# ---- design 1 ----
Figure 1. Wires at chosen ports, followed through buffers (design 1).
Drawn at 1.5 px/um.
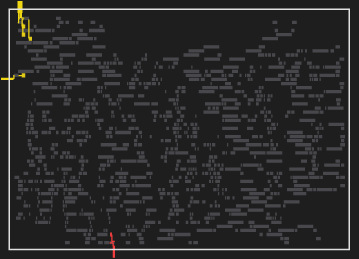

===== src/rtl/pipelined_tree_multiplier.sv =====
// pipelined_tree_multiplier
//   WIDTH x WIDTH multiplier built as a binary adder tree of partial products.
//   Stage 0 registers the operands, mode, tag and valid bit. Each of the
//   LEVELS = log2(WIDTH) adder levels is registered, and the last level drives
//   P directly. Signed and unsigned modes are selected per operation. A
//   single global enable stalls the whole pipe when the output is blocked.
//
// Ports
//   clk        rising-edge clock
//   reset      synchronous, active-high; clears all valid, data and tag state
//   in_valid   operand pair present         in_ready   block accepts this cycle
//   signed_i   1 = two's complement operands
//   A, B       WIDTH-bit operands           in_tag     sideband tag
//   out_valid  P/out_tag hold a result      out_ready  consumer accepts result
//   P          2*WIDTH-bit product          out_tag    tag paired with P
//   busy       OR of all stage valid bits
module pipelined_tree_multiplier #(
  parameter int WIDTH = 8,
  parameter int TAG_W = 4
) (
  input  logic                 clk,
  input  logic                 reset,
  input  logic                 in_valid,
  output logic                 in_ready,
  input  logic                 signed_i,
  input  logic [WIDTH-1:0]     A,
  input  logic [WIDTH-1:0]     B,
  input  logic [TAG_W-1:0]     in_tag,
  output logic                 out_valid,
  input  logic                 out_ready,
  output logic [2*WIDTH-1:0]   P,
  output logic [TAG_W-1:0]     out_tag,
  output logic                 busy
);

  localparam int unsigned LEVELS = $clog2(WIDTH);
  localparam int unsigned PW     = 2 * WIDTH;

  logic               en;
  logic [WIDTH-1:0]   a_q;
  logic [WIDTH-1:0]   b_q;
  logic               sgn_q;
  logic [LEVELS:0]    vld_q;
  logic [TAG_W-1:0]   tag_q [LEVELS+1];
  logic [PW-1:0]      pp    [WIDTH];

  // Heap-ordered tree registers: node i sums its children 2i and 2i+1.
  // Indices WIDTH/2..WIDTH-1 form the first level (children are partial
  // products); node 1 is the root and is the final product.
  logic [PW-1:0]      node  [1:WIDTH-1];

  assign out_valid = vld_q[LEVELS];
  assign en        = ~(out_valid & ~out_ready);
  assign in_ready  = en;
  assign busy      = |vld_q;
  assign P         = node[1];
  assign out_tag   = tag_q[LEVELS];

  // Partial products from the stage-0 operands. In signed mode the
  // multiplicand is sign-extended and the MSB row carries weight -2^(W-1),
  // so it is subtracted instead of added.
  always_comb begin
    logic [PW-1:0] a_ext;
    a_ext = {{WIDTH{sgn_q & a_q[WIDTH-1]}}, a_q};
    for (int unsigned i = 0; i < WIDTH; i++) begin
      pp[i] = b_q[i] ? (a_ext << i) : '0;
    end
    if (sgn_q && b_q[WIDTH-1]) begin
      pp[WIDTH-1] = '0 - (a_ext << (WIDTH - 1));
    end
  end

  always_ff @(posedge clk) begin
    if (reset) begin
      a_q   <= '0;
      b_q   <= '0;
      sgn_q <= 1'b0;
      vld_q <= '0;
      for (int unsigned k = 0; k <= LEVELS; k++) begin
        tag_q[k] <= '0;
      end
      for (int unsigned i = 1; i < WIDTH; i++) begin
        node[i] <= '0;
      end
    end else if (en) begin
      a_q      <= A;
      b_q      <= B;
      sgn_q    <= signed_i;
      vld_q    <= {vld_q[LEVELS-1:0], in_valid};
      tag_q[0] <= in_tag;
      for (int unsigned k = 1; k <= LEVELS; k++) begin
        tag_q[k] <= tag_q[k-1];
      end
      for (int unsigned i = WIDTH / 2; i < WIDTH; i++) begin
        node[i] <= pp[2*i-WIDTH] + pp[2*i-WIDTH+1];
      end
      for (int unsigned i = 1; i < WIDTH / 2; i++) begin
        node[i] <= node[2*i] + node[2*i+1];
      end
    end
  end

endmodule

===== config.mk =====
export PLATFORM = sky130hd
export DESIGN_NAME = pipelined_tree_multiplier
export DESIGN_NICKNAME = d
export VERILOG_FILES = /design/src/rtl/pipelined_tree_multiplier.sv
export SDC_FILE = /design/constraint.sdc
export NUM_CORES = 1
export LEC_CHECK = 0
export CELL_PAD_IN_SITES_DETAIL_PLACEMENT = 0
export CELL_PAD_IN_SITES_GLOBAL_PLACEMENT = 1
export CORE_ASPECT_RATIO = 0.7
export CORE_MARGIN = 2
export CORE_UTILIZATION = 25
export CTS_CLUSTER_SIZE = 24
export DETAILED_ROUTE_END_ITERATION = 8
export GPL_TIMING_DRIVEN = 0
export HOLD_SLACK_MARGIN = 0.02
export MAX_ROUTING_LAYER = met4
export PLACE_DENSITY = 0.45
export SLEW_MARGIN = 20
export SYNTH_ARGS = -nofsm -noshare
export SYNTH_HDL_FRONTEND = slang
export SYNTH_SLANG_ARGS = --single-unit

===== constraint.sdc =====
create_clock -name clk -period 12.2 [get_ports clk]
set_input_delay 1.83 -clock clk [delete_from_list [all_inputs] [get_ports clk]]
set_output_delay 1.83 -clock clk [all_outputs]
set_load 0.01 [all_outputs]

# ---- design 2 ----
$ cat config.mk
export PLATFORM = sky130hd
export DESIGN_NAME = counter_binary
export DESIGN_NICKNAME = d
export VERILOG_FILES = /design/src/rtl/counter_binary.sv
export SDC_FILE = /design/constraint.sdc
export NUM_CORES = 1
export LEC_CHECK = 0
export CAP_MARGIN = 20
export CORE_AREA = 2 2 39 41
export DETAILED_ROUTE_END_ITERATION = 7
export DIE_AREA = 0 0 41 43
export PLACE_DENSITY_LB_ADDON = 0.2
export SYNTH_ARGS = -nofsm -noshare
export SYNTH_HDL_FRONTEND = slang
export SYNTH_SLANG_ARGS = --single-unit
export TNS_END_PERCENT = 30
$ cat constraint.sdc
create_clock -name i_clock -period 7.41 [get_ports i_clock]
set_input_delay 1.482 -clock i_clock [delete_from_list [all_inputs] [get_ports i_clock]]
set_output_delay 1.482 -clock i_clock [all_outputs]
set_load 0.02 [all_outputs]
$ cat src/rtl/counter_binary.sv
// counter_binary: synchronous up/down binary counter with parallel load,
// exposed adder carry chain, carry-out and two's-complement overflow flags.
// Typical use is a FIFO address counter: run = increment strobe, and a load
// of zero at the last address gives modulo-N wrap.

module counter_binary #(
  // Width must be set by the instantiator; 4 is only a usable default.
  parameter int                    WORD_WIDTH    = 4,
  parameter logic [WORD_WIDTH-1:0] INCREMENT     = '0,
  parameter logic [WORD_WIDTH-1:0] INITIAL_COUNT = '0
) (
  input  logic                  i_clock,
  input  logic                  i_clear,
  input  logic                  i_up_down,
  input  logic                  i_run,
  input  logic                  i_load,
  input  logic [WORD_WIDTH-1:0] i_load_count,
  input  logic                  i_carry_in,
  output logic                  o_carry_out,
  output logic [WORD_WIDTH-1:0] o_carries,
  output logic                  o_overflow,
  output logic [WORD_WIDTH-1:0] o_count
);

  // Power-up value matches the post-clear value.
  logic [WORD_WIDTH-1:0] r_count = INITIAL_COUNT;

  logic [WORD_WIDTH-1:0] w_addend;
  logic                  w_lsb_carry;
  logic [WORD_WIDTH-1:0] w_next;
  logic                  w_carry_out;

  // Down counting reuses the same adder: count + ~INCREMENT + ~carry_in,
  // so carry_in acts as a borrow-in and carry_out as "no borrow".
  always_comb begin
    w_addend    = i_up_down ? ~INCREMENT   : INCREMENT;
    w_lsb_carry = i_up_down ? ~i_carry_in  : i_carry_in;
    {w_carry_out, w_next} = {1'b0, r_count}
                          + {1'b0, w_addend}
                          + {{WORD_WIDTH{1'b0}}, w_lsb_carry};
  end

  // Carry into each bit recovered from sum ^ operands; the MSB carry-in
  // against carry-out gives signed overflow. Valid every cycle.
  always_comb begin
    o_carries   = w_next ^ r_count ^ w_addend;
    o_carry_out = w_carry_out;
    o_overflow  = o_carries[WORD_WIDTH-1] ^ w_carry_out;
  end

  // Count register, priority clear > load > run > hold.
  always_ff @(posedge i_clock) begin
    if (i_clear)     r_count <= INITIAL_COUNT;
    else if (i_load) r_count <= i_load_count;
    else if (i_run)  r_count <= w_next;
  end

  assign o_count = r_count;

endmodule

# ---- design 3 ----
==> config.mk <==
export PLATFORM = sky130hd
export DESIGN_NAME = cruise_speed_ctrl
export DESIGN_NICKNAME = d
export VERILOG_FILES = /design/src/rtl/cruise_speed_ctrl.sv
export SDC_FILE = /design/constraint.sdc
export NUM_CORES = 1
export LEC_CHECK = 0
export CAP_MARGIN = 20
export CORE_ASPECT_RATIO = 0.8
export CORE_MARGIN = 2
export CORE_UTILIZATION = 47
export DETAILED_ROUTE_END_ITERATION = 7
export PLACE_DENSITY = 0.81
export RECOVER_POWER = 25
export SLEW_MARGIN = 15
export SYNTH_ARGS = -nofsm -noshare
export SYNTH_HDL_FRONTEND = slang
export SYNTH_SLANG_ARGS = --single-unit
export TNS_END_PERCENT = 5
==> constraint.sdc <==
create_clock -name clk -period 2.17 [get_ports clk]
set_input_delay 0.5425 -clock clk [delete_from_list [all_inputs] [get_ports clk]]
set_output_delay 0.5425 -clock clk [all_outputs]
set_load 0.01 [all_outputs]
==> src/rtl/cruise_speed_ctrl.sv <==
// rtl/cruise_speed_ctrl.sv - cruise control setpoint FSM with debounced speed correction
//
// Ports:
//   clk        - single clock, all state on rising edge
//   rst        - asynchronous active-high reset
//   power      - cruise master enable (level)
//   set        - capture current speed as setpoint / engage
//   resume     - re-engage at the retained setpoint
//   cancel     - drop to standby, keep setpoint
//   brake      - brake pedal, drop to standby, keep setpoint
//   speed      - current vehicle speed
//   in_g       - comparator: speed > set_speed
//   in_eq      - comparator: speed == set_speed
//   in_l       - comparator: speed < set_speed
//   set_speed  - registered setpoint feeding the comparator chain
//   accel      - registered request to add throttle
//   decel      - registered request to reduce throttle
//   cruising   - high iff the FSM is in CRUISE
//   err        - registered flag, one cycle per non-one-hot compare sample

module cruise_speed_ctrl #(
   parameter int WIDTH     = 8,
   parameter int HOLD      = 3,
   parameter int MIN_SPEED = 40
) (
   input  logic             clk,
   input  logic             rst,
   input  logic             power,
   input  logic             set,
   input  logic             resume,
   input  logic             cancel,
   input  logic             brake,
   input  logic [WIDTH-1:0] speed,
   input  logic             in_g,
   input  logic             in_eq,
   input  logic             in_l,
   output logic [WIDTH-1:0] set_speed,
   output logic             accel,
   output logic             decel,
   output logic             cruising,
   output logic             err
);

   localparam int CW = (HOLD < 1) ? 1 : $clog2(HOLD + 1);

   typedef enum logic [1:0] {OFF, STANDBY, CRUISE} state_t;

   state_t           state, state_n;
   logic             set_valid, set_valid_n;
   logic [WIDTH-1:0] set_speed_n;
   logic [CW-1:0]    cnt, cnt_n;
   logic             last_g, last_g_n;
   logic             accel_n, decel_n, err_n;
   logic             fast_enough;
   logic             legal;
   logic             same_code;

   assign fast_enough = (speed >= WIDTH'(MIN_SPEED));
   assign legal       = ({in_g, in_eq, in_l} == 3'b100) ||
                        ({in_g, in_eq, in_l} == 3'b010) ||
                        ({in_g, in_eq, in_l} == 3'b001);
   // A nonzero count means the previous sample was a legal g/l code,
   // recorded in last_g.
   assign same_code   = (cnt != '0) && (last_g == in_g);

   always_comb begin
      state_n     = state;
      set_valid_n = set_valid;
      set_speed_n = set_speed;
      cnt_n       = '0;
      last_g_n    = last_g;
      accel_n     = 1'b0;
      decel_n     = 1'b0;
      err_n       = 1'b0;

      if (!power) begin
         state_n     = OFF;
         set_valid_n = 1'b0;
         set_speed_n = '0;
      end else begin
         case (state)
            OFF: state_n = STANDBY;
            STANDBY: begin
               if (brake || cancel) begin
                  state_n = STANDBY;
               end else if (set) begin
                  if (fast_enough) begin
                     state_n     = CRUISE;
                     set_speed_n = speed;
                     set_valid_n = 1'b1;
                  end
               end else if (resume && set_valid && fast_enough) begin
                  state_n = CRUISE;
               end
            end
            CRUISE: begin
               if (brake || cancel) begin
                  state_n = STANDBY;
               end else if (set && fast_enough) begin
                  // Recapture: counter and requests restart from zero.
                  set_speed_n = speed;
               end else begin
                  err_n = !legal;
                  if (legal && !in_eq) begin
                     if (!same_code)
                        cnt_n = CW'(1);
                     else if (cnt == CW'(HOLD))
                        cnt_n = cnt;
                     else
                        cnt_n = cnt + CW'(1);
                     last_g_n = in_g;
                     decel_n  = in_g && (cnt_n == CW'(HOLD));
                     accel_n  = in_l && (cnt_n == CW'(HOLD));
                  end
               end
            end
            default: state_n = OFF;
         endcase
      end
   end

   always_ff @(posedge clk or posedge rst) begin
      if (rst) begin
         state     <= OFF;
         set_valid <= 1'b0;
         set_speed <= '0;
         cnt       <= '0;
         last_g    <= 1'b0;
         accel     <= 1'b0;
         decel     <= 1'b0;
         err       <= 1'b0;
      end else begin
         state     <= state_n;
         set_valid <= set_valid_n;
         set_speed <= set_speed_n;
         cnt       <= cnt_n;
         last_g    <= last_g_n;
         accel     <= accel_n;
         decel     <= decel_n;
         err       <= err_n;
      end
   end

   assign cruising = (state == CRUISE);

endmodule

# ---- design 4 ----
## config.mk

```make
export PLATFORM = sky130hd
export DESIGN_NAME = uart_tx_fifo
export DESIGN_NICKNAME = d
export VERILOG_FILES = /design/src/rtl/uart_tx_fifo.sv
export SDC_FILE = /design/constraint.sdc
export NUM_CORES = 1
export LEC_CHECK = 0
export CAP_MARGIN = 40
export CORE_UTILIZATION = 51
export CTS_CLUSTER_SIZE = 8
export DETAILED_ROUTE_END_ITERATION = 10
export GPL_TIMING_DRIVEN = 0
export PLACE_DENSITY = 0.73
export SYNTH_ARGS = -nofsm -noshare
export SYNTH_HDL_FRONTEND = slang
export SYNTH_SLANG_ARGS = --single-unit
```

## constraint.sdc

```tcl
create_clock -name clk -period 3.5 [get_ports clk]
set_input_delay 0.7 -clock clk [delete_from_list [all_inputs] [get_ports clk]]
set_output_delay 0.7 -clock clk [all_outputs]
set_load 0.01 [all_outputs]
```

## src/rtl/uart_tx_fifo.sv

```systemverilog
// UART transmitter fed by a first-word-fall-through FIFO; LSB-first, optional parity, 1/2 stop bits.
// Define TX_CTS_EN to add the active-low cts_n input that gates the start of each frame.
module uart_tx_fifo #(
    parameter int DATA_W       = 8,
    parameter int FIFO_DEPTH   = 16,
    localparam int CNT_W       = $clog2(FIFO_DEPTH) + 1
) (
    input  logic              clk,
    input  logic              rst,
    input  logic              bclk,
    input  logic [DATA_W-1:0] din,
    input  logic              tx_en,
    input  logic              par_en,
    input  logic              par_odd,
    input  logic              stop2,
`ifdef TX_CTS_EN
    input  logic              cts_n,
`endif
    output logic              full,
    output logic [CNT_W-1:0]  level,
    output logic              ovf,
    output logic              txd,
    output logic              tx_rdy
);

    localparam int ADDR_W = $clog2(FIFO_DEPTH);
    localparam int BIT_W  = $clog2(DATA_W);
    localparam logic [BIT_W-1:0] LAST_BIT = BIT_W'(DATA_W - 1);

    typedef enum logic [2:0] {
        IDLE,
        START,
        DATA,
        PARITY,
        STOP
    } state_t;

    logic [DATA_W-1:0] mem [FIFO_DEPTH];
    logic [ADDR_W-1:0] wr_ptr;
    logic [ADDR_W-1:0] rd_ptr;
    logic              empty;
    logic              push;
    logic              pop;
    logic              start_ok;
    logic [DATA_W-1:0] head;

    state_t            state;
    logic [DATA_W-1:0] shift;
    logic [BIT_W-1:0]  bit_cnt;
    logic              stop_cnt;
    logic              par_acc;
    logic              par_next;
    logic              cfg_par;
    logic              cfg_stop2;

    assign full  = (level == CNT_W'(FIFO_DEPTH));
    assign empty = (level == '0);
    assign push  = tx_en && !full;
    assign head  = mem[rd_ptr];

`ifdef TX_CTS_EN
    assign start_ok = !empty && !cts_n;
`else
    assign start_ok = !empty;
`endif

    // A frame may begin from IDLE, or from STOP once the last stop bit has been sent.
    assign pop = bclk && start_ok &&
                 ((state == IDLE) || ((state == STOP) && !(cfg_stop2 && !stop_cnt)));

    assign par_next = par_acc ^ shift[0];
    assign tx_rdy   = (state == IDLE) && empty;

    // NOTE: the storage array has no reset; only pointers and level define its contents.
    always_ff @(posedge clk) begin
        if (push) begin
            mem[wr_ptr] <= din;
        end
    end

    // NOTE: all state below uses non-blocking assignments so every register samples pre-edge values.
    always_ff @(posedge clk or negedge rst) begin
        if (!rst) begin
            wr_ptr <= '0;
            rd_ptr <= '0;
            level  <= '0;
            ovf    <= 1'b0;
        end else begin
            ovf <= tx_en && full;
            if (push) begin
                wr_ptr <= wr_ptr + ADDR_W'(1);
            end
            if (pop) begin
                rd_ptr <= rd_ptr + ADDR_W'(1);
            end
            unique case ({push, pop})
                2'b10:   level <= level + CNT_W'(1);
                2'b01:   level <= level - CNT_W'(1);
                default: ;
            endcase
        end
    end

    always_ff @(posedge clk or negedge rst) begin
        if (!rst) begin
            state     <= IDLE;
            txd       <= 1'b1;
            shift     <= '0;
            bit_cnt   <= '0;
            stop_cnt  <= 1'b0;
            par_acc   <= 1'b0;
            cfg_par   <= 1'b0;
            cfg_stop2 <= 1'b0;
        end else if (bclk) begin
            if (pop) begin
                shift     <= head;
                cfg_par   <= par_en;
                cfg_stop2 <= stop2;
                par_acc   <= par_odd;
                txd       <= 1'b0;
                state     <= START;
            end else begin
                unique case (state)
                    IDLE: begin
                        txd <= 1'b1;
                    end
                    START: begin
                        txd     <= shift[0];
                        bit_cnt <= '0;
                        state   <= DATA;
                    end
                    DATA: begin
                        par_acc <= par_next;
                        if (bit_cnt == LAST_BIT) begin
                            if (cfg_par) begin
                                txd   <= par_next;
                                state <= PARITY;
                            end else begin
                                txd      <= 1'b1;
                                stop_cnt <= 1'b0;
                                state    <= STOP;
                            end
                        end else begin
                            shift   <= shift >> 1;
                            txd     <= shift[1];
                            bit_cnt <= bit_cnt + BIT_W'(1);
                        end
                    end
                    PARITY: begin
                        txd      <= 1'b1;
                        stop_cnt <= 1'b0;
                        state    <= STOP;
                    end
                    STOP: begin
                        txd <= 1'b1;
                        if (cfg_stop2 && !stop_cnt) begin
                            stop_cnt <= 1'b1;
                        end else begin
                            state <= IDLE;
                        end
                    end
                    default: begin
                        txd   <= 1'b1;
                        state <= IDLE;
                    end
                endcase
            end
        end
    end

endmodule
```

# ---- design 5 ----
## src/rtl/sev_seg_pkg.sv

```systemverilog
// Shared types and the hex glyph table for the multiplexed 7-segment scan controller.
package sev_seg_pkg;

  typedef enum logic {
    ST_DEAD = 1'b0,
    ST_ON   = 1'b1
  } scan_state_e;

  // Returns active-high segments in gfedcba order.
  function automatic logic [6:0] hex_to_seg(input logic [3:0] hex);
    logic [6:0] seg;
    case (hex)
      4'h0:    seg = 7'h3F;
      4'h1:    seg = 7'h06;
      4'h2:    seg = 7'h5B;
      4'h3:    seg = 7'h4F;
      4'h4:    seg = 7'h66;
      4'h5:    seg = 7'h6D;
      4'h6:    seg = 7'h7D;
      4'h7:    seg = 7'h07;
      4'h8:    seg = 7'h7F;
      4'h9:    seg = 7'h6F;
      4'hA:    seg = 7'h77;
      4'hB:    seg = 7'h7C;
      4'hC:    seg = 7'h39;
      4'hD:    seg = 7'h5E;
      4'hE:    seg = 7'h79;
      default: seg = 7'h71;
    endcase
    return seg;
  endfunction

endpackage

```

## src/rtl/sev_seg_slot_timer.sv

```systemverilog
// Slot counter and digit index for the scan; flags the last cycle of the last slot of a frame.
module sev_seg_slot_timer #(
  parameter int NUM_DIGITS  = 8,
  parameter int SLOT_CYCLES = 50000,
  localparam int CNT_W = $clog2(SLOT_CYCLES),
  localparam int IDX_W = $clog2(NUM_DIGITS)
) (
  input  logic             clk,
  input  logic             reset,
  output logic [CNT_W-1:0] cnt,
  output logic [IDX_W-1:0] idx,
  output logic             frame_end
);

  logic [CNT_W-1:0] cnt_reg;
  logic [IDX_W-1:0] idx_reg;
  logic             slot_end;

  assign slot_end  = (cnt_reg == CNT_W'(SLOT_CYCLES - 1));
  assign frame_end = slot_end && (idx_reg == IDX_W'(NUM_DIGITS - 1));
  assign cnt       = cnt_reg;
  assign idx       = idx_reg;

  always_ff @(posedge clk) begin
    if (reset) begin
      cnt_reg <= '0;
      idx_reg <= '0;
    end else if (slot_end) begin
      cnt_reg <= '0;
      idx_reg <= frame_end ? '0 : idx_reg + 1'b1;
    end else begin
      cnt_reg <= cnt_reg + 1'b1;
    end
  end

endmodule

```

## src/rtl/sev_seg_scan_ctrl.sv

```systemverilog
// Multiplexed 7-segment scan controller: frame-synchronous double buffer, PWM brightness,
// anti-ghost dead time, leading-zero blanking and a registered frame pulse.
module sev_seg_scan_ctrl
  import sev_seg_pkg::*;
#(
  parameter int NUM_DIGITS  = 8,
  parameter int SLOT_CYCLES = 50000,
  parameter int DEAD_CYCLES = 2,
  parameter int PWM_BITS    = 4,
  parameter int SEG_ACT_LOW = 1,
  parameter int AN_ACT_LOW  = 1
) (
  input  logic                    clk,
  input  logic                    reset,
  input  logic [4*NUM_DIGITS-1:0] value_i,
  input  logic [NUM_DIGITS-1:0]   dp_i,
  input  logic                    load_i,
  input  logic [PWM_BITS-1:0]     brightness_i,
  input  logic                    lz_blank_i,
  output logic [6:0]              seg_o,
  output logic                    dp_o,
  output logic [NUM_DIGITS-1:0]   an_o,
  output logic                    frame_o
);

  localparam int CNT_W = $clog2(SLOT_CYCLES);
  localparam int IDX_W = $clog2(NUM_DIGITS);
  localparam logic [CNT_W-1:0]      DEAD_C = CNT_W'(DEAD_CYCLES);
  localparam logic [PWM_BITS-1:0]   DEAD_P = PWM_BITS'(DEAD_CYCLES);
  localparam logic [NUM_DIGITS-1:0] AN_OFF = (AN_ACT_LOW != 0) ? '1 : '0;
  localparam logic [6:0]            SEG_OFF = (SEG_ACT_LOW != 0) ? 7'h7F : 7'h00;
  localparam logic                  DP_OFF  = (SEG_ACT_LOW != 0);

  if (SLOT_CYCLES < DEAD_CYCLES + 2 ** PWM_BITS) begin : g_bad_params
    $error("SLOT_CYCLES must cover DEAD_CYCLES plus one full PWM period");
  end

  logic [CNT_W-1:0] cnt;
  logic [IDX_W-1:0] idx;
  logic             frame_end;

  sev_seg_slot_timer #(
    .NUM_DIGITS (NUM_DIGITS),
    .SLOT_CYCLES(SLOT_CYCLES)
  ) u_timer (
    .clk      (clk),
    .reset    (reset),
    .cnt      (cnt),
    .idx      (idx),
    .frame_end(frame_end)
  );

  logic [4*NUM_DIGITS-1:0] disp_val_reg, pend_val_reg;
  logic [NUM_DIGITS-1:0]   disp_dp_reg, pend_dp_reg;
  logic                    pend_flag_reg;
  logic [PWM_BITS-1:0]     bri_reg;

  // The display buffer only changes on the frame boundary, so a frame never tears.
  always_ff @(posedge clk) begin
    if (reset) begin
      disp_val_reg  <= '0;
      disp_dp_reg   <= '0;
      pend_val_reg  <= '0;
      pend_dp_reg   <= '0;
      pend_flag_reg <= 1'b0;
      bri_reg       <= '0;
    end else begin
      if (cnt == '0) bri_reg <= brightness_i;
      if (frame_end) begin
        pend_flag_reg <= 1'b0;
        if (load_i) begin
          disp_val_reg <= value_i;
          disp_dp_reg  <= dp_i;
        end else if (pend_flag_reg) begin
          disp_val_reg <= pend_val_reg;
          disp_dp_reg  <= pend_dp_reg;
        end
      end else if (load_i) begin
        pend_val_reg  <= value_i;
        pend_dp_reg   <= dp_i;
        pend_flag_reg <= 1'b1;
      end
    end
  end

  scan_state_e         scan_state;
  logic [PWM_BITS-1:0] bri_eff, pwm_phase;
  logic [NUM_DIGITS-1:0] blank_vec, an_on;
  logic [3:0]          digit_nib;
  logic                lit;
  logic [6:0]          seg_on, seg_next;
  logic [NUM_DIGITS-1:0] an_next;
  logic                dp_next;

  assign scan_state = (cnt < DEAD_C) ? ST_DEAD : ST_ON;
  // Brightness is taken live in the first cycle so a zero dead time still sees the new value.
  assign bri_eff    = (cnt == '0) ? brightness_i : bri_reg;
  assign pwm_phase  = cnt[PWM_BITS-1:0] - DEAD_P;
  assign digit_nib  = disp_val_reg[4*idx +: 4];

  for (genvar gi = 0; gi < NUM_DIGITS; gi++) begin : g_digit
    if (gi == 0) begin : g_first
      assign blank_vec[gi] = 1'b0;
    end else begin : g_upper
      assign blank_vec[gi] = lz_blank_i && (disp_val_reg[4*NUM_DIGITS-1:4*gi] == '0);
    end
    assign an_on[gi] = lit && (idx == IDX_W'(gi));
  end

  assign lit      = (scan_state == ST_ON) && (pwm_phase < bri_eff) && !blank_vec[idx];
  assign seg_on   = lit ? hex_to_seg(digit_nib) : 7'h00;
  assign seg_next = (SEG_ACT_LOW != 0) ? ~seg_on : seg_on;
  assign an_next  = (AN_ACT_LOW != 0) ? ~an_on : an_on;
  assign dp_next  = (lit && disp_dp_reg[idx]) ^ DP_OFF;

  always_ff @(posedge clk) begin
    if (reset) begin
      an_o    <= AN_OFF;
      seg_o   <= SEG_OFF;
      dp_o    <= DP_OFF;
      frame_o <= 1'b0;
    end else begin
      an_o    <= an_next;
      seg_o   <= seg_next;
      dp_o    <= dp_next;
      frame_o <= frame_end;
    end
  end

endmodule
```

## config.mk

```make
export PLATFORM = sky130hd
export DESIGN_NAME = sev_seg_scan_ctrl
export DESIGN_NICKNAME = d
export VERILOG_FILES = /design/src/rtl/sev_seg_pkg.sv /design/src/rtl/sev_seg_slot_timer.sv /design/src/rtl/sev_seg_scan_ctrl.sv
export SDC_FILE = /design/constraint.sdc
export NUM_CORES = 1
export LEC_CHECK = 0
export ABC_AREA = 1
export CORE_UTILIZATION = 45
export CTS_CLUSTER_DIAMETER = 120
export DETAILED_ROUTE_END_ITERATION = 8
export HOLD_SLACK_MARGIN = 0.12
export PLACE_DENSITY = 0.76
export SKIP_CTS_REPAIR_TIMING = 1
export SLEW_MARGIN = 20
export SYNTH_ARGS = -nofsm -noshare
export SYNTH_HDL_FRONTEND = slang
export SYNTH_HIERARCHICAL = 1
export SYNTH_SLANG_ARGS = --single-unit
```

## constraint.sdc

```tcl
create_clock -name clk -period 2 [get_ports clk]
set_input_delay 0.2 -clock clk [delete_from_list [all_inputs] [get_ports clk]]
set_output_delay 0.2 -clock clk [all_outputs]
set_load 0.01 [all_outputs]
```


==> gallery <==
Placement view.
panel A
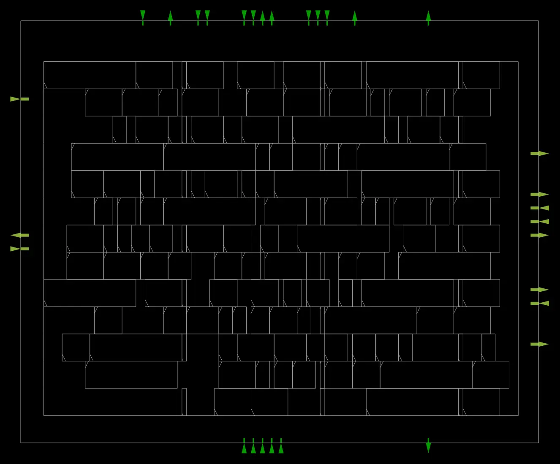
panel B
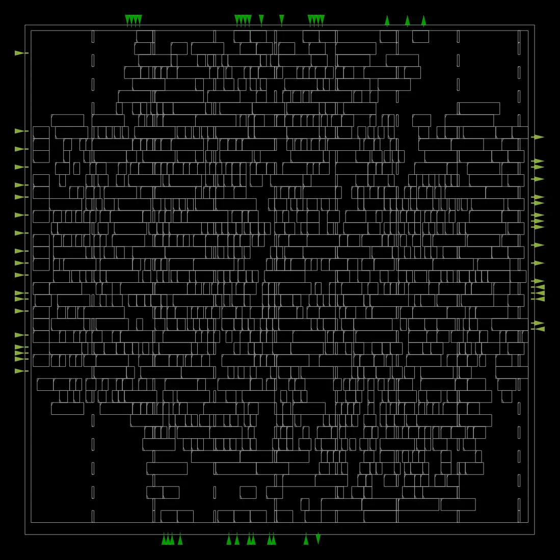
panel C
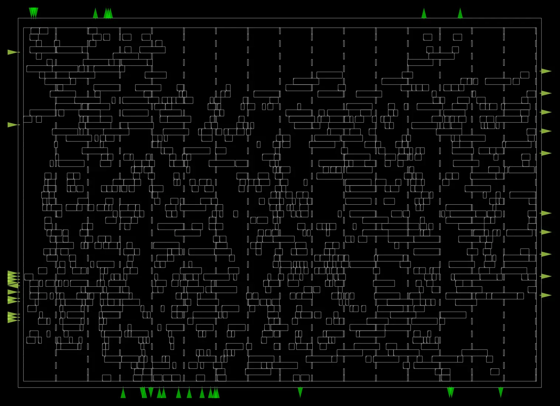
panel D
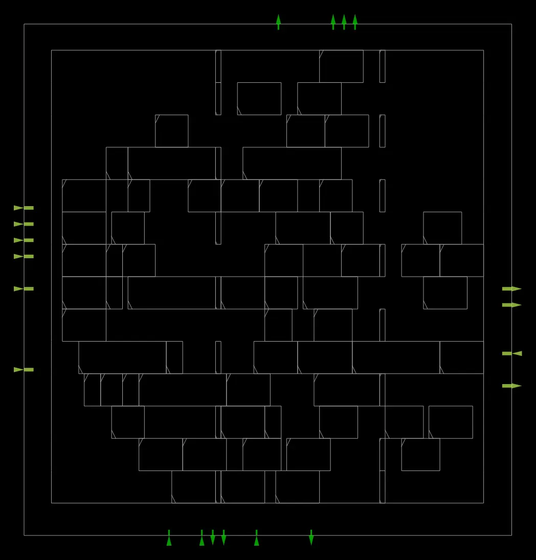
panel E
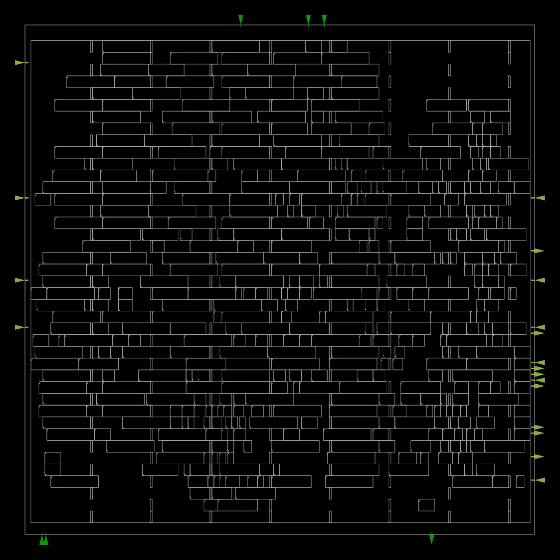
design 4 -> panel E
design 1 -> panel C
design 2 -> panel D
design 3 -> panel A
design 5 -> panel B
- fewest sequential cells: panel D

Figure 2. Met1 routing (design 1).
Drawn at 2 px/um. Supply wires on this layer in grey. Cells faint in the background.
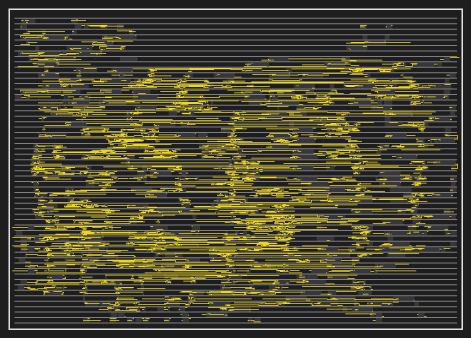
The longest straight run is 86.0 um. The layer carries 12600 um of wire.

Figure 3. Placement density heat map (design 1).
Drawn at 1.5 px/um. 23 x 16 tiles, from dark blue (low) to red (high), 0 to 100% covered.
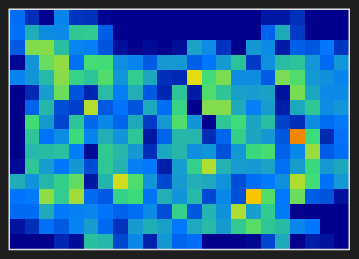
The fullest tile reaches 85%. The mean over all tiles is 27%. 15% of the tiles are nearly empty.

Notes on Figure 1 above:
Key: red = in_valid [bits 1, direction input, end cells 1, buffers 1, wire 12.6 um]; yellow = in_tag [bits 4, direction input, end cells 4, buffers 4, wire 53.0 um]
top-level I/O count: 48
Port Buffer Count: 47

==> run summary, design 1 <==
Outcome = complete, no violations
Required time worst endpoint = 10.37 ns
DR WL met2 = 9848 um
Crit path buf inv count = 4
Rel. slew slack = 39.75%
Pin count of the biggest net entering global routing = 47
Bufs w/o clock = 103
Clk tree area frac = 5.436%
Worst slew pin tran = 0.9038 ns
Routability congestion estimate = 0.7648
P&R area growth vs syn = 19.35%
Worst-path cell chain = clkdlybuf4s50_1, nor2b_1, inv_2, clkbuf_1, clkdlybuf4s50_1
Logic area = 4444 sq um
Clkbuf count = 18
First-iteration detailed-routing DRC count = 246
CP dominant cell by count = clkdlybuf4s50_1
Post-DP Area = 9708 sq um
Die W = 225.7 um
Cell area leaders = edfxtp_1, ha_1, and2_1
Final design utilization = 30.46%
Mux frac, synth = 1.062%
Register Area = 3784 sq um
Number of antenna violations at the first check in global routing = 0
Post-synth seq share = 43.99%
Final slew viol count = 0
Cycle use final = 43.13%
-- design 1: worst paths after layout --
check	from	endpoint	depth (start not counted)
setup / recovery	out_ready	in_ready	5
hold / removal	vld_q[1]$_SDFFE_PP0N_	vld_q[1]$_SDFFE_PP0N_	2
setup reg to reg	sgn_q$_SDFFE_PP0N_	node[0][127]$_SDFFCE_PN0P_	9
hold reg to reg	vld_q[1]$_SDFFE_PP0N_	vld_q[1]$_SDFFE_PP0N_	2
-- design 1: where the power goes --
group          leakage (uW)  internal, uW  switching, uW
registers           0.00153           512           12.2
logic               0.00271          55.0           72.1
clock network      0.000257           281            214
total               0.00450           848            298
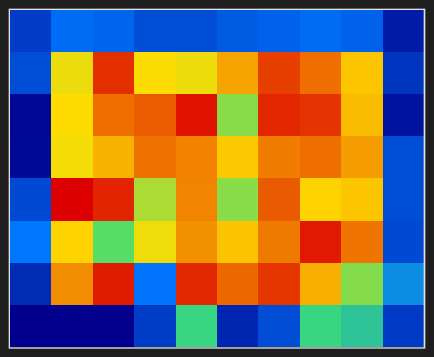
Figure 4: design 3, placement density heat map.
Drawn at 8 px/um. 10 x 8 tiles, from dark blue (low) to red (high), 0 to 100% covered.
The fullest tile reaches 100%. The mean over all tiles is 55%. 5.0% of the tiles are nearly empty.

==> run summary, design 3 <==
First-pass GRT wire length = 3236 um
Synth cell count leaders = dfrtp_1, nand2_1, o21ai_2
Cells in synth_stat.txt = 88
Net Switching = 147.4 uW
P_clk = 166 uW
Worst r2r path cells = 4
GRT Resource Usage Total = 19.97%
Clkbuf count = 3
Syn Nets = 106
Outcome = complete, no violations
Area leader share = 49.71%
Leakage = 0.0005242 uW
Setup Buffers After CTS = 0
Worst slew pin tran = 0.6278 ns
First-iteration detailed-routing DRC count = 11
Rel. slew slack = 58.10%
Hold Path Sink = set_speed[1]$_DFFE_PP0P_
Crit-path max FO = 5
XORs/XNORs by Area = 2.047%
Seq cells = 17
Final Net Count = 142
Post-DP Area = 1205 sq um
DRT Pass-1 Iters = 4
CP startpoint kind = flip-flop
Int Pwr = 442.4 uW
Wire length on met3 = 109 um
Top pwr grp = sequential cells
Most frequent cell after synthesis = dfrtp_1
Number of fill cells = 133
design 3: flip-flops by register name, summed over array words and instances, names as in the netlist:
signal / flops
last_g: 1
cnt: 2
set_valid: 1
accel: 1
state: 2
set_speed: 8
err: 1
decel: 1
design 3: critical path, cell delays in order, from the launching register on:
cell,delay [ns]
dfrtp_1,0.43
and2b_4,0.28
clkdlybuf4s50_1,0.53
design 3: cells in the final DEF, fill, tap and decap left out, types with 4 or more instances in the layout:
cell type	count
nand3_1	6
buf_4	4
nor2_1	5
clkdlybuf4s50_1	28
dfrtp_1	17
inv_1	4
a21oi_1	4
nand2_1	11
o21ai_2	8
Figure 5. Wires at chosen ports, followed through buffers (design 2).
Drawn at 8 px/um.
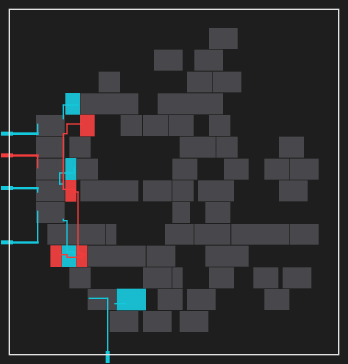
Key: red = i_clear [bits 1, direction input, end cells 4, buffers 1, wire 29.7 um]; cyan = i_load_count [bits 4, direction input, end cells 4, buffers 4, wire 38.6 um]

Figure 6. Met1 routing (design 2).
Drawn at 12 px/um. Supply wires on this layer in grey. Cells faint in the background.
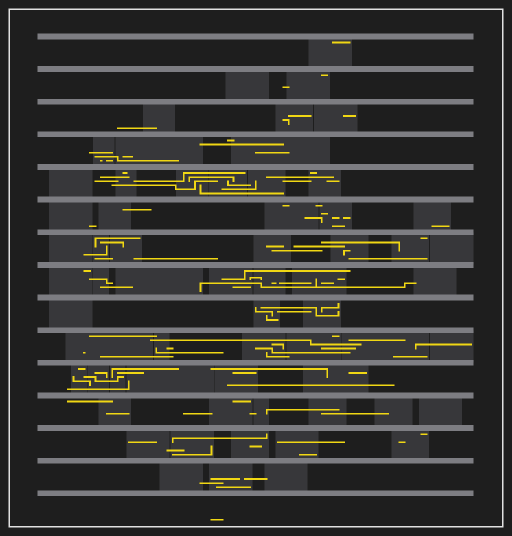
The layer carries 358 um of wire. The layer holds 44% of the routed length.
grt met1 use: 13.46%
DRT Wirelength: 806 um
via count: 382

==> run summary, design 2 <==
Multi-input gates = 37
Min-delay worst type = reg2reg
Outcome = complete, no violations
Grt met2 use = 19.06%
Crit path buf inv count = 2
P&R area growth vs syn = 52.25%
Critical path's top delay family = buffers and inverters
DR WL met2 = 411 um
Cells in synth_stat.txt = 43
Setup ws final = 1.710 ns
Syn Inst Count = 43
Cell count along the critical path = 7
Synth logic family = XOR/XNOR gates
Commonest Layout Cell = clkdlybuf4s50_1
GRT Resource Usage Total = 11.53%
Unique cell types = 22
Ant diodes = 0
==> design 2: through the flow <==
step	std cells	utilization (%)	hold WS (ns)
floorplan	43	-	0.6902
global placement	76	44.21	0.6681
detailed placement	76	44.21	0.6524
CTS	79	45.84	0.6725
global route	79	45.84	0.7422
finish	79	45.84	0.6678
==> design 2: power groups by stage <==
stage / logic (uW) / registers (uW) / clock network (uW)
after floorplan: 45.5 / 28.0 / 0
after global placement: 78.2 / 26.3 / 0
after detailed placement: 78.5 / 26.3 / 0
after CTS: 78.7 / 25.9 / 28.2
after global routing: 85.0 / 26.2 / 28.8
final: 77.7 / 25.8 / 26.8
Figure 7. Cell sizes after repair (design 5).
Drawn at 3 px/um.
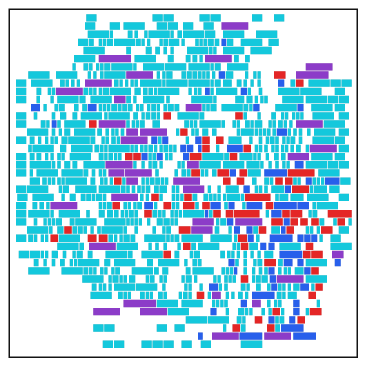
Key: purple = x6 and larger [cells 39, share 4.1%, most used clkbuf_16]; red = x3 and x4 [cells 71, share 7.4%, most used buf_4]; cyan = x1 and smaller [cells 780, share 81%, most used nand2_1]; blue = x2 [cells 71, share 7.4%, most used nand2_2]
bufs w/o clock: 129
Design Area, Final: 7879 sq um

==> run summary, design 5 <==
Outcome = finished with violations
Failing checks = setup timing
Worst r2r path cells = 12
Most frequent cell after synthesis = nand2_1
Vias in the first global route = 5163
GRT Resource Usage Total = 23.32%
Worst-path cell chain = nor2_4, nand2_2, nor2_4, nand2_4, mux2i_4, ha_4, a21oi_2, a21boi_2, nand2_2, a21oi_4, clkbuf_16, nand2_1
Tot Pwr = 6220 uW
Hold path depth = 3
Setup ws final = -0.1081 ns
Final period demand of the worst path = 2.108 ns
Dominant cell type by area after synthesis = dfxtp_1
Grt met1 use = 28.46%
Complex Gates by Area = 14.83%
Most frequent cells in the layout = nand2_1, dfxtp_1, nor2_1
Post-DP Area = 6865 sq um
Ant diodes = 0
Mean post-synth cell area = 6.894 sq um
Yosys reg bits = 121
Critical Path AT = 2.43 ns
Final std cells w/o fill = 1133
PwrDens = 789.4 nW/um^2
Area leader share = 41.78%
H-Tree Depth = 4
Leakage = 0.003228 uW
Cycle use final = 105.4%
VDD IR max = 0.5361 mV
Clk sinks = 121
Final number of setup-violating endpoints = 17
[design 5: cell type report]
type,instances,area [sq um]
sequential,121,2440
inverter,54,207.7
fill,1099,4690
timing repair buffer,129,1313
clock buffer,17,425.4
clock inverter,15,176.4
tap,172,215.2
multi-input combinational,625,3102
[design 5: where the power goes]
group	leakage, uW	internal (uW)	total [uW]	switching (uW)
sequential	0.000990	2480	2520	34.3
clock	0.000289	1960	3110	1160
combinational	0.00195	288	593	305
Figure 8. Wires at chosen ports, followed through buffers (design 4).
Drawn at 3 px/um.
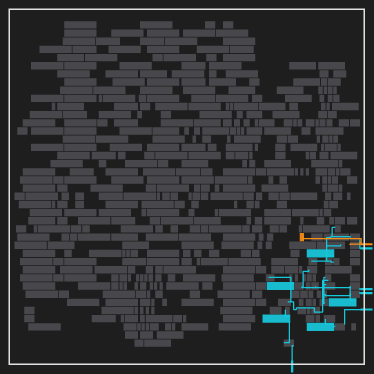
Key: cyan = level [bits 5, direction output, end cells 5, buffers 5, wire 173 um]; orange = stop2 [bits 1, direction input, end cells 1, buffers 1, wire 25.6 um]
top-level I/O count: 24
Port Buffer Count: 23

Figure 9. Met1 routing (design 4).
Drawn at 4 px/um. Supply wires on this layer in grey. Cells faint in the background.
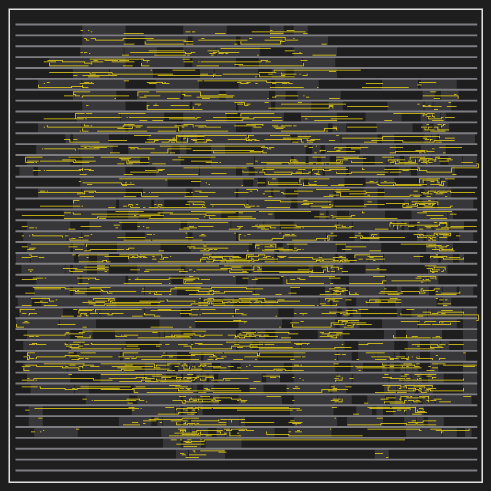
The longest straight run is 50.1 um. The layer carries 5690 um of wire. The layer holds 43% of the routed length. 464 nets have wire on it.

==> run summary, design 4 <==
Outcome = complete, no violations
Worst-path cell chain = buf_2, or4_4, o2111ai_4, inv_2, buf_2, ha_1, clkbuf_1, xor2_1, ha_1, inv_1, a222oi_1, nor3_1, xor2_1
Worst slew pin tran = 0.8876 ns
CTS resizes = 0
Top class by area = flip-flops and latches
Register clock-pin slew on the reported worst setup and hold paths = 0.06 ns
Share of cells above drive strength 1 = 16.77%
Tot Pwr = 6563 uW
Comb pwr share = 33.1%
Inverters = 9
DRT Pass-1 Iters = 4
Final period demand of the worst path = 3.297 ns
Final slew viol count = 0
Int Pwr = 4439 uW
H-Tree Depth = 4
[design 4: flip-flops by register name, summed over array words and instances, names as in the netlist]
| name | flops |
|---|---|
| ovf | 1 |
| par_acc | 1 |
| state | 3 |
| cfg_par | 1 |
| txd | 1 |
| shift | 8 |
| mem | 128 |
| level | 5 |
| rd_ptr | 4 |
| stop_cnt | 1 |
| wr_ptr | 4 |
| bit_cnt | 3 |
| cfg_stop2 | 1 |
[design 4: routing by layer]
layer	wire, um	part of all wire (%)
met1	5693	43
met2	6950	52
met3	615	4.6
met4	129	0.96
met5	0	0

# ---- design 6 ----
Figure 10. Placement view (design 6).
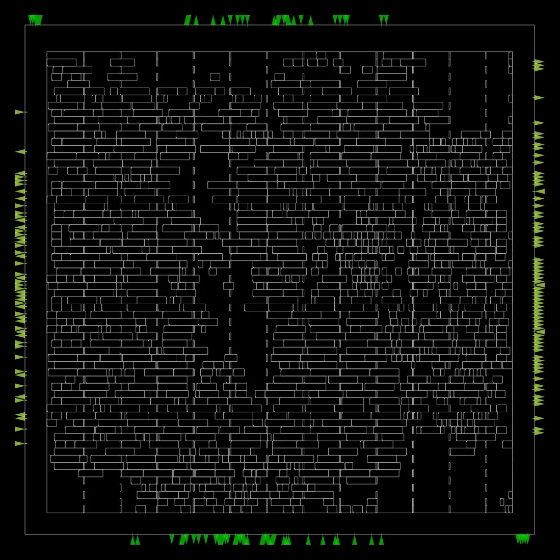

==> config.mk <==
export PLATFORM = sky130hd
export DESIGN_NAME = id_queue_stage_flat
export DESIGN_NICKNAME = d
export VERILOG_FILES = /design/src/rtl/id_queue_stage_if.sv /design/src/rtl/id_queue_stage.sv /design/src/flat_wrapper.sv
export SDC_FILE = /design/constraint.sdc
export NUM_CORES = 1
export LEC_CHECK = 0
export CAP_MARGIN = 20
export CELL_PAD_IN_SITES_DETAIL_PLACEMENT = 0
export CELL_PAD_IN_SITES_GLOBAL_PLACEMENT = 1
export CORE_MARGIN = 8
export CORE_UTILIZATION = 45
export CTS_CLUSTER_SIZE = 20
export DETAILED_ROUTE_END_ITERATION = 10
export PLACE_DENSITY = 0.79
export SYNTH_ARGS = -nofsm -noshare
export SYNTH_HDL_FRONTEND = slang
export SYNTH_SLANG_ARGS = --single-unit
==> constraint.sdc <==
create_clock -name clk -period 3.4 [get_ports clk]
set_input_delay 0.34 -clock clk [delete_from_list [all_inputs] [get_ports clk]]
set_output_delay 0.34 -clock clk [all_outputs]
set_load 0.01 [all_outputs]
==> src/rtl/id_queue_stage_if.sv <==
// Fetch-side and execute-side handshake bundle for id_queue_stage.
// The slave modport is the decode stage's view; master is the driver/consumer view.
interface id_queue_stage_if #(
    parameter int ADDR_W = 32,
    parameter int XLEN   = 32
);
    logic              in_valid_i;
    logic              in_ready_o;
    logic [ADDR_W-1:0] in_pc_i;
    logic [31:0]       in_inst_i;

    logic              out_valid_o;
    logic              out_ready_i;
    logic [ADDR_W-1:0] out_pc_o;
    logic [6:0]        out_opcode_o;
    logic [2:0]        out_funct3_o;
    logic [6:0]        out_funct7_o;
    logic [4:0]        out_rd_o;
    logic [4:0]        out_rs1_o;
    logic [4:0]        out_rs2_o;
    logic              out_rd_we_o;
    logic              out_rs1_re_o;
    logic              out_rs2_re_o;
    logic [XLEN-1:0]   out_imm_o;
    logic [11:0]       out_csr_o;
    logic              out_illegal_o;

    modport slave (
        input  in_valid_i, in_pc_i, in_inst_i, out_ready_i,
        output in_ready_o, out_valid_o, out_pc_o, out_opcode_o, out_funct3_o,
               out_funct7_o, out_rd_o, out_rs1_o, out_rs2_o, out_rd_we_o,
               out_rs1_re_o, out_rs2_re_o, out_imm_o, out_csr_o, out_illegal_o
    );

    modport master (
        output in_valid_i, in_pc_i, in_inst_i, out_ready_i,
        input  in_ready_o, out_valid_o, out_pc_o, out_opcode_o, out_funct3_o,
               out_funct7_o, out_rd_o, out_rs1_o, out_rs2_o, out_rd_we_o,
               out_rs1_re_o, out_rs2_re_o, out_imm_o, out_csr_o, out_illegal_o
    );
endinterface

==> src/rtl/id_queue_stage.sv <==
// RV32I decode stage: DEPTH-entry instruction FIFO, head decoder, registered output slot.
// Define ID_QUEUE_ZICSR_EN to decode SYSTEM/CSR instructions; otherwise opcode 0x73 is illegal.
module id_queue_stage #(
    parameter int ADDR_W = 32,
    parameter int XLEN   = 32,
    parameter int DEPTH  = 4
) (
    input  logic                   clk,
    input  logic                   rst_n,
    input  logic                   flush_i,
    id_queue_stage_if.slave        bus,
    output logic [$clog2(DEPTH):0] level_o
);
    localparam int PTR_W = $clog2(DEPTH);
    localparam int CNT_W = PTR_W + 1;

    localparam logic [6:0] OPC_LOAD   = 7'b0000011;
    localparam logic [6:0] OPC_FENCE  = 7'b0001111;
    localparam logic [6:0] OPC_OPIMM  = 7'b0010011;
    localparam logic [6:0] OPC_AUIPC  = 7'b0010111;
    localparam logic [6:0] OPC_STORE  = 7'b0100011;
    localparam logic [6:0] OPC_OP     = 7'b0110011;
    localparam logic [6:0] OPC_LUI    = 7'b0110111;
    localparam logic [6:0] OPC_BRANCH = 7'b1100011;
    localparam logic [6:0] OPC_JALR   = 7'b1100111;
    localparam logic [6:0] OPC_JAL    = 7'b1101111;
`ifdef ID_QUEUE_ZICSR_EN
    localparam logic [6:0] OPC_SYSTEM = 7'b1110011;
`endif

    typedef struct packed {
        logic [ADDR_W-1:0] pc;
        logic [6:0]        opcode;
        logic [2:0]        funct3;
        logic [6:0]        funct7;
        logic [4:0]        rd;
        logic [4:0]        rs1;
        logic [4:0]        rs2;
        logic              rd_we;
        logic              rs1_re;
        logic              rs2_re;
        logic [XLEN-1:0]   imm;
        logic [11:0]       csr;
        logic              illegal;
    } dec_t;

    typedef enum logic {S_EMPTY, S_FULL} state_t;

    logic [ADDR_W-1:0] pc_mem   [DEPTH];
    logic [31:0]       inst_mem [DEPTH];

    logic [PTR_W-1:0] rd_ptr_q, wr_ptr_q;
    logic [CNT_W-1:0] count_q, count_d;
    state_t           state_q;
    dec_t             dec_q, dec_d;

    logic push, load, out_valid;

    assign out_valid = (state_q == S_FULL);
    assign push      = bus.in_valid_i & bus.in_ready_o;
    assign load      = (count_q != '0) & (~out_valid | bus.out_ready_i);
    assign count_d   = count_q + CNT_W'(push) - CNT_W'(load);

    // Head of queue and its fields
    logic [ADDR_W-1:0] head_pc;
    logic [31:0]       ins;
    logic [6:0]        op, f7;
    logic [2:0]        f3;
    logic [4:0]        rd, rs1, rs2;
    logic [XLEN-1:0]   imm_i, imm_s, imm_b, imm_u, imm_j, imm_sh;

    assign head_pc = pc_mem[rd_ptr_q];
    assign ins     = inst_mem[rd_ptr_q];
    assign op      = ins[6:0];
    assign f3      = ins[14:12];
    assign f7      = ins[31:25];
    assign rd      = ins[11:7];
    assign rs1     = ins[19:15];
    assign rs2     = ins[24:20];

    assign imm_i  = {{(XLEN-12){ins[31]}}, ins[31:20]};
    assign imm_s  = {{(XLEN-12){ins[31]}}, ins[31:25], ins[11:7]};
    assign imm_b  = {{(XLEN-13){ins[31]}}, ins[31], ins[7], ins[30:25], ins[11:8], 1'b0};
    assign imm_u  = {{(XLEN-32){ins[31]}}, ins[31:12], 12'b0};
    assign imm_j  = {{(XLEN-21){ins[31]}}, ins[31], ins[19:12], ins[20], ins[30:21], 1'b0};
    assign imm_sh = {{(XLEN-5){1'b0}}, ins[24:20]};

    logic ill;

    always_comb begin
        dec_d        = '0;
        ill          = 1'b0;
        dec_d.pc     = head_pc;
        dec_d.opcode = op;
        case (op)
            OPC_OPIMM: begin
                dec_d.funct3 = f3;
                dec_d.rd     = rd;
                dec_d.rs1    = rs1;
                dec_d.rd_we  = 1'b1;
                dec_d.rs1_re = 1'b1;
                dec_d.imm    = imm_i;
                if (f3 == 3'd1 || f3 == 3'd5) begin
                    dec_d.imm    = imm_sh;
                    dec_d.funct7 = f7;
                    // Only SRAI may carry funct7=0x20
                    ill = (f7 != 7'h00) && !(f3 == 3'd5 && f7 == 7'h20);
                end
            end
            OPC_LOAD: begin
                dec_d.funct3 = f3;
                dec_d.rd     = rd;
                dec_d.rs1    = rs1;
                dec_d.rd_we  = 1'b1;
                dec_d.rs1_re = 1'b1;
                dec_d.imm    = imm_i;
                ill = (f3 == 3'd3) || (f3 == 3'd6) || (f3 == 3'd7);
            end
            OPC_STORE: begin
                dec_d.funct3 = f3;
                dec_d.rs1    = rs1;
                dec_d.rs2    = rs2;
                dec_d.rs1_re = 1'b1;
                dec_d.rs2_re = 1'b1;
                dec_d.imm    = imm_s;
                ill = (f3 > 3'd2);
            end
            OPC_OP: begin
                dec_d.funct3 = f3;
                dec_d.funct7 = f7;
                dec_d.rd     = rd;
                dec_d.rs1    = rs1;
                dec_d.rs2    = rs2;
                dec_d.rd_we  = 1'b1;
                dec_d.rs1_re = 1'b1;
                dec_d.rs2_re = 1'b1;
                ill = !(f7 == 7'h00 || f7 == 7'h20 || f7 == 7'h01);
            end
            OPC_BRANCH: begin
                dec_d.funct3 = f3;
                dec_d.rs1    = rs1;
                dec_d.rs2    = rs2;
                dec_d.rs1_re = 1'b1;
                dec_d.rs2_re = 1'b1;
                dec_d.imm    = imm_b;
                ill = (f3 == 3'd2) || (f3 == 3'd3);
            end
            OPC_JAL: begin
                dec_d.rd    = rd;
                dec_d.rd_we = 1'b1;
                dec_d.imm   = imm_j;
            end
            OPC_JALR: begin
                dec_d.funct3 = f3;
                dec_d.rd     = rd;
                dec_d.rs1    = rs1;
                dec_d.rd_we  = 1'b1;
                dec_d.rs1_re = 1'b1;
                dec_d.imm    = imm_i;
                ill = (f3 != 3'd0);
            end
            OPC_LUI, OPC_AUIPC: begin
                dec_d.rd    = rd;
                dec_d.rd_we = 1'b1;
                dec_d.imm   = imm_u;
            end
            OPC_FENCE: begin
                dec_d.funct3 = f3;
            end
`ifdef ID_QUEUE_ZICSR_EN
            OPC_SYSTEM: begin
                dec_d.funct3 = f3;
                dec_d.csr    = ins[31:20];
                dec_d.rd     = rd;
                dec_d.rd_we  = 1'b1;
                if (f3 == 3'd0 || f3 == 3'd4) begin
                    ill = 1'b1;
                end else if (f3[2]) begin
                    dec_d.imm = {{(XLEN-5){1'b0}}, ins[19:15]};
                end else begin
                    dec_d.rs1    = rs1;
                    dec_d.rs1_re = 1'b1;
                end
            end
`endif
            default: ill = 1'b1;
        endcase
        if (ins[1:0] != 2'b11) ill = 1'b1;
        // Illegal words still flow in order, carrying only pc/opcode and the flag
        if (ill) begin
            dec_d         = '0;
            dec_d.pc      = head_pc;
            dec_d.opcode  = op;
            dec_d.illegal = 1'b1;
        end
        if (dec_d.rd == 5'd0) dec_d.rd_we = 1'b0;
    end

    always_ff @(posedge clk) begin
        if (rst_n && !flush_i && push) begin
            pc_mem[wr_ptr_q]   <= bus.in_pc_i;
            inst_mem[wr_ptr_q] <= bus.in_inst_i;
        end
    end

    always_ff @(posedge clk) begin
        if (!rst_n || flush_i) begin
            rd_ptr_q <= '0;
            wr_ptr_q <= '0;
            count_q  <= '0;
            state_q  <= S_EMPTY;
            dec_q    <= '0;
        end else begin
            count_q <= count_d;
            if (push) wr_ptr_q <= wr_ptr_q + 1'b1;
            case (state_q)
                S_EMPTY: if (load) begin
                    dec_q    <= dec_d;
                    rd_ptr_q <= rd_ptr_q + 1'b1;
                    state_q  <= S_FULL;
                end
                S_FULL: if (load) begin
                    dec_q    <= dec_d;
                    rd_ptr_q <= rd_ptr_q + 1'b1;
                end else if (bus.out_ready_i) begin
                    dec_q   <= '0;
                    state_q <= S_EMPTY;
                end
                default: state_q <= S_EMPTY;
            endcase
        end
    end

    assign bus.in_ready_o    = (count_q != CNT_W'(DEPTH));
    assign level_o           = count_q;
    assign bus.out_valid_o   = out_valid;
    assign bus.out_pc_o      = dec_q.pc;
    assign bus.out_opcode_o  = dec_q.opcode;
    assign bus.out_funct3_o  = dec_q.funct3;
    assign bus.out_funct7_o  = dec_q.funct7;
    assign bus.out_rd_o      = dec_q.rd;
    assign bus.out_rs1_o     = dec_q.rs1;
    assign bus.out_rs2_o     = dec_q.rs2;
    assign bus.out_rd_we_o   = dec_q.rd_we;
    assign bus.out_rs1_re_o  = dec_q.rs1_re;
    assign bus.out_rs2_re_o  = dec_q.rs2_re;
    assign bus.out_imm_o     = dec_q.imm;
    assign bus.out_csr_o     = dec_q.csr;
    assign bus.out_illegal_o = dec_q.illegal;
endmodule

==> src/flat_wrapper.sv <==
// flat-port wrapper written by rule: the top's interface ports become plain ports
module id_queue_stage_flat 
#(
    parameter int ADDR_W = 32,
    parameter int XLEN   = 32,
    parameter int DEPTH  = 4
)
  (clk, rst_n, flush_i, level_o, bus_in_valid_i, bus_in_pc_i, bus_in_inst_i, bus_out_ready_i, bus_in_ready_o, bus_out_valid_o, bus_out_pc_o, bus_out_opcode_o, bus_out_funct3_o, bus_out_funct7_o, bus_out_rd_o, bus_out_rs1_o, bus_out_rs2_o, bus_out_rd_we_o, bus_out_rs1_re_o, bus_out_rs2_re_o, bus_out_imm_o, bus_out_csr_o, bus_out_illegal_o);
  id_queue_stage_if #(.ADDR_W(ADDR_W), .XLEN(XLEN)) bus_i ();
  input  logic clk;
  input  logic rst_n;
  input  logic flush_i;
  output logic [$clog2(DEPTH):0] level_o;
  input wire logic [$bits(bus_i.in_valid_i)-1:0] bus_in_valid_i;
  input wire logic [$bits(bus_i.in_pc_i)-1:0] bus_in_pc_i;
  input wire logic [$bits(bus_i.in_inst_i)-1:0] bus_in_inst_i;
  input wire logic [$bits(bus_i.out_ready_i)-1:0] bus_out_ready_i;
  output wire logic [$bits(bus_i.in_ready_o)-1:0] bus_in_ready_o;
  output wire logic [$bits(bus_i.out_valid_o)-1:0] bus_out_valid_o;
  output wire logic [$bits(bus_i.out_pc_o)-1:0] bus_out_pc_o;
  output wire logic [$bits(bus_i.out_opcode_o)-1:0] bus_out_opcode_o;
  output wire logic [$bits(bus_i.out_funct3_o)-1:0] bus_out_funct3_o;
  output wire logic [$bits(bus_i.out_funct7_o)-1:0] bus_out_funct7_o;
  output wire logic [$bits(bus_i.out_rd_o)-1:0] bus_out_rd_o;
  output wire logic [$bits(bus_i.out_rs1_o)-1:0] bus_out_rs1_o;
  output wire logic [$bits(bus_i.out_rs2_o)-1:0] bus_out_rs2_o;
  output wire logic [$bits(bus_i.out_rd_we_o)-1:0] bus_out_rd_we_o;
  output wire logic [$bits(bus_i.out_rs1_re_o)-1:0] bus_out_rs1_re_o;
  output wire logic [$bits(bus_i.out_rs2_re_o)-1:0] bus_out_rs2_re_o;
  output wire logic [$bits(bus_i.out_imm_o)-1:0] bus_out_imm_o;
  output wire logic [$bits(bus_i.out_csr_o)-1:0] bus_out_csr_o;
  output wire logic [$bits(bus_i.out_illegal_o)-1:0] bus_out_illegal_o;
  assign bus_i.in_valid_i = bus_in_valid_i;
  assign bus_i.in_pc_i = bus_in_pc_i;
  assign bus_i.in_inst_i = bus_in_inst_i;
  assign bus_i.out_ready_i = bus_out_ready_i;
  assign bus_in_ready_o = bus_i.in_ready_o;
  assign bus_out_valid_o = bus_i.out_valid_o;
  assign bus_out_pc_o = bus_i.out_pc_o;
  assign bus_out_opcode_o = bus_i.out_opcode_o;
  assign bus_out_funct3_o = bus_i.out_funct3_o;
  assign bus_out_funct7_o = bus_i.out_funct7_o;
  assign bus_out_rd_o = bus_i.out_rd_o;
  assign bus_out_rs1_o = bus_i.out_rs1_o;
  assign bus_out_rs2_o = bus_i.out_rs2_o;
  assign bus_out_rd_we_o = bus_i.out_rd_we_o;
  assign bus_out_rs1_re_o = bus_i.out_rs1_re_o;
  assign bus_out_rs2_re_o = bus_i.out_rs2_re_o;
  assign bus_out_imm_o = bus_i.out_imm_o;
  assign bus_out_csr_o = bus_i.out_csr_o;
  assign bus_out_illegal_o = bus_i.out_illegal_o;
  id_queue_stage #(.ADDR_W(ADDR_W), .XLEN(XLEN), .DEPTH(DEPTH)) u_core (.clk(clk), .rst_n(rst_n), .flush_i(flush_i), .bus(bus_i), .level_o(level_o));
endmodule
# ---- design 7 ----
### src/rtl/blink_rate_sequencer.sv
// blink_rate_sequencer
// Run/pause controller and four-rate selector for the LED blink divider.
// clock_out toggles every HALF[rate_sel] cycles of clock_in while running.
// Rate requests made while running are queued in pending_sel and only take
// effect at a toggle boundary, so a half-period is never cut short.
// Optional feature macro: BLINK_SEQ_SYNC_EN -- when defined, next and pause
// are treated as asynchronous button levels and pass through a 2-flop
// synchronizer plus rising-edge detector (3 cycles of added latency).
module blink_rate_sequencer #(
    parameter logic [31:0] HALF0 = 32'd10_000_000,
    parameter logic [31:0] HALF1 = 32'd25_000_000,
    parameter logic [31:0] HALF2 = 32'd50_000_000,
    parameter logic [31:0] HALF3 = 32'd100_000_000
) (
    input  logic       clock_in,
    input  logic       reset,
    input  logic       next,
    input  logic       pause,
    output logic       clock_out,
    output logic       tick,
    output logic [1:0] rate_sel,
    output logic       running
);

    typedef enum logic {
        ST_RUN   = 1'b0,
        ST_PAUSE = 1'b1
    } state_t;

    state_t      state_reg, state_next;
    logic [31:0] count_reg, count_next;
    logic        clock_out_reg, clock_out_next;
    logic        tick_reg, tick_next;
    logic [1:0]  rate_sel_reg, rate_sel_next;
    logic [1:0]  pending_sel_reg, pending_sel_next;

    logic        next_req;
    logic        pause_req;

`ifdef BLINK_SEQ_SYNC_EN
    // Button levels arrive asynchronously: synchronize, then emit one
    // single-cycle request per rising edge of each button.
    logic [1:0] btn_level;
    logic [1:0] btn_req;

    assign btn_level = {pause, next};

    genvar gi;
    generate
        for (gi = 0; gi < 2; gi++) begin : g_sync
            logic sync1_reg;
            logic sync2_reg;
            logic sync3_reg;
            logic req_reg;

            // Two-flop synchronizer, delayed copy and registered edge pulse.
            always_ff @(posedge clock_in) begin
                if (reset) begin
                    sync1_reg <= 1'b0;
                    sync2_reg <= 1'b0;
                    sync3_reg <= 1'b0;
                    req_reg   <= 1'b0;
                end else begin
                    sync1_reg <= btn_level[gi];
                    sync2_reg <= sync1_reg;
                    sync3_reg <= sync2_reg;
                    req_reg   <= sync2_reg & ~sync3_reg;
                end
            end

            assign btn_req[gi] = req_reg;
        end
    endgenerate

    assign next_req  = btn_req[0];
    assign pause_req = btn_req[1];
`else
    assign next_req  = next;
    assign pause_req = pause;
`endif

    // Half-period length, in clock_in cycles, of a given rate.
    function automatic logic [31:0] half_of(input logic [1:0] sel);
        logic [31:0] h;
        case (sel)
            2'd0:    h = HALF0;
            2'd1:    h = HALF1;
            2'd2:    h = HALF2;
            default: h = HALF3;
        endcase
        return h;
    endfunction

    // Terminal count of the rate in effect; exact equality keeps every
    // half-period exactly HALFn cycles and keeps count from ever wrapping.
    logic [31:0] terminal_count;
    logic        at_terminal;

    assign terminal_count = half_of(rate_sel_reg) - 32'd1;
    assign at_terminal    = (count_reg == terminal_count);

    // State and datapath registers; reset overrides every request.
    always_ff @(posedge clock_in) begin
        if (reset) begin
            state_reg       <= ST_RUN;
            count_reg       <= 32'd0;
            clock_out_reg   <= 1'b0;
            tick_reg        <= 1'b0;
            rate_sel_reg    <= 2'd0;
            pending_sel_reg <= 2'd0;
        end else begin
            state_reg       <= state_next;
            count_reg       <= count_next;
            clock_out_reg   <= clock_out_next;
            tick_reg        <= tick_next;
            rate_sel_reg    <= rate_sel_next;
            pending_sel_reg <= pending_sel_next;
        end
    end

    // Next-state and datapath decisions, all judged against the state at
    // the start of the cycle (so next and pause together see the same state).
    always_comb begin
        logic [1:0] pending_inc;

        state_next       = state_reg;
        count_next       = count_reg;
        clock_out_next   = clock_out_reg;
        tick_next        = 1'b0;
        rate_sel_next    = rate_sel_reg;
        pending_sel_next = pending_sel_reg;
        pending_inc      = pending_sel_reg + 2'd1;

        case (state_reg)
            ST_RUN: begin
                // A next request only queues a rate; it is loaded at a toggle,
                // including a toggle in this very cycle.
                if (next_req) begin
                    pending_sel_next = pending_inc;
                end
                if (at_terminal) begin
                    // The toggle always completes, even if pause arrives now.
                    count_next     = 32'd0;
                    clock_out_next = ~clock_out_reg;
                    tick_next      = 1'b1;
                    rate_sel_next  = next_req ? pending_inc : pending_sel_reg;
                end else if (!pause_req) begin
                    count_next = count_reg + 32'd1;
                end
            end
            ST_PAUSE: begin
                // While paused a rate step is applied immediately and the
                // half-period restarts from zero on resume.
                if (next_req) begin
                    pending_sel_next = pending_inc;
                    rate_sel_next    = pending_inc;
                    count_next       = 32'd0;
                end
            end
            default: begin
                state_next = ST_RUN;
            end
        endcase

        if (pause_req) begin
            state_next = (state_reg == ST_RUN) ? ST_PAUSE : ST_RUN;
        end
    end

    assign clock_out = clock_out_reg;
    assign tick      = tick_reg;
    assign rate_sel  = rate_sel_reg;
    assign running   = (state_reg == ST_RUN);

endmodule

### config.mk
export PLATFORM = sky130hd
export DESIGN_NAME = blink_rate_sequencer
export DESIGN_NICKNAME = d
export VERILOG_FILES = /design/src/rtl/blink_rate_sequencer.sv
export SDC_FILE = /design/constraint.sdc
export NUM_CORES = 1
export LEC_CHECK = 0
export CORE_MARGIN = 4
export CORE_UTILIZATION = 35
export CTS_CLUSTER_SIZE = 40
export DETAILED_ROUTE_END_ITERATION = 10
export PLACE_DENSITY = 0.57
export SLEW_MARGIN = 10
export SYNTH_ARGS = -nofsm -noshare
export SYNTH_HDL_FRONTEND = slang
export SYNTH_SLANG_ARGS = --single-unit
### constraint.sdc
create_clock -name clock_in -period 2.8 [get_ports clock_in]
set_input_delay 0.56 -clock clock_in [delete_from_list [all_inputs] [get_ports clock_in]]
set_output_delay 0.56 -clock clock_in [all_outputs]
set_load 0.02 [all_outputs]
Figure 11. Met1 routing (design 6).
Drawn at 3 px/um. Supply wires on this layer in grey. Cells faint in the background.
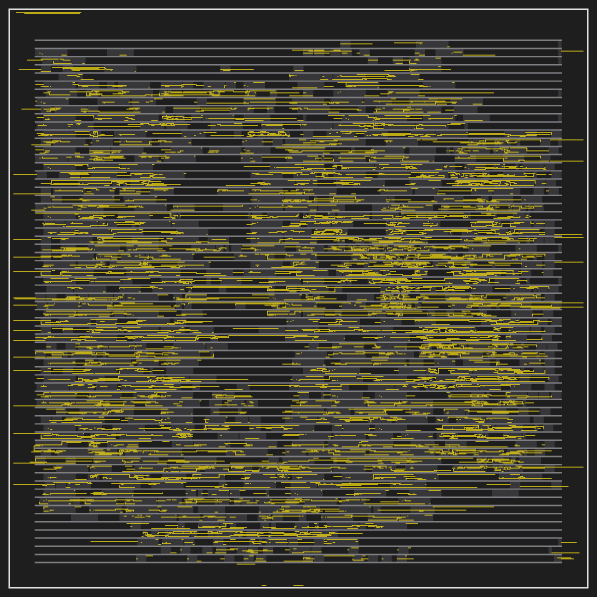
The wires run mostly horizontal. The layer holds 43% of the routed length. The layer carries 13700 um of wire. 1025 nets have wire on it. The longest straight run is 62.6 um.
via count: 8017
grt met1 use: 22.24%
DRT Wirelength: 31900 um

## Picture notes: Figure 10
final std cells w/o fill: 1473
Seq cells: 366

==> run summary, design 6 <==
Post-synth seq share = 70.67%
Mean post-synth cell area = 16.27 sq um
Outcome = complete, no violations
Tally of OpenROAD warnings = 29
Cell count along the critical path = 8
Largest registers = u_core.inst_mem: 128 flops, u_core.pc_mem: 128 flops
Sw Ratio = 27.18%
Setup TNS = 0 ns
Residual DRC count = 0
DRT Pass-1 Iters = 5
Pin count of the biggest net entering global routing = 56
Top pwr grp = sequential cells
Core ar. = 30590 sq um
Setup ws final = 0.4366 ns
Critical path's largest stage delay = 0.61 ns
Hold_ws = 0.4470 ns
Max cap viols = 0
Synth logic family = multiplexers
ANT nets after route = 0
Cells in synth_stat.txt = 860
Mux frac, synth = 10.64%
Cell area leaders = edfxtp_1, dfxtp_1, mux4_2
H-Tree Depth = 2
## design 6: layout make-up
cell class | count | area, sq um
multi-input combinational | 422 | 3752
sequential | 366 | 9897
inverter | 16 | 60.06
tap | 396 | 495.5
timing repair buffer | 202 | 2012
clock buffer | 53 | 1112
fill | 2409 | 13160
clock inverter | 18 | 103.9
## design 6: through the flow
| step | area, sq um | util (%) |
|---|---|---|
| after floorplan | 14040 | - |
| after global placement | 16220 | 53.01 |
| after detailed placement | 16220 | 53.01 |
| after CTS | 17430 | 56.99 |
| after global routing | 17430 | 56.99 |
| final | 17430 | 56.99 |
Figure 12. Met1 routing (design 7).
Drawn at 6 px/um. Supply wires on this layer in grey. Cells faint in the background.
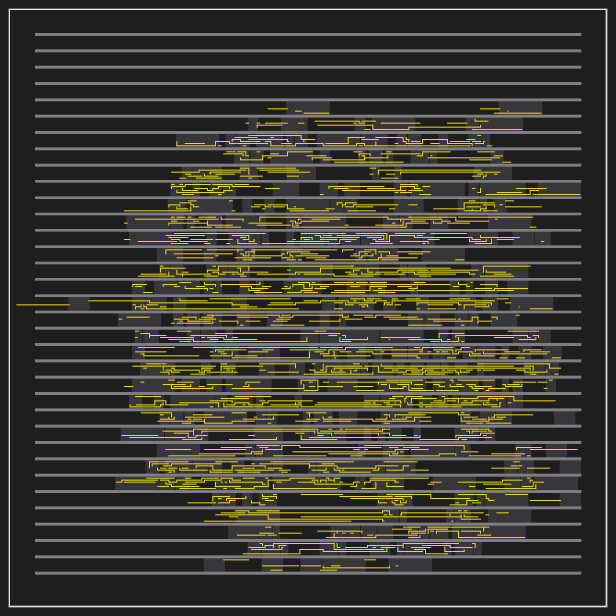
The wires run mostly horizontal. 341 nets have wire on it. The layer holds 47% of the routed length. The layer carries 3910 um of wire.

Figure 13. Wires at chosen ports, followed through buffers (design 7).
Drawn at 4 px/um.
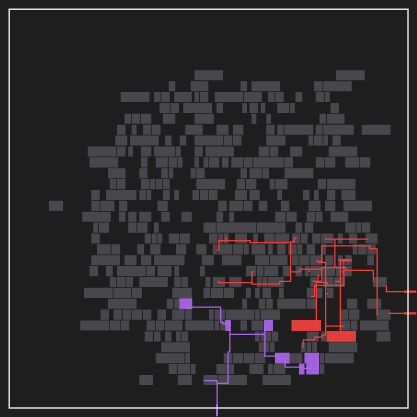
Key: red = rate_sel [bits 2, direction output, end cells 2, buffers 4, wire 252 um]; purple = next [bits 1, direction input, end cells 8, buffers 1, wire 78.6 um]

==> run summary, design 7 <==
Congestion Overflow GR = 0
Placed cell count = 462
WL/cell = 17.72 um
VDD IR max = 0.1504 mV
ANT nets after route = 0
Critical path's top delay family = AND-OR/OR-AND gates
Design Area, Final = 3115 sq um
DRT Wirelength = 8329 um
Comb area share = 58.43%
Outcome = complete, no violations
Max cap viols = 0
Worst-path cell chain = ha_1, and4_1, nand4_1, a2111oi_4, a31oi_2, a31oi_4, buf_4, a31oi_2
Most frequent cells in the layout = dfxtp_1, nand2_1, nand3_1, a31oi_1, nor2_1
Ant diodes = 0
Sw Ratio = 30.62%
Yosys reg bits = 39
Hold path depth = 2
Worst slew pin tran = 0.5424 ns
Post-synth EDFFs = 0
Syn Nets = 363
==> design 7: cells by family (layout without fill, tap and decap cells) <==
kind of cell,count (synthesis),count (layout),share of synthesized area (%)
compound gates,83,83,22.61
xor+xnor,9,9,2.703
fa+ha+maj,1,1,0.4289
buf+inv,46,53,11.50
flops,39,39,26.77
mux,5,5,1.716
simple gates,175,175,34.28
==> design 7: worst min-delay path: cells and delay by family (launching register included) <==
family | cells | cell delay [ns]
flops | 1 | 0.33
compound gates | 2 | 0.12

==> screenshots <==
Cell sizes after repair.
Plate I
Drawn at 2 px/um.
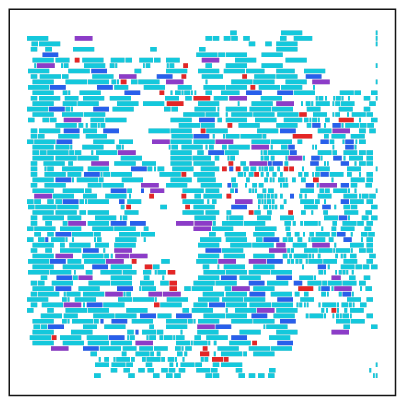
Plate II
Drawn at 4 px/um.
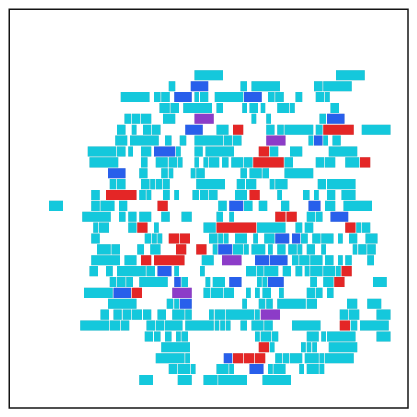
Plate I -> design 6
Plate II -> design 7
Of these, most cells: Plate I


# ---- design 8 ----
==> src/rtl/seq_divider.sv <==
// rtl/seq_divider.sv - sequential signed restoring divider, 2N-bit dividend by N-bit divisor
module seq_divider #(
  parameter int N = 4
) (
  input  logic                  clk,
  input  logic                  rstN,
  input  logic                  start,
  input  logic signed [2*N-1:0] dividend,
  input  logic signed [N-1:0]   divisor,
  output logic signed [2*N-1:0] quo,
  output logic signed [N-1:0]   rem,
  output logic                  busy,
  output logic                  done,
  output logic                  err
);

  localparam int CW = $clog2(2*N) + 1;
  localparam logic [CW-1:0] LAST_ITER = CW'(2*N-1);

  typedef enum logic [1:0] {IDLE, RUN, FIX, DONE} state_t;

  state_t         state, state_nxt;
  logic [2*N-1:0] dvd_mag;
  logic [2*N-1:0] q_acc;
  logic [N-1:0]   dvs_mag;
  logic [N-1:0]   prem;
  logic [N-1:0]   rem_raw;
  logic [CW-1:0]  cnt;
  logic           qsign, rsign, ovf, dz;
  logic [N:0]     shifted, trial;
  logic           accept;

  assign accept = start && (state == IDLE || state == DONE);

  // prem < |divisor| <= 2^(N-1), so the shifted value fits N+1 bits and trial[N] is its sign
  always_comb begin
    shifted = {prem, dvd_mag[2*N-1]};
    trial   = shifted - {1'b0, dvs_mag};
  end

  always_ff @(posedge clk or negedge rstN) begin
    if (!rstN) state <= IDLE;
    else       state <= state_nxt;
  end

  always_comb begin
    state_nxt = state;
    case (state)
      IDLE, DONE: if (start) state_nxt = (divisor == '0) ? FIX : RUN;
      RUN:        if (cnt == LAST_ITER) state_nxt = FIX;
      FIX:        state_nxt = DONE;
      default:    state_nxt = IDLE;
    endcase
  end

  always_ff @(posedge clk or negedge rstN) begin
    if (!rstN) begin
      quo     <= '0;
      rem     <= '0;
      busy    <= 1'b0;
      done    <= 1'b0;
      err     <= 1'b0;
      dvd_mag <= '0;
      q_acc   <= '0;
      dvs_mag <= '0;
      prem    <= '0;
      rem_raw <= '0;
      cnt     <= '0;
      qsign   <= 1'b0;
      rsign   <= 1'b0;
      ovf     <= 1'b0;
      dz      <= 1'b0;
    end else begin
      case (state)
        IDLE, DONE: begin
          if (accept) begin
            dvd_mag <= dividend[2*N-1] ? -dividend : dividend;
            dvs_mag <= divisor[N-1] ? -divisor : divisor;
            qsign   <= dividend[2*N-1] ^ divisor[N-1];
            rsign   <= dividend[2*N-1];
            ovf     <= (dividend == {1'b1, {(2*N-1){1'b0}}}) && (divisor == '1);
            dz      <= (divisor == '0);
            rem_raw <= dividend[N-1:0];
            prem    <= '0;
            q_acc   <= '0;
            cnt     <= '0;
            busy    <= 1'b1;
            done    <= 1'b0;
            err     <= 1'b0;
          end
        end
        RUN: begin
          prem    <= trial[N] ? shifted[N-1:0] : trial[N-1:0];
          q_acc   <= {q_acc[2*N-2:0], ~trial[N]};
          dvd_mag <= dvd_mag << 1;
          cnt     <= cnt + 1'b1;
        end
        FIX: begin
          if (dz) begin
            quo <= '0;
            rem <= rem_raw;
            err <= 1'b1;
          end else begin
            // -2^(2N-1) / -1 wraps back to -2^(2N-1) naturally; only the flag is special
            quo <= qsign ? -q_acc : q_acc;
            rem <= rsign ? -prem : prem;
            err <= ovf;
          end
          busy <= 1'b0;
          done <= 1'b1;
        end
        default: ;
      endcase
    end
  end

endmodule

==> config.mk <==
export PLATFORM = sky130hd
export DESIGN_NAME = seq_divider
export DESIGN_NICKNAME = d
export VERILOG_FILES = /design/src/rtl/seq_divider.sv
export SDC_FILE = /design/constraint.sdc
export NUM_CORES = 1
export LEC_CHECK = 0
export CORE_MARGIN = 8
export CORE_UTILIZATION = 57
export DETAILED_ROUTE_END_ITERATION = 12
export PLACE_DENSITY = 0.85
export SYNTH_ARGS = -nofsm -noshare
export SYNTH_HDL_FRONTEND = slang
export SYNTH_SLANG_ARGS = --single-unit
export TNS_END_PERCENT = 1
==> constraint.sdc <==
create_clock -name clk -period 2.71 [get_ports clk]
set_input_delay 0.542 -clock clk [delete_from_list [all_inputs] [get_ports clk]]
set_output_delay 0.542 -clock clk [all_outputs]
set_load 0.03 [all_outputs]
# ---- design 9 ----
File: config.mk
export PLATFORM = sky130hd
export DESIGN_NAME = memory_stage
export DESIGN_NICKNAME = d
export VERILOG_FILES = /design/src/rtl/memory_stage.sv
export SDC_FILE = /design/constraint.sdc
export NUM_CORES = 1
export LEC_CHECK = 0
export ABC_AREA = 1
export CAP_MARGIN = 15
export CORE_AREA = 2 2 302 304
export CTS_BUF_LIST = sky130_fd_sc_hd__clkbuf_8
export DETAILED_ROUTE_END_ITERATION = 10
export DIE_AREA = 0 0 304 306
export PLACE_DENSITY = 0.43
export SYNTH_ARGS = -nofsm -noshare
export SYNTH_HDL_FRONTEND = slang
export SYNTH_SLANG_ARGS = --single-unit
File: constraint.sdc
create_clock -name CLK -period 4.05 [get_ports CLK]
set_input_delay 0.6075 -clock CLK [delete_from_list [all_inputs] [get_ports CLK]]
set_output_delay 0.6075 -clock CLK [all_outputs]
set_load 0.03 [all_outputs]
File: src/rtl/memory_stage.sv
// memory_stage: pipeline MEM stage. Issues loads/stores over a single-outstanding
// REQ/ACK data-memory port, resolves fetch redirects, and registers results into
// the writeback latch. Hung accesses are aborted after TIMEOUT waiting cycles.
module memory_stage #(
    parameter int TIMEOUT = 16
) (
    input  logic        CLK,
    input  logic        RESET,

    input  logic        MEM_V,
    input  logic [31:0] MEM_IR,
    input  logic [18:0] MEM_Cst,
    input  logic [63:0] MEM_RES,
    input  logic [63:0] MEM_Address,
    input  logic [63:0] MEM_NPC,
    input  logic        MEM_PC_MUX,
    input  logic [63:0] MEM_Target_Address,

    output logic        MEM_STALL,
    output logic        FE_PC_MUX,
    output logic [63:0] FE_Target_Address,

    output logic        DMEM_REQ,
    output logic        DMEM_WE,
    output logic [63:0] DMEM_ADDR,
    output logic [63:0] DMEM_WDATA,
    output logic [7:0]  DMEM_WSTRB,
    input  logic        DMEM_ACK,
    input  logic [63:0] DMEM_RDATA,

    output logic        WB_V,
    output logic        WB_RegWrite,
    output logic [4:0]  WB_DR,
    output logic [63:0] WB_DATA,
    output logic [31:0] WB_IR,
    output logic [18:0] WB_Cst,
    output logic [63:0] WB_NPC,
    output logic        WB_EXC,
    output logic [1:0]  WB_EXC_CAUSE
);

    localparam int CW = $clog2(TIMEOUT + 1);
    localparam logic [CW-1:0] CNT_MAX = CW'(TIMEOUT);

    localparam logic [6:0] OPC_LOAD     = 7'b0000011;
    localparam logic [6:0] OPC_STORE    = 7'b0100011;
    localparam logic [6:0] OPC_OP       = 7'b0110011;
    localparam logic [6:0] OPC_OP_IMM   = 7'b0010011;
    localparam logic [6:0] OPC_OP_32    = 7'b0111011;
    localparam logic [6:0] OPC_OP_IMM32 = 7'b0011011;
    localparam logic [6:0] OPC_LUI      = 7'b0110111;
    localparam logic [6:0] OPC_AUIPC    = 7'b0010111;
    localparam logic [6:0] OPC_JAL      = 7'b1101111;
    localparam logic [6:0] OPC_JALR     = 7'b1100111;

    typedef enum logic {
        ST_IDLE = 1'b0,
        ST_WAIT = 1'b1
    } state_t;

    state_t        state, state_next;
    logic [CW-1:0] cnt, cnt_next;

    logic [6:0]  opcode;
    logic [1:0]  size;
    logic        is_unsigned;
    logic [2:0]  lane;
    logic        is_load, is_store, mem_op, misaligned, aligned_op;
    logic        done, abort;
    logic [7:0]  size_mask;
    logic [63:0] rdata_sh, load_data;
    logic        writes_rd;

    logic        wb_v_n, wb_rw_n, wb_exc_n;
    logic [1:0]  wb_cause_n;
    logic [63:0] wb_data_n;

    assign opcode      = MEM_IR[6:0];
    assign size        = MEM_IR[13:12];
    assign is_unsigned = MEM_IR[14];
    assign lane        = MEM_Address[2:0];
    assign is_load     = (opcode == OPC_LOAD);
    assign is_store    = (opcode == OPC_STORE);
    assign mem_op      = MEM_V & (is_load | is_store);
    assign aligned_op  = mem_op & ~misaligned;

    assign FE_PC_MUX         = MEM_V & MEM_PC_MUX;
    assign FE_Target_Address = MEM_Target_Address;
    assign DMEM_ADDR         = {MEM_Address[63:3], 3'b000};

    // Alignment check and byte-lane steering for both store and load data
    always_comb begin
        misaligned = 1'b0;
        size_mask  = 8'h00;
        load_data  = '0;
        case (size)
            2'd0: begin misaligned = 1'b0;       size_mask = 8'h01; end
            2'd1: begin misaligned = lane[0];    size_mask = 8'h03; end
            2'd2: begin misaligned = |lane[1:0]; size_mask = 8'h0F; end
            default: begin misaligned = |lane;   size_mask = 8'hFF; end
        endcase
        DMEM_WSTRB = size_mask << lane;
        DMEM_WDATA = MEM_RES << {lane, 3'b000};
        rdata_sh   = DMEM_RDATA >> {lane, 3'b000};
        case (size)
            2'd0:    load_data = {{56{~is_unsigned & rdata_sh[7]}},  rdata_sh[7:0]};
            2'd1:    load_data = {{48{~is_unsigned & rdata_sh[15]}}, rdata_sh[15:0]};
            2'd2:    load_data = {{32{~is_unsigned & rdata_sh[31]}}, rdata_sh[31:0]};
            default: load_data = rdata_sh;
        endcase
    end

    // Access FSM state and wait counter; reset drops any outstanding request
    always_ff @(posedge CLK) begin
        if (RESET) begin
            state <= ST_IDLE;
            cnt   <= '0;
        end else begin
            state <= state_next;
            cnt   <= cnt_next;
        end
    end

    // Next state: enter WAIT on an unacknowledged request, leave on ACK or timeout
    always_comb begin
        state_next = state;
        cnt_next   = cnt;
        case (state)
            ST_IDLE: begin
                if (aligned_op && !DMEM_ACK) begin
                    state_next = ST_WAIT;
                    cnt_next   = CW'(1);
                end
            end
            default: begin
                if (DMEM_ACK || cnt == CNT_MAX) begin
                    state_next = ST_IDLE;
                    cnt_next   = '0;
                end else begin
                    cnt_next = cnt + CW'(1);
                end
            end
        endcase
    end

    // Memory port handshake, stall, and completion/abort strobes
    always_comb begin
        DMEM_REQ  = 1'b0;
        MEM_STALL = 1'b0;
        done      = 1'b0;
        abort     = 1'b0;
        case (state)
            ST_IDLE: begin
                DMEM_REQ  = aligned_op & ~RESET;
                MEM_STALL = aligned_op & ~DMEM_ACK;
                done      = aligned_op & DMEM_ACK;
            end
            default: begin
                DMEM_REQ  = ~RESET;
                MEM_STALL = ~DMEM_ACK & (cnt != CNT_MAX);
                done      = DMEM_ACK;
                abort     = ~DMEM_ACK & (cnt == CNT_MAX);
            end
        endcase
        DMEM_WE = DMEM_REQ & is_store;
    end

    // Writeback values: bubble while stalled, exceptions suppress register write
    always_comb begin
        wb_exc_n   = 1'b0;
        wb_cause_n = 2'd0;
        wb_v_n     = (state == ST_IDLE) ? (MEM_V & ~MEM_STALL) : (done | abort);
        if (state == ST_IDLE && mem_op && misaligned) begin
            wb_exc_n   = 1'b1;
            wb_cause_n = is_load ? 2'd1 : 2'd2;
        end else if (abort) begin
            wb_exc_n   = 1'b1;
            wb_cause_n = 2'd3;
        end
        if (is_load && !wb_exc_n)
            wb_data_n = load_data;
        else if (opcode == OPC_OP_32 || opcode == OPC_OP_IMM32)
            wb_data_n = {{32{MEM_RES[31]}}, MEM_RES[31:0]};
        else
            wb_data_n = MEM_RES;
        writes_rd = opcode inside {OPC_OP, OPC_OP_IMM, OPC_OP_32, OPC_OP_IMM32,
                                   OPC_LUI, OPC_AUIPC, OPC_JAL, OPC_JALR, OPC_LOAD};
        wb_rw_n   = wb_v_n & ~wb_exc_n & (MEM_IR[11:7] != 5'd0) & writes_rd;
    end

    // Writeback latch
    always_ff @(posedge CLK) begin
        if (RESET) begin
            WB_V         <= 1'b0;
            WB_RegWrite  <= 1'b0;
            WB_DR        <= '0;
            WB_DATA      <= '0;
            WB_IR        <= '0;
            WB_Cst       <= '0;
            WB_NPC       <= '0;
            WB_EXC       <= 1'b0;
            WB_EXC_CAUSE <= '0;
        end else begin
            WB_V         <= wb_v_n;
            WB_RegWrite  <= wb_rw_n;
            WB_DR        <= MEM_IR[11:7];
            WB_DATA      <= wb_data_n;
            WB_IR        <= MEM_IR;
            WB_Cst       <= MEM_Cst;
            WB_NPC       <= MEM_NPC;
            WB_EXC       <= wb_exc_n;
            WB_EXC_CAUSE <= wb_cause_n;
        end
    end

endmodule

# ---- design 10 ----
[src/rtl/sram_arb_pkg.sv]
// Shared encodings for the two-master SRAM/memory AXI arbiter.
package sram_arb_pkg;

    typedef enum logic [1:0] {
        R_IDLE = 2'd0,
        R_ADDR = 2'd1,
        R_DATA = 2'd2
    } rd_state_t;

    typedef enum logic [1:0] {
        W_IDLE = 2'd0,
        W_ADDR = 2'd1,
        W_DATA = 2'd2,
        W_RESP = 2'd3
    } wr_state_t;

    typedef enum logic [1:0] {
        RESP_OKAY   = 2'b00,
        RESP_EXOKAY = 2'b01,
        RESP_SLVERR = 2'b10,
        RESP_DECERR = 2'b11
    } resp_t;

    // M0 = instruction-fetch cache, M1 = data cache
    localparam logic M0 = 1'b0;
    localparam logic M1 = 1'b1;

endpackage

[src/rtl/rr_arb2.sv]
// Two-way picker. prio names the master that wins a tie in round-robin mode;
// it only moves when a burst completes, so a held grant never disturbs it.
module rr_arb2
    import sram_arb_pkg::*;
(
    input  logic       clock,
    input  logic       reset_n,
    input  logic [1:0] req,
    input  logic       update,
    input  logic       owner,
    input  logic       rr_en,
    output logic       grant
);

    logic prio;

    // after a completed burst the other master gets priority
    always_ff @(posedge clock or negedge reset_n) begin
        if (!reset_n) begin
            prio <= M0;
        end else if (update) begin
            prio <= ~owner;
        end
    end

    // single requester always wins; a tie goes to prio, or to M1 when fixed
    assign grant = (req == 2'b11) ? (rr_en ? prio : M1) : req[1];

endmodule

[src/rtl/sram_axi_arbiter.sv]
// Two-master to one-slave AXI arbiter for the memory port. Read and write
// channels are arbitrated independently; a grant is held for a full burst.
// Data phases are pure combinational routing gated by the FSM state.
module sram_axi_arbiter
    import sram_arb_pkg::*;
#(
    parameter int ADDR_W = 64,
    parameter int DATA_W = 64,
    parameter int RR_EN  = 1
) (
    input  logic                clock,
    input  logic                reset_n,
    // master 0
    input  logic                m0_ar_valid,
    input  logic [ADDR_W-1:0]   m0_ar_addr,
    input  logic [7:0]          m0_ar_len,
    input  logic [2:0]          m0_ar_size,
    input  logic [1:0]          m0_ar_burst,
    output logic                m0_ar_ready,
    output logic                m0_r_valid,
    output logic [DATA_W-1:0]   m0_r_data,
    output logic [1:0]          m0_r_resp,
    output logic                m0_r_last,
    input  logic                m0_r_ready,
    input  logic                m0_aw_valid,
    input  logic [ADDR_W-1:0]   m0_aw_addr,
    input  logic [7:0]          m0_aw_len,
    input  logic [2:0]          m0_aw_size,
    input  logic [1:0]          m0_aw_burst,
    output logic                m0_aw_ready,
    input  logic                m0_w_valid,
    input  logic [DATA_W-1:0]   m0_w_data,
    input  logic [DATA_W/8-1:0] m0_w_strb,
    output logic                m0_w_ready,
    output logic                m0_b_valid,
    output logic [1:0]          m0_b_resp,
    input  logic                m0_b_ready,
    // master 1
    input  logic                m1_ar_valid,
    input  logic [ADDR_W-1:0]   m1_ar_addr,
    input  logic [7:0]          m1_ar_len,
    input  logic [2:0]          m1_ar_size,
    input  logic [1:0]          m1_ar_burst,
    output logic                m1_ar_ready,
    output logic                m1_r_valid,
    output logic [DATA_W-1:0]   m1_r_data,
    output logic [1:0]          m1_r_resp,
    output logic                m1_r_last,
    input  logic                m1_r_ready,
    input  logic                m1_aw_valid,
    input  logic [ADDR_W-1:0]   m1_aw_addr,
    input  logic [7:0]          m1_aw_len,
    input  logic [2:0]          m1_aw_size,
    input  logic [1:0]          m1_aw_burst,
    output logic                m1_aw_ready,
    input  logic                m1_w_valid,
    input  logic [DATA_W-1:0]   m1_w_data,
    input  logic [DATA_W/8-1:0] m1_w_strb,
    output logic                m1_w_ready,
    output logic                m1_b_valid,
    output logic [1:0]          m1_b_resp,
    input  logic                m1_b_ready,
    // slave
    output logic                s_ar_valid,
    output logic [ADDR_W-1:0]   s_ar_addr,
    output logic [7:0]          s_ar_len,
    output logic [2:0]          s_ar_size,
    output logic [1:0]          s_ar_burst,
    input  logic                s_ar_ready,
    input  logic                s_r_valid,
    input  logic [DATA_W-1:0]   s_r_data,
    input  logic [1:0]          s_r_resp,
    input  logic                s_r_last,
    output logic                s_r_ready,
    output logic                s_aw_valid,
    output logic [ADDR_W-1:0]   s_aw_addr,
    output logic [7:0]          s_aw_len,
    output logic [2:0]          s_aw_size,
    output logic [1:0]          s_aw_burst,
    input  logic                s_aw_ready,
    output logic                s_w_valid,
    output logic [DATA_W-1:0]   s_w_data,
    output logic [DATA_W/8-1:0] s_w_strb,
    input  logic                s_w_ready,
    input  logic                s_b_valid,
    input  logic [1:0]          s_b_resp,
    output logic                s_b_ready
);

    localparam logic RR_BIT = (RR_EN != 0);

    rd_state_t  rd_state;
    logic       rd_owner;
    logic       rd_grant;
    logic       rd_addr_ph;
    logic       rd_data_ph;
    logic       rd_done;

    wr_state_t  wr_state;
    logic       wr_owner;
    logic       wr_grant;
    logic       wr_addr_ph;
    logic       wr_data_ph;
    logic       wr_resp_ph;
    logic       wr_done;
    logic [7:0] wlen;
    logic [7:0] wcnt;

    rr_arb2 u_rd_arb (
        .clock   (clock),
        .reset_n (reset_n),
        .req     ({m1_ar_valid, m0_ar_valid}),
        .update  (rd_done),
        .owner   (rd_owner),
        .rr_en   (RR_BIT),
        .grant   (rd_grant)
    );

    rr_arb2 u_wr_arb (
        .clock   (clock),
        .reset_n (reset_n),
        .req     ({m1_aw_valid, m0_aw_valid}),
        .update  (wr_done),
        .owner   (wr_owner),
        .rr_en   (RR_BIT),
        .grant   (wr_grant)
    );

    assign rd_addr_ph = (rd_state == R_ADDR);
    assign rd_data_ph = (rd_state == R_DATA);
    assign rd_done    = rd_data_ph && s_r_valid && s_r_ready && s_r_last;

    assign wr_addr_ph = (wr_state == W_ADDR);
    assign wr_data_ph = (wr_state == W_DATA);
    assign wr_resp_ph = (wr_state == W_RESP);
    assign wr_done    = wr_resp_ph && s_b_valid && s_b_ready;

    // read channel: arbitrate one cycle, forward AR, hold until the last R beat
    always_ff @(posedge clock or negedge reset_n) begin
        if (!reset_n) begin
            rd_state <= R_IDLE;
            rd_owner <= M0;
        end else begin
            case (rd_state)
                R_IDLE: if (m0_ar_valid || m1_ar_valid) begin
                    rd_owner <= rd_grant;
                    rd_state <= R_ADDR;
                end
                R_ADDR: if (s_ar_valid && s_ar_ready) rd_state <= R_DATA;
                R_DATA: if (rd_done) rd_state <= R_IDLE;
                default: rd_state <= R_IDLE;
            endcase
        end
    end

    // write channel: W only after AW, beats counted against the latched len
    always_ff @(posedge clock or negedge reset_n) begin
        if (!reset_n) begin
            wr_state <= W_IDLE;
            wr_owner <= M0;
            wlen     <= 8'd0;
            wcnt     <= 8'd0;
        end else begin
            case (wr_state)
                W_IDLE: if (m0_aw_valid || m1_aw_valid) begin
                    wr_owner <= wr_grant;
                    wr_state <= W_ADDR;
                end
                W_ADDR: if (s_aw_valid && s_aw_ready) begin
                    wlen     <= s_aw_len;
                    wcnt     <= 8'd0;
                    wr_state <= W_DATA;
                end
                W_DATA: if (s_w_valid && s_w_ready) begin
                    if (wcnt == wlen) begin
                        wr_state <= W_RESP;
                    end else begin
                        wcnt <= wcnt + 8'd1;
                    end
                end
                W_RESP: if (wr_done) wr_state <= W_IDLE;
                default: wr_state <= W_IDLE;
            endcase
        end
    end

    // AR forwarding from the owner's live request
    assign s_ar_valid  = rd_addr_ph && (rd_owner ? m1_ar_valid : m0_ar_valid);
    assign s_ar_addr   = rd_addr_ph ? (rd_owner ? m1_ar_addr  : m0_ar_addr)  : '0;
    assign s_ar_len    = rd_addr_ph ? (rd_owner ? m1_ar_len   : m0_ar_len)   : '0;
    assign s_ar_size   = rd_addr_ph ? (rd_owner ? m1_ar_size  : m0_ar_size)  : '0;
    assign s_ar_burst  = rd_addr_ph ? (rd_owner ? m1_ar_burst : m0_ar_burst) : '0;
    assign m0_ar_ready = rd_addr_ph && (rd_owner == M0) && s_ar_ready;
    assign m1_ar_ready = rd_addr_ph && (rd_owner == M1) && s_ar_ready;

    // R routing: payload broadcast, valid only to the owner
    assign s_r_ready  = rd_data_ph && (rd_owner ? m1_r_ready : m0_r_ready);
    assign m0_r_valid = rd_data_ph && (rd_owner == M0) && s_r_valid;
    assign m1_r_valid = rd_data_ph && (rd_owner == M1) && s_r_valid;
    assign m0_r_data  = rd_data_ph ? s_r_data : '0;
    assign m1_r_data  = rd_data_ph ? s_r_data : '0;
    assign m0_r_resp  = rd_data_ph ? s_r_resp : RESP_OKAY;
    assign m1_r_resp  = rd_data_ph ? s_r_resp : RESP_OKAY;
    assign m0_r_last  = rd_data_ph && s_r_last;
    assign m1_r_last  = rd_data_ph && s_r_last;

    // AW forwarding
    assign s_aw_valid  = wr_addr_ph && (wr_owner ? m1_aw_valid : m0_aw_valid);
    assign s_aw_addr   = wr_addr_ph ? (wr_owner ? m1_aw_addr  : m0_aw_addr)  : '0;
    assign s_aw_len    = wr_addr_ph ? (wr_owner ? m1_aw_len   : m0_aw_len)   : '0;
    assign s_aw_size   = wr_addr_ph ? (wr_owner ? m1_aw_size  : m0_aw_size)  : '0;
    assign s_aw_burst  = wr_addr_ph ? (wr_owner ? m1_aw_burst : m0_aw_burst) : '0;
    assign m0_aw_ready = wr_addr_ph && (wr_owner == M0) && s_aw_ready;
    assign m1_aw_ready = wr_addr_ph && (wr_owner == M1) && s_aw_ready;

    // W routing; beats beyond wlen see ready low because the state has left W_DATA
    assign s_w_valid  = wr_data_ph && (wr_owner ? m1_w_valid : m0_w_valid);
    assign s_w_data   = wr_data_ph ? (wr_owner ? m1_w_data : m0_w_data) : '0;
    assign s_w_strb   = wr_data_ph ? (wr_owner ? m1_w_strb : m0_w_strb) : '0;
    assign m0_w_ready = wr_data_ph && (wr_owner == M0) && s_w_ready;
    assign m1_w_ready = wr_data_ph && (wr_owner == M1) && s_w_ready;

    // B routing
    assign s_b_ready  = wr_resp_ph && (wr_owner ? m1_b_ready : m0_b_ready);
    assign m0_b_valid = wr_resp_ph && (wr_owner == M0) && s_b_valid;
    assign m1_b_valid = wr_resp_ph && (wr_owner == M1) && s_b_valid;
    assign m0_b_resp  = wr_resp_ph ? s_b_resp : RESP_OKAY;
    assign m1_b_resp  = wr_resp_ph ? s_b_resp : RESP_OKAY;

endmodule

[config.mk]
export PLATFORM = sky130hd
export DESIGN_NAME = sram_axi_arbiter
export DESIGN_NICKNAME = d
export VERILOG_FILES = /design/src/rtl/sram_arb_pkg.sv /design/src/rtl/rr_arb2.sv /design/src/rtl/sram_axi_arbiter.sv
export SDC_FILE = /design/constraint.sdc
export NUM_CORES = 1
export LEC_CHECK = 0
export CORE_AREA = 2 2 357 359
export DETAILED_ROUTE_END_ITERATION = 8
export DIE_AREA = 0 0 359 361
export GPL_ROUTABILITY_DRIVEN = 0
export PLACE_DENSITY = 0.3
export RECOVER_POWER = 25
export SYNTH_ARGS = -nofsm -noshare
export SYNTH_HDL_FRONTEND = slang
export SYNTH_SLANG_ARGS = --single-unit
[constraint.sdc]
create_clock -name clock -period 5.15 [get_ports clock]
set_input_delay 1.2875 -clock clock [delete_from_list [all_inputs] [get_ports clock]]
set_output_delay 1.2875 -clock clock [all_outputs]
set_load 0.1 [all_outputs]
# ---- design 11 ----
## src/rtl/riscv_v_hazard_ctrl.sv

```systemverilog
// -----------------------------------------------------------------------------
// riscv_v_hazard_ctrl
//
// Issue controller for the vector pipeline. It tracks vector register writes
// that are in flight between EXE and WB, and it tracks multi-cycle multiplies
// that occupy EXE. From these it produces the ID-stage stall:
//   - a read-after-write hazard on vs1, vs2 or the v0 mask stalls ID, or
//   - a multiply that is still in EXE stalls ID.
// While ID is held, a bubble is inserted into EXE.
//
// Ports
//   clk            clock
//   rst            asynchronous reset, active low
//   clear_pipe     synchronous flush of all in-flight state; wins over everything
//   riscv_stall    global freeze from the integer core
//   valid_id       a vector instruction is present in ID
//   vd_wr_en_id    the ID instruction writes vd_id
//   vd_id          destination register of the ID instruction
//   vs1_rd_en_id   the ID instruction reads vs1_id
//   vs1_id         source register 1
//   vs2_rd_en_id   the ID instruction reads vs2_id
//   vs2_id         source register 2
//   vm_rd_en_id    the ID instruction reads the mask register v0
//   is_mul_id      the ID instruction is a multiply
//   riscv_v_stall  hold ID and bubble EXE (combinational)
//   exe_hold       EXE is occupied by a multiply and does not advance
//   pending_mask   bit r set while a tracked write to register r is in flight
// -----------------------------------------------------------------------------
module riscv_v_hazard_ctrl #(
   parameter int NUM_VREGS  = 32,
   parameter int ADDR_W     = 5,
   parameter int PIPE_DEPTH = 3,
   parameter int MUL_LAT    = 3
) (
   input  logic                 clk,
   input  logic                 rst,
   input  logic                 clear_pipe,
   input  logic                 riscv_stall,
   input  logic                 valid_id,
   input  logic                 vd_wr_en_id,
   input  logic [ADDR_W-1:0]    vd_id,
   input  logic                 vs1_rd_en_id,
   input  logic [ADDR_W-1:0]    vs1_id,
   input  logic                 vs2_rd_en_id,
   input  logic [ADDR_W-1:0]    vs2_id,
   input  logic                 vm_rd_en_id,
   input  logic                 is_mul_id,
   output logic                 riscv_v_stall,
   output logic                 exe_hold,
   output logic [NUM_VREGS-1:0] pending_mask
);

   // MUL_LAT is at most 15, so the remaining-cycle counter never exceeds 14.
   localparam int CNT_W = 4;

   typedef enum logic [0:0] {
      IDLE     = 1'b0,
      MUL_BUSY = 1'b1
   } state_t;

   state_t                              state_reg, state_next;
   logic [CNT_W-1:0]                    cnt_reg, cnt_next;

   // Tag pipe: index 0 = EXE, 1 = MEM, PIPE_DEPTH-1 = WB.
   logic [PIPE_DEPTH-1:0]               tag_valid_reg, tag_valid_next;
   logic [PIPE_DEPTH-1:0][ADDR_W-1:0]   tag_addr_reg, tag_addr_next;

   logic [PIPE_DEPTH-1:0]               src_hit;
   logic                                hazard;
   logic                                accept;
   logic                                mul_start;

   // ------------------------------------------------------------------------
   // Hazard detection: every valid entry, WB included, blocks a reader because
   // the register file write only becomes visible the cycle after WB and there
   // is no bypass. The instruction in ID is not in the tag pipe, so vd==vs1
   // within one instruction is never seen as a hazard.
   // ------------------------------------------------------------------------
   genvar gi, gj;
   generate
      for (gi = 0; gi < PIPE_DEPTH; gi++) begin : g_hit
         assign src_hit[gi] = tag_valid_reg[gi] &
                              ((vs1_rd_en_id & (tag_addr_reg[gi] == vs1_id)) |
                               (vs2_rd_en_id & (tag_addr_reg[gi] == vs2_id)) |
                               (vm_rd_en_id  & (tag_addr_reg[gi] == '0)));
      end
   endgenerate

   assign hazard        = |src_hit;
   assign exe_hold      = (state_reg == MUL_BUSY);
   assign riscv_v_stall = valid_id & (hazard | exe_hold);
   assign accept        = valid_id & ~riscv_v_stall & ~riscv_stall;
   assign mul_start     = accept & is_mul_id & (MUL_LAT > 1);

   // ------------------------------------------------------------------------
   // Pending mask: one decoder per architectural register, OR-ed over entries.
   // ------------------------------------------------------------------------
   generate
      for (gi = 0; gi < NUM_VREGS; gi++) begin : g_mask
         logic [PIPE_DEPTH-1:0] match;
         for (gj = 0; gj < PIPE_DEPTH; gj++) begin : g_entry
            assign match[gj] = tag_valid_reg[gj] &
                               (tag_addr_reg[gj] == ADDR_W'(gi));
         end
         assign pending_mask[gi] = |match;
      end
   endgenerate

   // ------------------------------------------------------------------------
   // Tag pipe next state.
   //   clear_pipe  : drop everything, even under a global freeze
   //   riscv_stall : hold everything
   //   exe_hold    : EXE keeps the multiply; MEM..WB drain, bubble into MEM
   //   otherwise   : shift, EXE loads the accepted write or a bubble
   // ------------------------------------------------------------------------
   always_comb begin
      tag_valid_next = tag_valid_reg;
      tag_addr_next  = tag_addr_reg;
      if (clear_pipe) begin
         tag_valid_next = '0;
      end else if (!riscv_stall) begin
         for (int i = PIPE_DEPTH - 1; i >= 1; i--) begin
            tag_valid_next[i] = tag_valid_reg[i-1];
            tag_addr_next[i]  = tag_addr_reg[i-1];
         end
         if (exe_hold) begin
            // The multiply stays in EXE, so it must not also appear in MEM.
            tag_valid_next[0] = tag_valid_reg[0];
            tag_addr_next[0]  = tag_addr_reg[0];
            tag_valid_next[1] = 1'b0;
         end else begin
            tag_valid_next[0] = accept & vd_wr_en_id;
            tag_addr_next[0]  = vd_id;
         end
      end
   end

   // ------------------------------------------------------------------------
   // Multiply occupancy FSM. cnt holds the number of further EXE cycles the
   // multiply needs; leaving at cnt==1 makes the multiply spend exactly
   // MUL_LAT cycles in EXE counted from the accept edge.
   // ------------------------------------------------------------------------
   always_comb begin
      state_next = state_reg;
      cnt_next   = cnt_reg;
      if (clear_pipe) begin
         state_next = IDLE;
         cnt_next   = '0;
      end else if (!riscv_stall) begin
         case (state_reg)
            IDLE: begin
               if (mul_start) begin
                  state_next = MUL_BUSY;
                  cnt_next   = CNT_W'(MUL_LAT - 1);
               end
            end
            MUL_BUSY: begin
               cnt_next = cnt_reg - 1'b1;
               if (cnt_reg == CNT_W'(1)) begin
                  state_next = IDLE;
               end
            end
            default: begin
               state_next = IDLE;
               cnt_next   = '0;
            end
         endcase
      end
   end

   always_ff @(posedge clk or negedge rst) begin
      if (!rst) begin
         state_reg     <= IDLE;
         cnt_reg       <= '0;
         tag_valid_reg <= '0;
         tag_addr_reg  <= '0;
      end else begin
         state_reg     <= state_next;
         cnt_reg       <= cnt_next;
         tag_valid_reg <= tag_valid_next;
         tag_addr_reg  <= tag_addr_next;
      end
   end

endmodule

```

## config.mk

```make
export PLATFORM = sky130hd
export DESIGN_NAME = riscv_v_hazard_ctrl
export DESIGN_NICKNAME = d
export VERILOG_FILES = /design/src/rtl/riscv_v_hazard_ctrl.sv
export SDC_FILE = /design/constraint.sdc
export NUM_CORES = 1
export LEC_CHECK = 0
export CORE_UTILIZATION = 45
export DETAILED_ROUTE_END_ITERATION = 16
export GPL_TIMING_DRIVEN = 1
export PLACE_DENSITY = 0.71
export SKIP_CTS_REPAIR_TIMING = 1
export SLEW_MARGIN = 20
export SYNTH_ARGS = -nofsm -noshare
export SYNTH_HDL_FRONTEND = slang
export SYNTH_SLANG_ARGS = --single-unit
```

## constraint.sdc

```tcl
create_clock -name clk -period 2 [get_ports clk]
set_input_delay 0.3 -clock clk [delete_from_list [all_inputs] [get_ports clk]]
set_output_delay 0.3 -clock clk [all_outputs]
set_load 0.03 [all_outputs]
```


==> screenshots <==
Placement view.
(a)
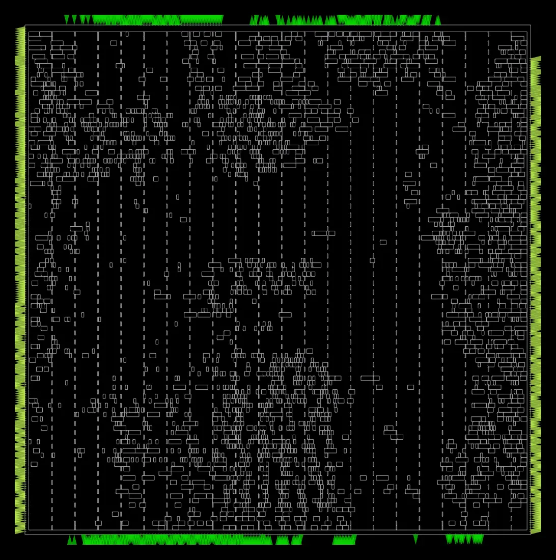
(b)
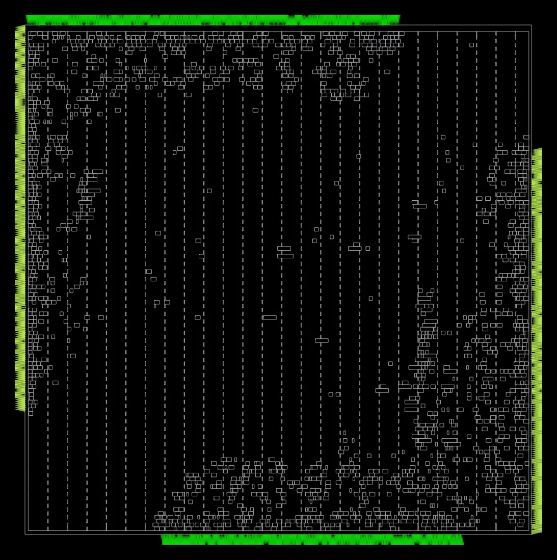
(c)
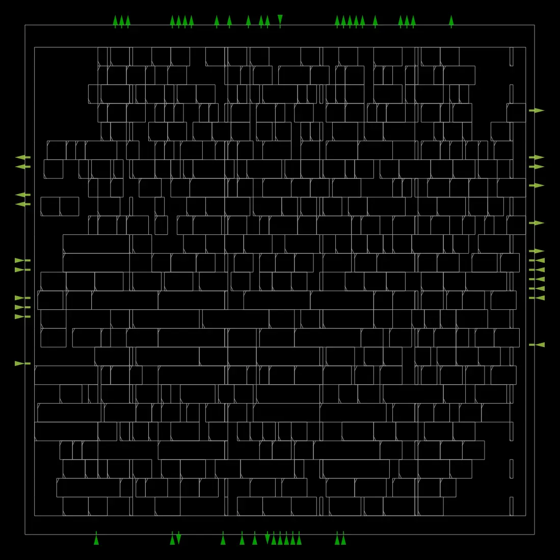
(d)
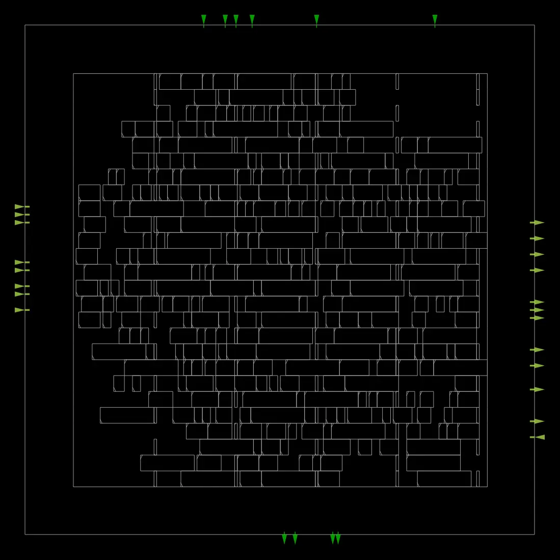
- design 10 = (b)
- design 8 = (d)
- design 11 = (c)
- design 9 = (a)

Figure 14. Met1 routing (design 9).
Drawn at 2 px/um. Supply wires on this layer in grey. Cells faint in the background.
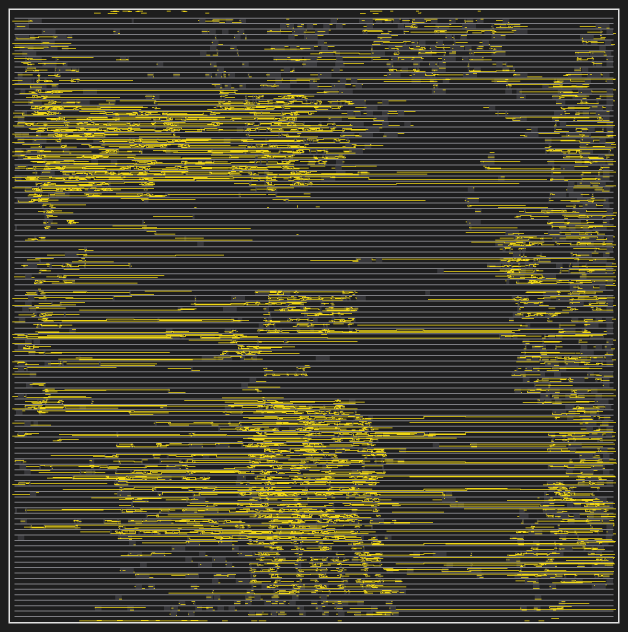
2297 nets have wire on it. The wires run mostly horizontal. The layer holds 35% of the routed length. The layer carries 29.5 mm of wire. The longest straight run is 140 um.

Figure 15. Wires at chosen ports, followed through buffers (design 9).
Drawn at 1 px/um.
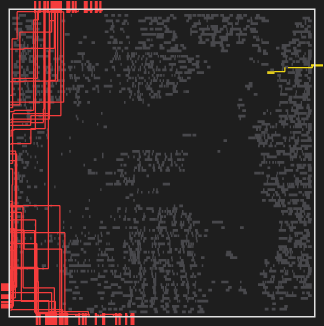
Key: red = MEM_Target_Address [bits 64, direction input, end cells 0, buffers 0, wire 4850 um]; yellow = WB_EXC [bits 1, direction output, end cells 1, buffers 1, wire 42.7 um]

==> run summary, design 9 <==
Outcome = complete, no violations
Tapcells = 1176
Critical path's top delay family = buffers and inverters
Required time worst endpoint = 3.44 ns
Setup TNS = 0 ns
NonClk Buf Share = 32.85%
Min-delay worst type = in2reg
Worst-path cell chain = buf_4, nor2_2, inv_1, nor2_2, inv_1, o21ai_0, clkdlybuf4s50_1
Share of cells above drive strength 1 = 6.225%
WL/cell = 24.44 um
H-Tree Depth = 4
Sw Ratio = 38.66%
Wire length on met3 = 7253 um
ANT nets after route = 0
Hold Path Sink = WB_NPC[22]$_SDFF_PP0_
Final slew viol count = 0
Int Pwr = 3166 uW
P&R area growth vs syn = 53.26%
Yosys stat area = 11620 sq um
Number of fill cells = 10290
Mux frac, synth = 0.3447%
Unique cell types = 36
Grt met2 use = 34.64%
Syn Inst Count = 1922
Multi-input gates = 1248
Crit-path slowest cell = clkdlybuf4s50_1
design 9: metrics by stage:
step	instances	util, %	power, uW	setup slack, ns	cell area (sq um)
floorplan	1924	-	3080	1.132	11620
CTS	3441	19.86	5284	0.5418	17790
detailed placement	3409	19.43	3853	0.5648	17410
global route	3443	19.86	5445	0.4316	17800
global placement	3409	19.43	3860	0.5903	17410
finish	3446	19.87	5161	0.4833	17800
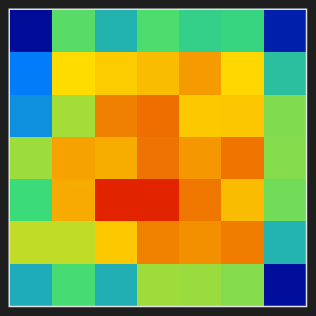
Figure 16: design 11, placement density heat map.
Drawn at 4 px/um. 7 x 7 tiles, from dark blue (low) to red (high), 0 to 100% covered.
45% of the tiles are over 75% full. The densest ninth of the die: centre. The emptiest ninth of the die: north-west. The mean over all tiles is 63%. The fullest tile reaches 96%.
Initial Utilization: 48.05%
Core ar.: 4848 sq um
final design utilization: 72.90%

==> run summary, design 11 <==
Leakage = 0.001608 uW
Final slew viol count = 0
Mean post-synth cell area = 7.897 sq um
Number of fill cells = 380
Total CTS buffers = 3
Setup ws final = -0.1756 ns
DRT Pass-1 Iters = 6
Outcome = finished with violations
Final hold vios = 0
Met3 Use GR = 3.794%
Tally of OpenROAD warnings = 28
Tot Pwr = 2266 uW
Final number of setup-violating endpoints = 2
Failing checks = setup timing
Setup crit start = tag_addr_reg[4]$_DFFE_PN0P_
Hold_ws = 0.3801 ns
Dominant cell type by area after synthesis = dfrtp_1
M1 WL = 3225 um
Pin count of the biggest net entering global routing = 24
Die W = 73.95 um
design 11: final cells by class:
cell class / count / share of cell area [%]
Tap cell: 67 / 2.372
Clock buffer: 3 / 1.168
Timing Repair Buffer: 117 / 28.21
Multi-Input combinational cell: 244 / 50.65
Inverter: 6 / 0.6372
Clock inverter: 1 / 0.1416
Sequential cell: 23 / 16.81
design 11: power groups by stage:
stage | sequential (uW) | combinational, uW | clock [uW]
3_5_place_dp | 809 | 884 | 0
5_1_grt | 810 | 1260 | 309
6_report | 799 | 1190 | 276
2_1_floorplan | 623 | 721 | 0
3_3_place_gp | 804 | 878 | 0
4_1_cts | 799 | 890 | 287
Figure 17. Wires at chosen ports, followed through buffers (design 8).
Drawn at 4 px/um.
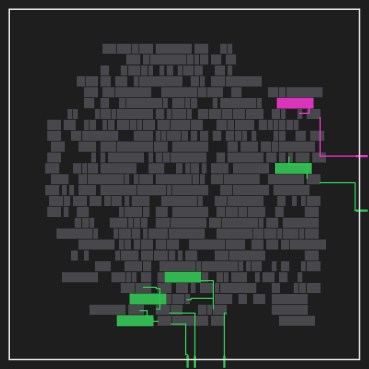
Key: green = rem [bits 4, direction output, end cells 4, buffers 4, wire 105 um]; magenta = busy [bits 1, direction output, end cells 1, buffers 1, wire 24.2 um]
Port Buffer Count: 29
top-level I/O count: 30

==> run summary, design 8 <==
Mux frac, synth = 7.233%
Design Area, Final = 3356 sq um
DR WL met2 = 2864 um
XORs/XNORs by Area = 5.457%
R2R Path Start = dvd_mag[7]$_DFFE_PN0P_
Cell area leaders = dfrtp_1, ha_1, o21ai_0
Final design utilization = 66.98%
Int Pwr = 2188 uW
Vias per Instance = 5.701
NonClk Buf Share = 10.07%
Final Net Count = 355
Pin count of the biggest net entering global routing = 24
Dominant cell type by area after synthesis = dfrtp_1
Leakage = 0.001490 uW
PwrDens = 1135 nW/um^2
Outcome = complete, no violations
Number of fill cells = 419
DP Worst Slack = 0.3197 ns
DRT Wirelength = 6012 um
Bufs w/o clock = 36
Setup Buffers After CTS = 0
Worst-Skew Late Latency = 0.31 ns
VDD IR max = 0.4438 mV
CTS max path bufs = 2
Setup TNS = 0 ns
design 8: power groups by stage:
| stage | Clock [uW] | Sequential, uW | Combinational (uW) |
|---|---|---|---|
| 2_1_floorplan | 0 | 1410 | 1310 |
| 3_3_place_gp | 0 | 1300 | 1870 |
| 3_5_place_dp | 0 | 1320 | 1940 |
| 4_1_cts | 553 | 1300 | 1970 |
| 5_1_grt | 587 | 1340 | 2170 |
| 6_report | 546 | 1310 | 1960 |
Figure 18. Met1 routing (design 10).
Drawn at 1.5 px/um. Supply wires on this layer in grey. Cells faint in the background.
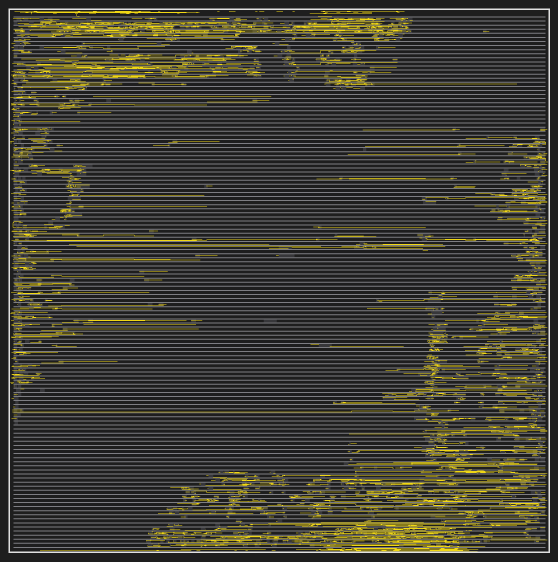
The layer carries 25.2 mm of wire. The longest straight run is 226 um. The layer holds 40% of the routed length. The wires run mostly horizontal. 1788 nets have wire on it.
via count: 8765
DRT Wirelength: 63210 um

==> run summary, design 10 <==
Required time worst endpoint = 3.86 ns
Hold Buf Count CTS = 0
Outcome = finished with violations
Post-synth seq share = 10.67%
Final period demand of the worst path = 4.449 ns
Pin count of the biggest net entering global routing = 80
Max cap viols = 1
R2R Path Start = wr_owner$_DFFE_PN0P_
Number of fill cells = 14430
Vias per Instance = 2.750
P&R area growth vs syn = 170.4%
Complex Gates by Area = 16.25%
Clkbuf count = 3
Setup crit start = rd_state[1]$_DFFE_PN0P_
Multi-input gates = 561
Register clock-pin slew on the reported worst setup and hold paths = 0.10 ns
Area leader share = 27.21%
Final slew viol count = 25
Ant diodes = 8
Failing checks = capacitance limit, slew limit
Placed cell count = 3175
CTS tree = yes
Worst slew pin tran = 1.991 ns
Bufs w/o clock = 934
Comb group = 11400 uW
Final hold vios = 0
Setup TNS = 0 ns
-- design 10: layer usage --
metal  vias to the layer above  wire [um]
li1                       4069          -
met2                       543      31280
met1                      4074      25160
met4                         6       1676
met3                        73       5060
met5                         -         41
-- design 10: critical path: stages, from the launching register on --
cell and delay (ns):
dfrtp_1 0.45, nor2b_2 1.13, and2_0 0.33, clkbuf_1 0.93
-- design 10: state kept, by name, summed over array words and instances (netlist names) --
register and flops:
rd_state 2, wcnt 8, u_wr_arb.prio 1, wr_owner 1
wlen 8, wr_state 2, u_rd_arb.prio 1, rd_owner 1


==> screenshots <==
Cell sizes after repair.
shot_01.png
Drawn at 3 px/um.
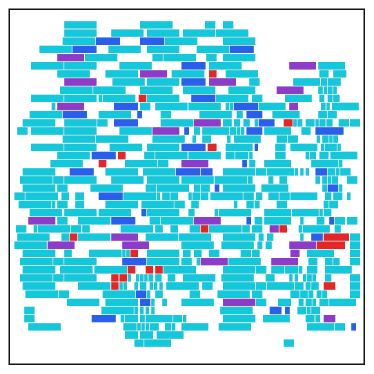
shot_02.png
Drawn at 8 px/um.
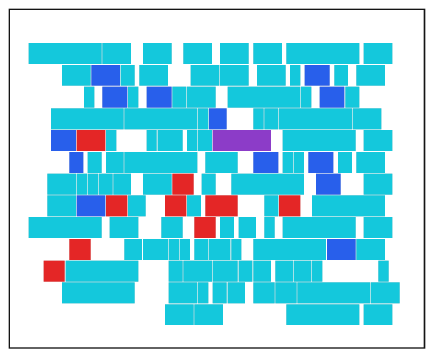
shot_03.png
Drawn at 4 px/um.
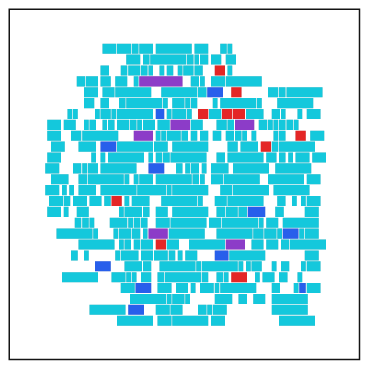
shot_04.png
Drawn at 1.5 px/um.
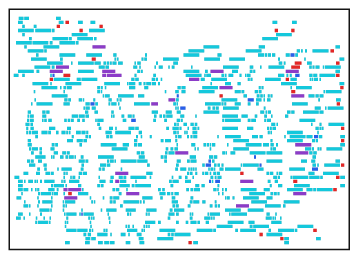
shot_05.png
Drawn at 8 px/um.
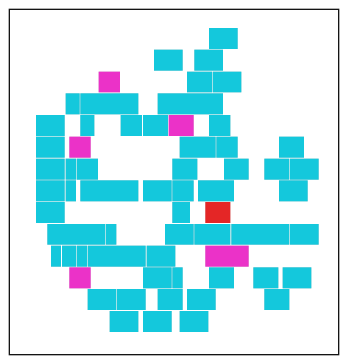
shot_06.png
Drawn at 4 px/um.
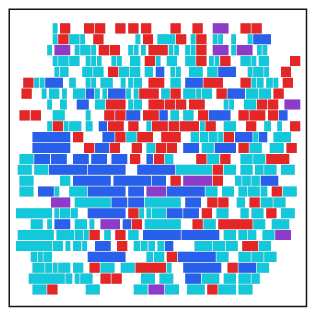
- fewest cells: shot_05.png
design 3 -> shot_02.png
design 4 -> shot_01.png
design 8 -> shot_03.png
design 11 -> shot_06.png
design 2 -> shot_05.png
design 1 -> shot_04.png


==> layout pictures side by side <==
Wires at chosen ports, followed through buffers.
image #1
Drawn at 8 px/um.
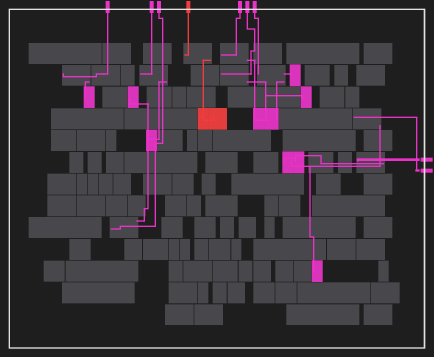
image #2
Drawn at 3 px/um.
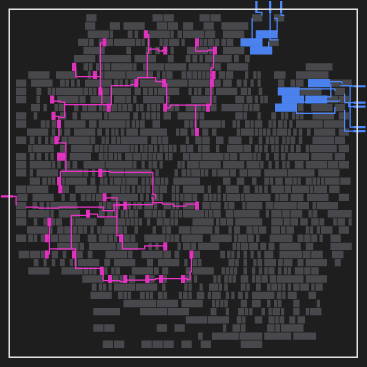
image #3
Drawn at 2 px/um.
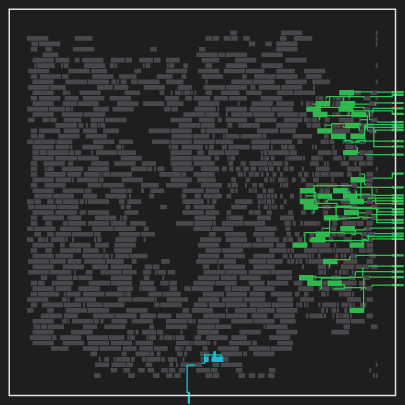
image #4
Drawn at 1 px/um.
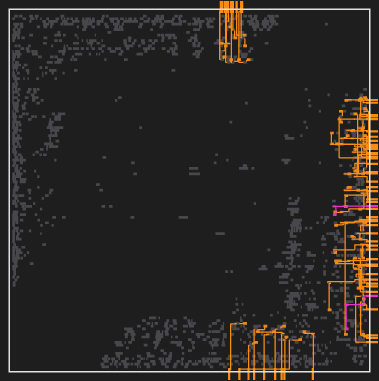
image #5
Drawn at 4 px/um.
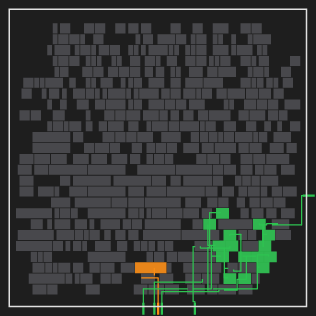
The one with the fewest cells is image #1.
The one with the largest die is image #4.
image #2: design 5
image #1: design 3
image #3: design 6
image #5: design 11
image #4: design 10

Power is estimated from default activity; no workload was simulated.
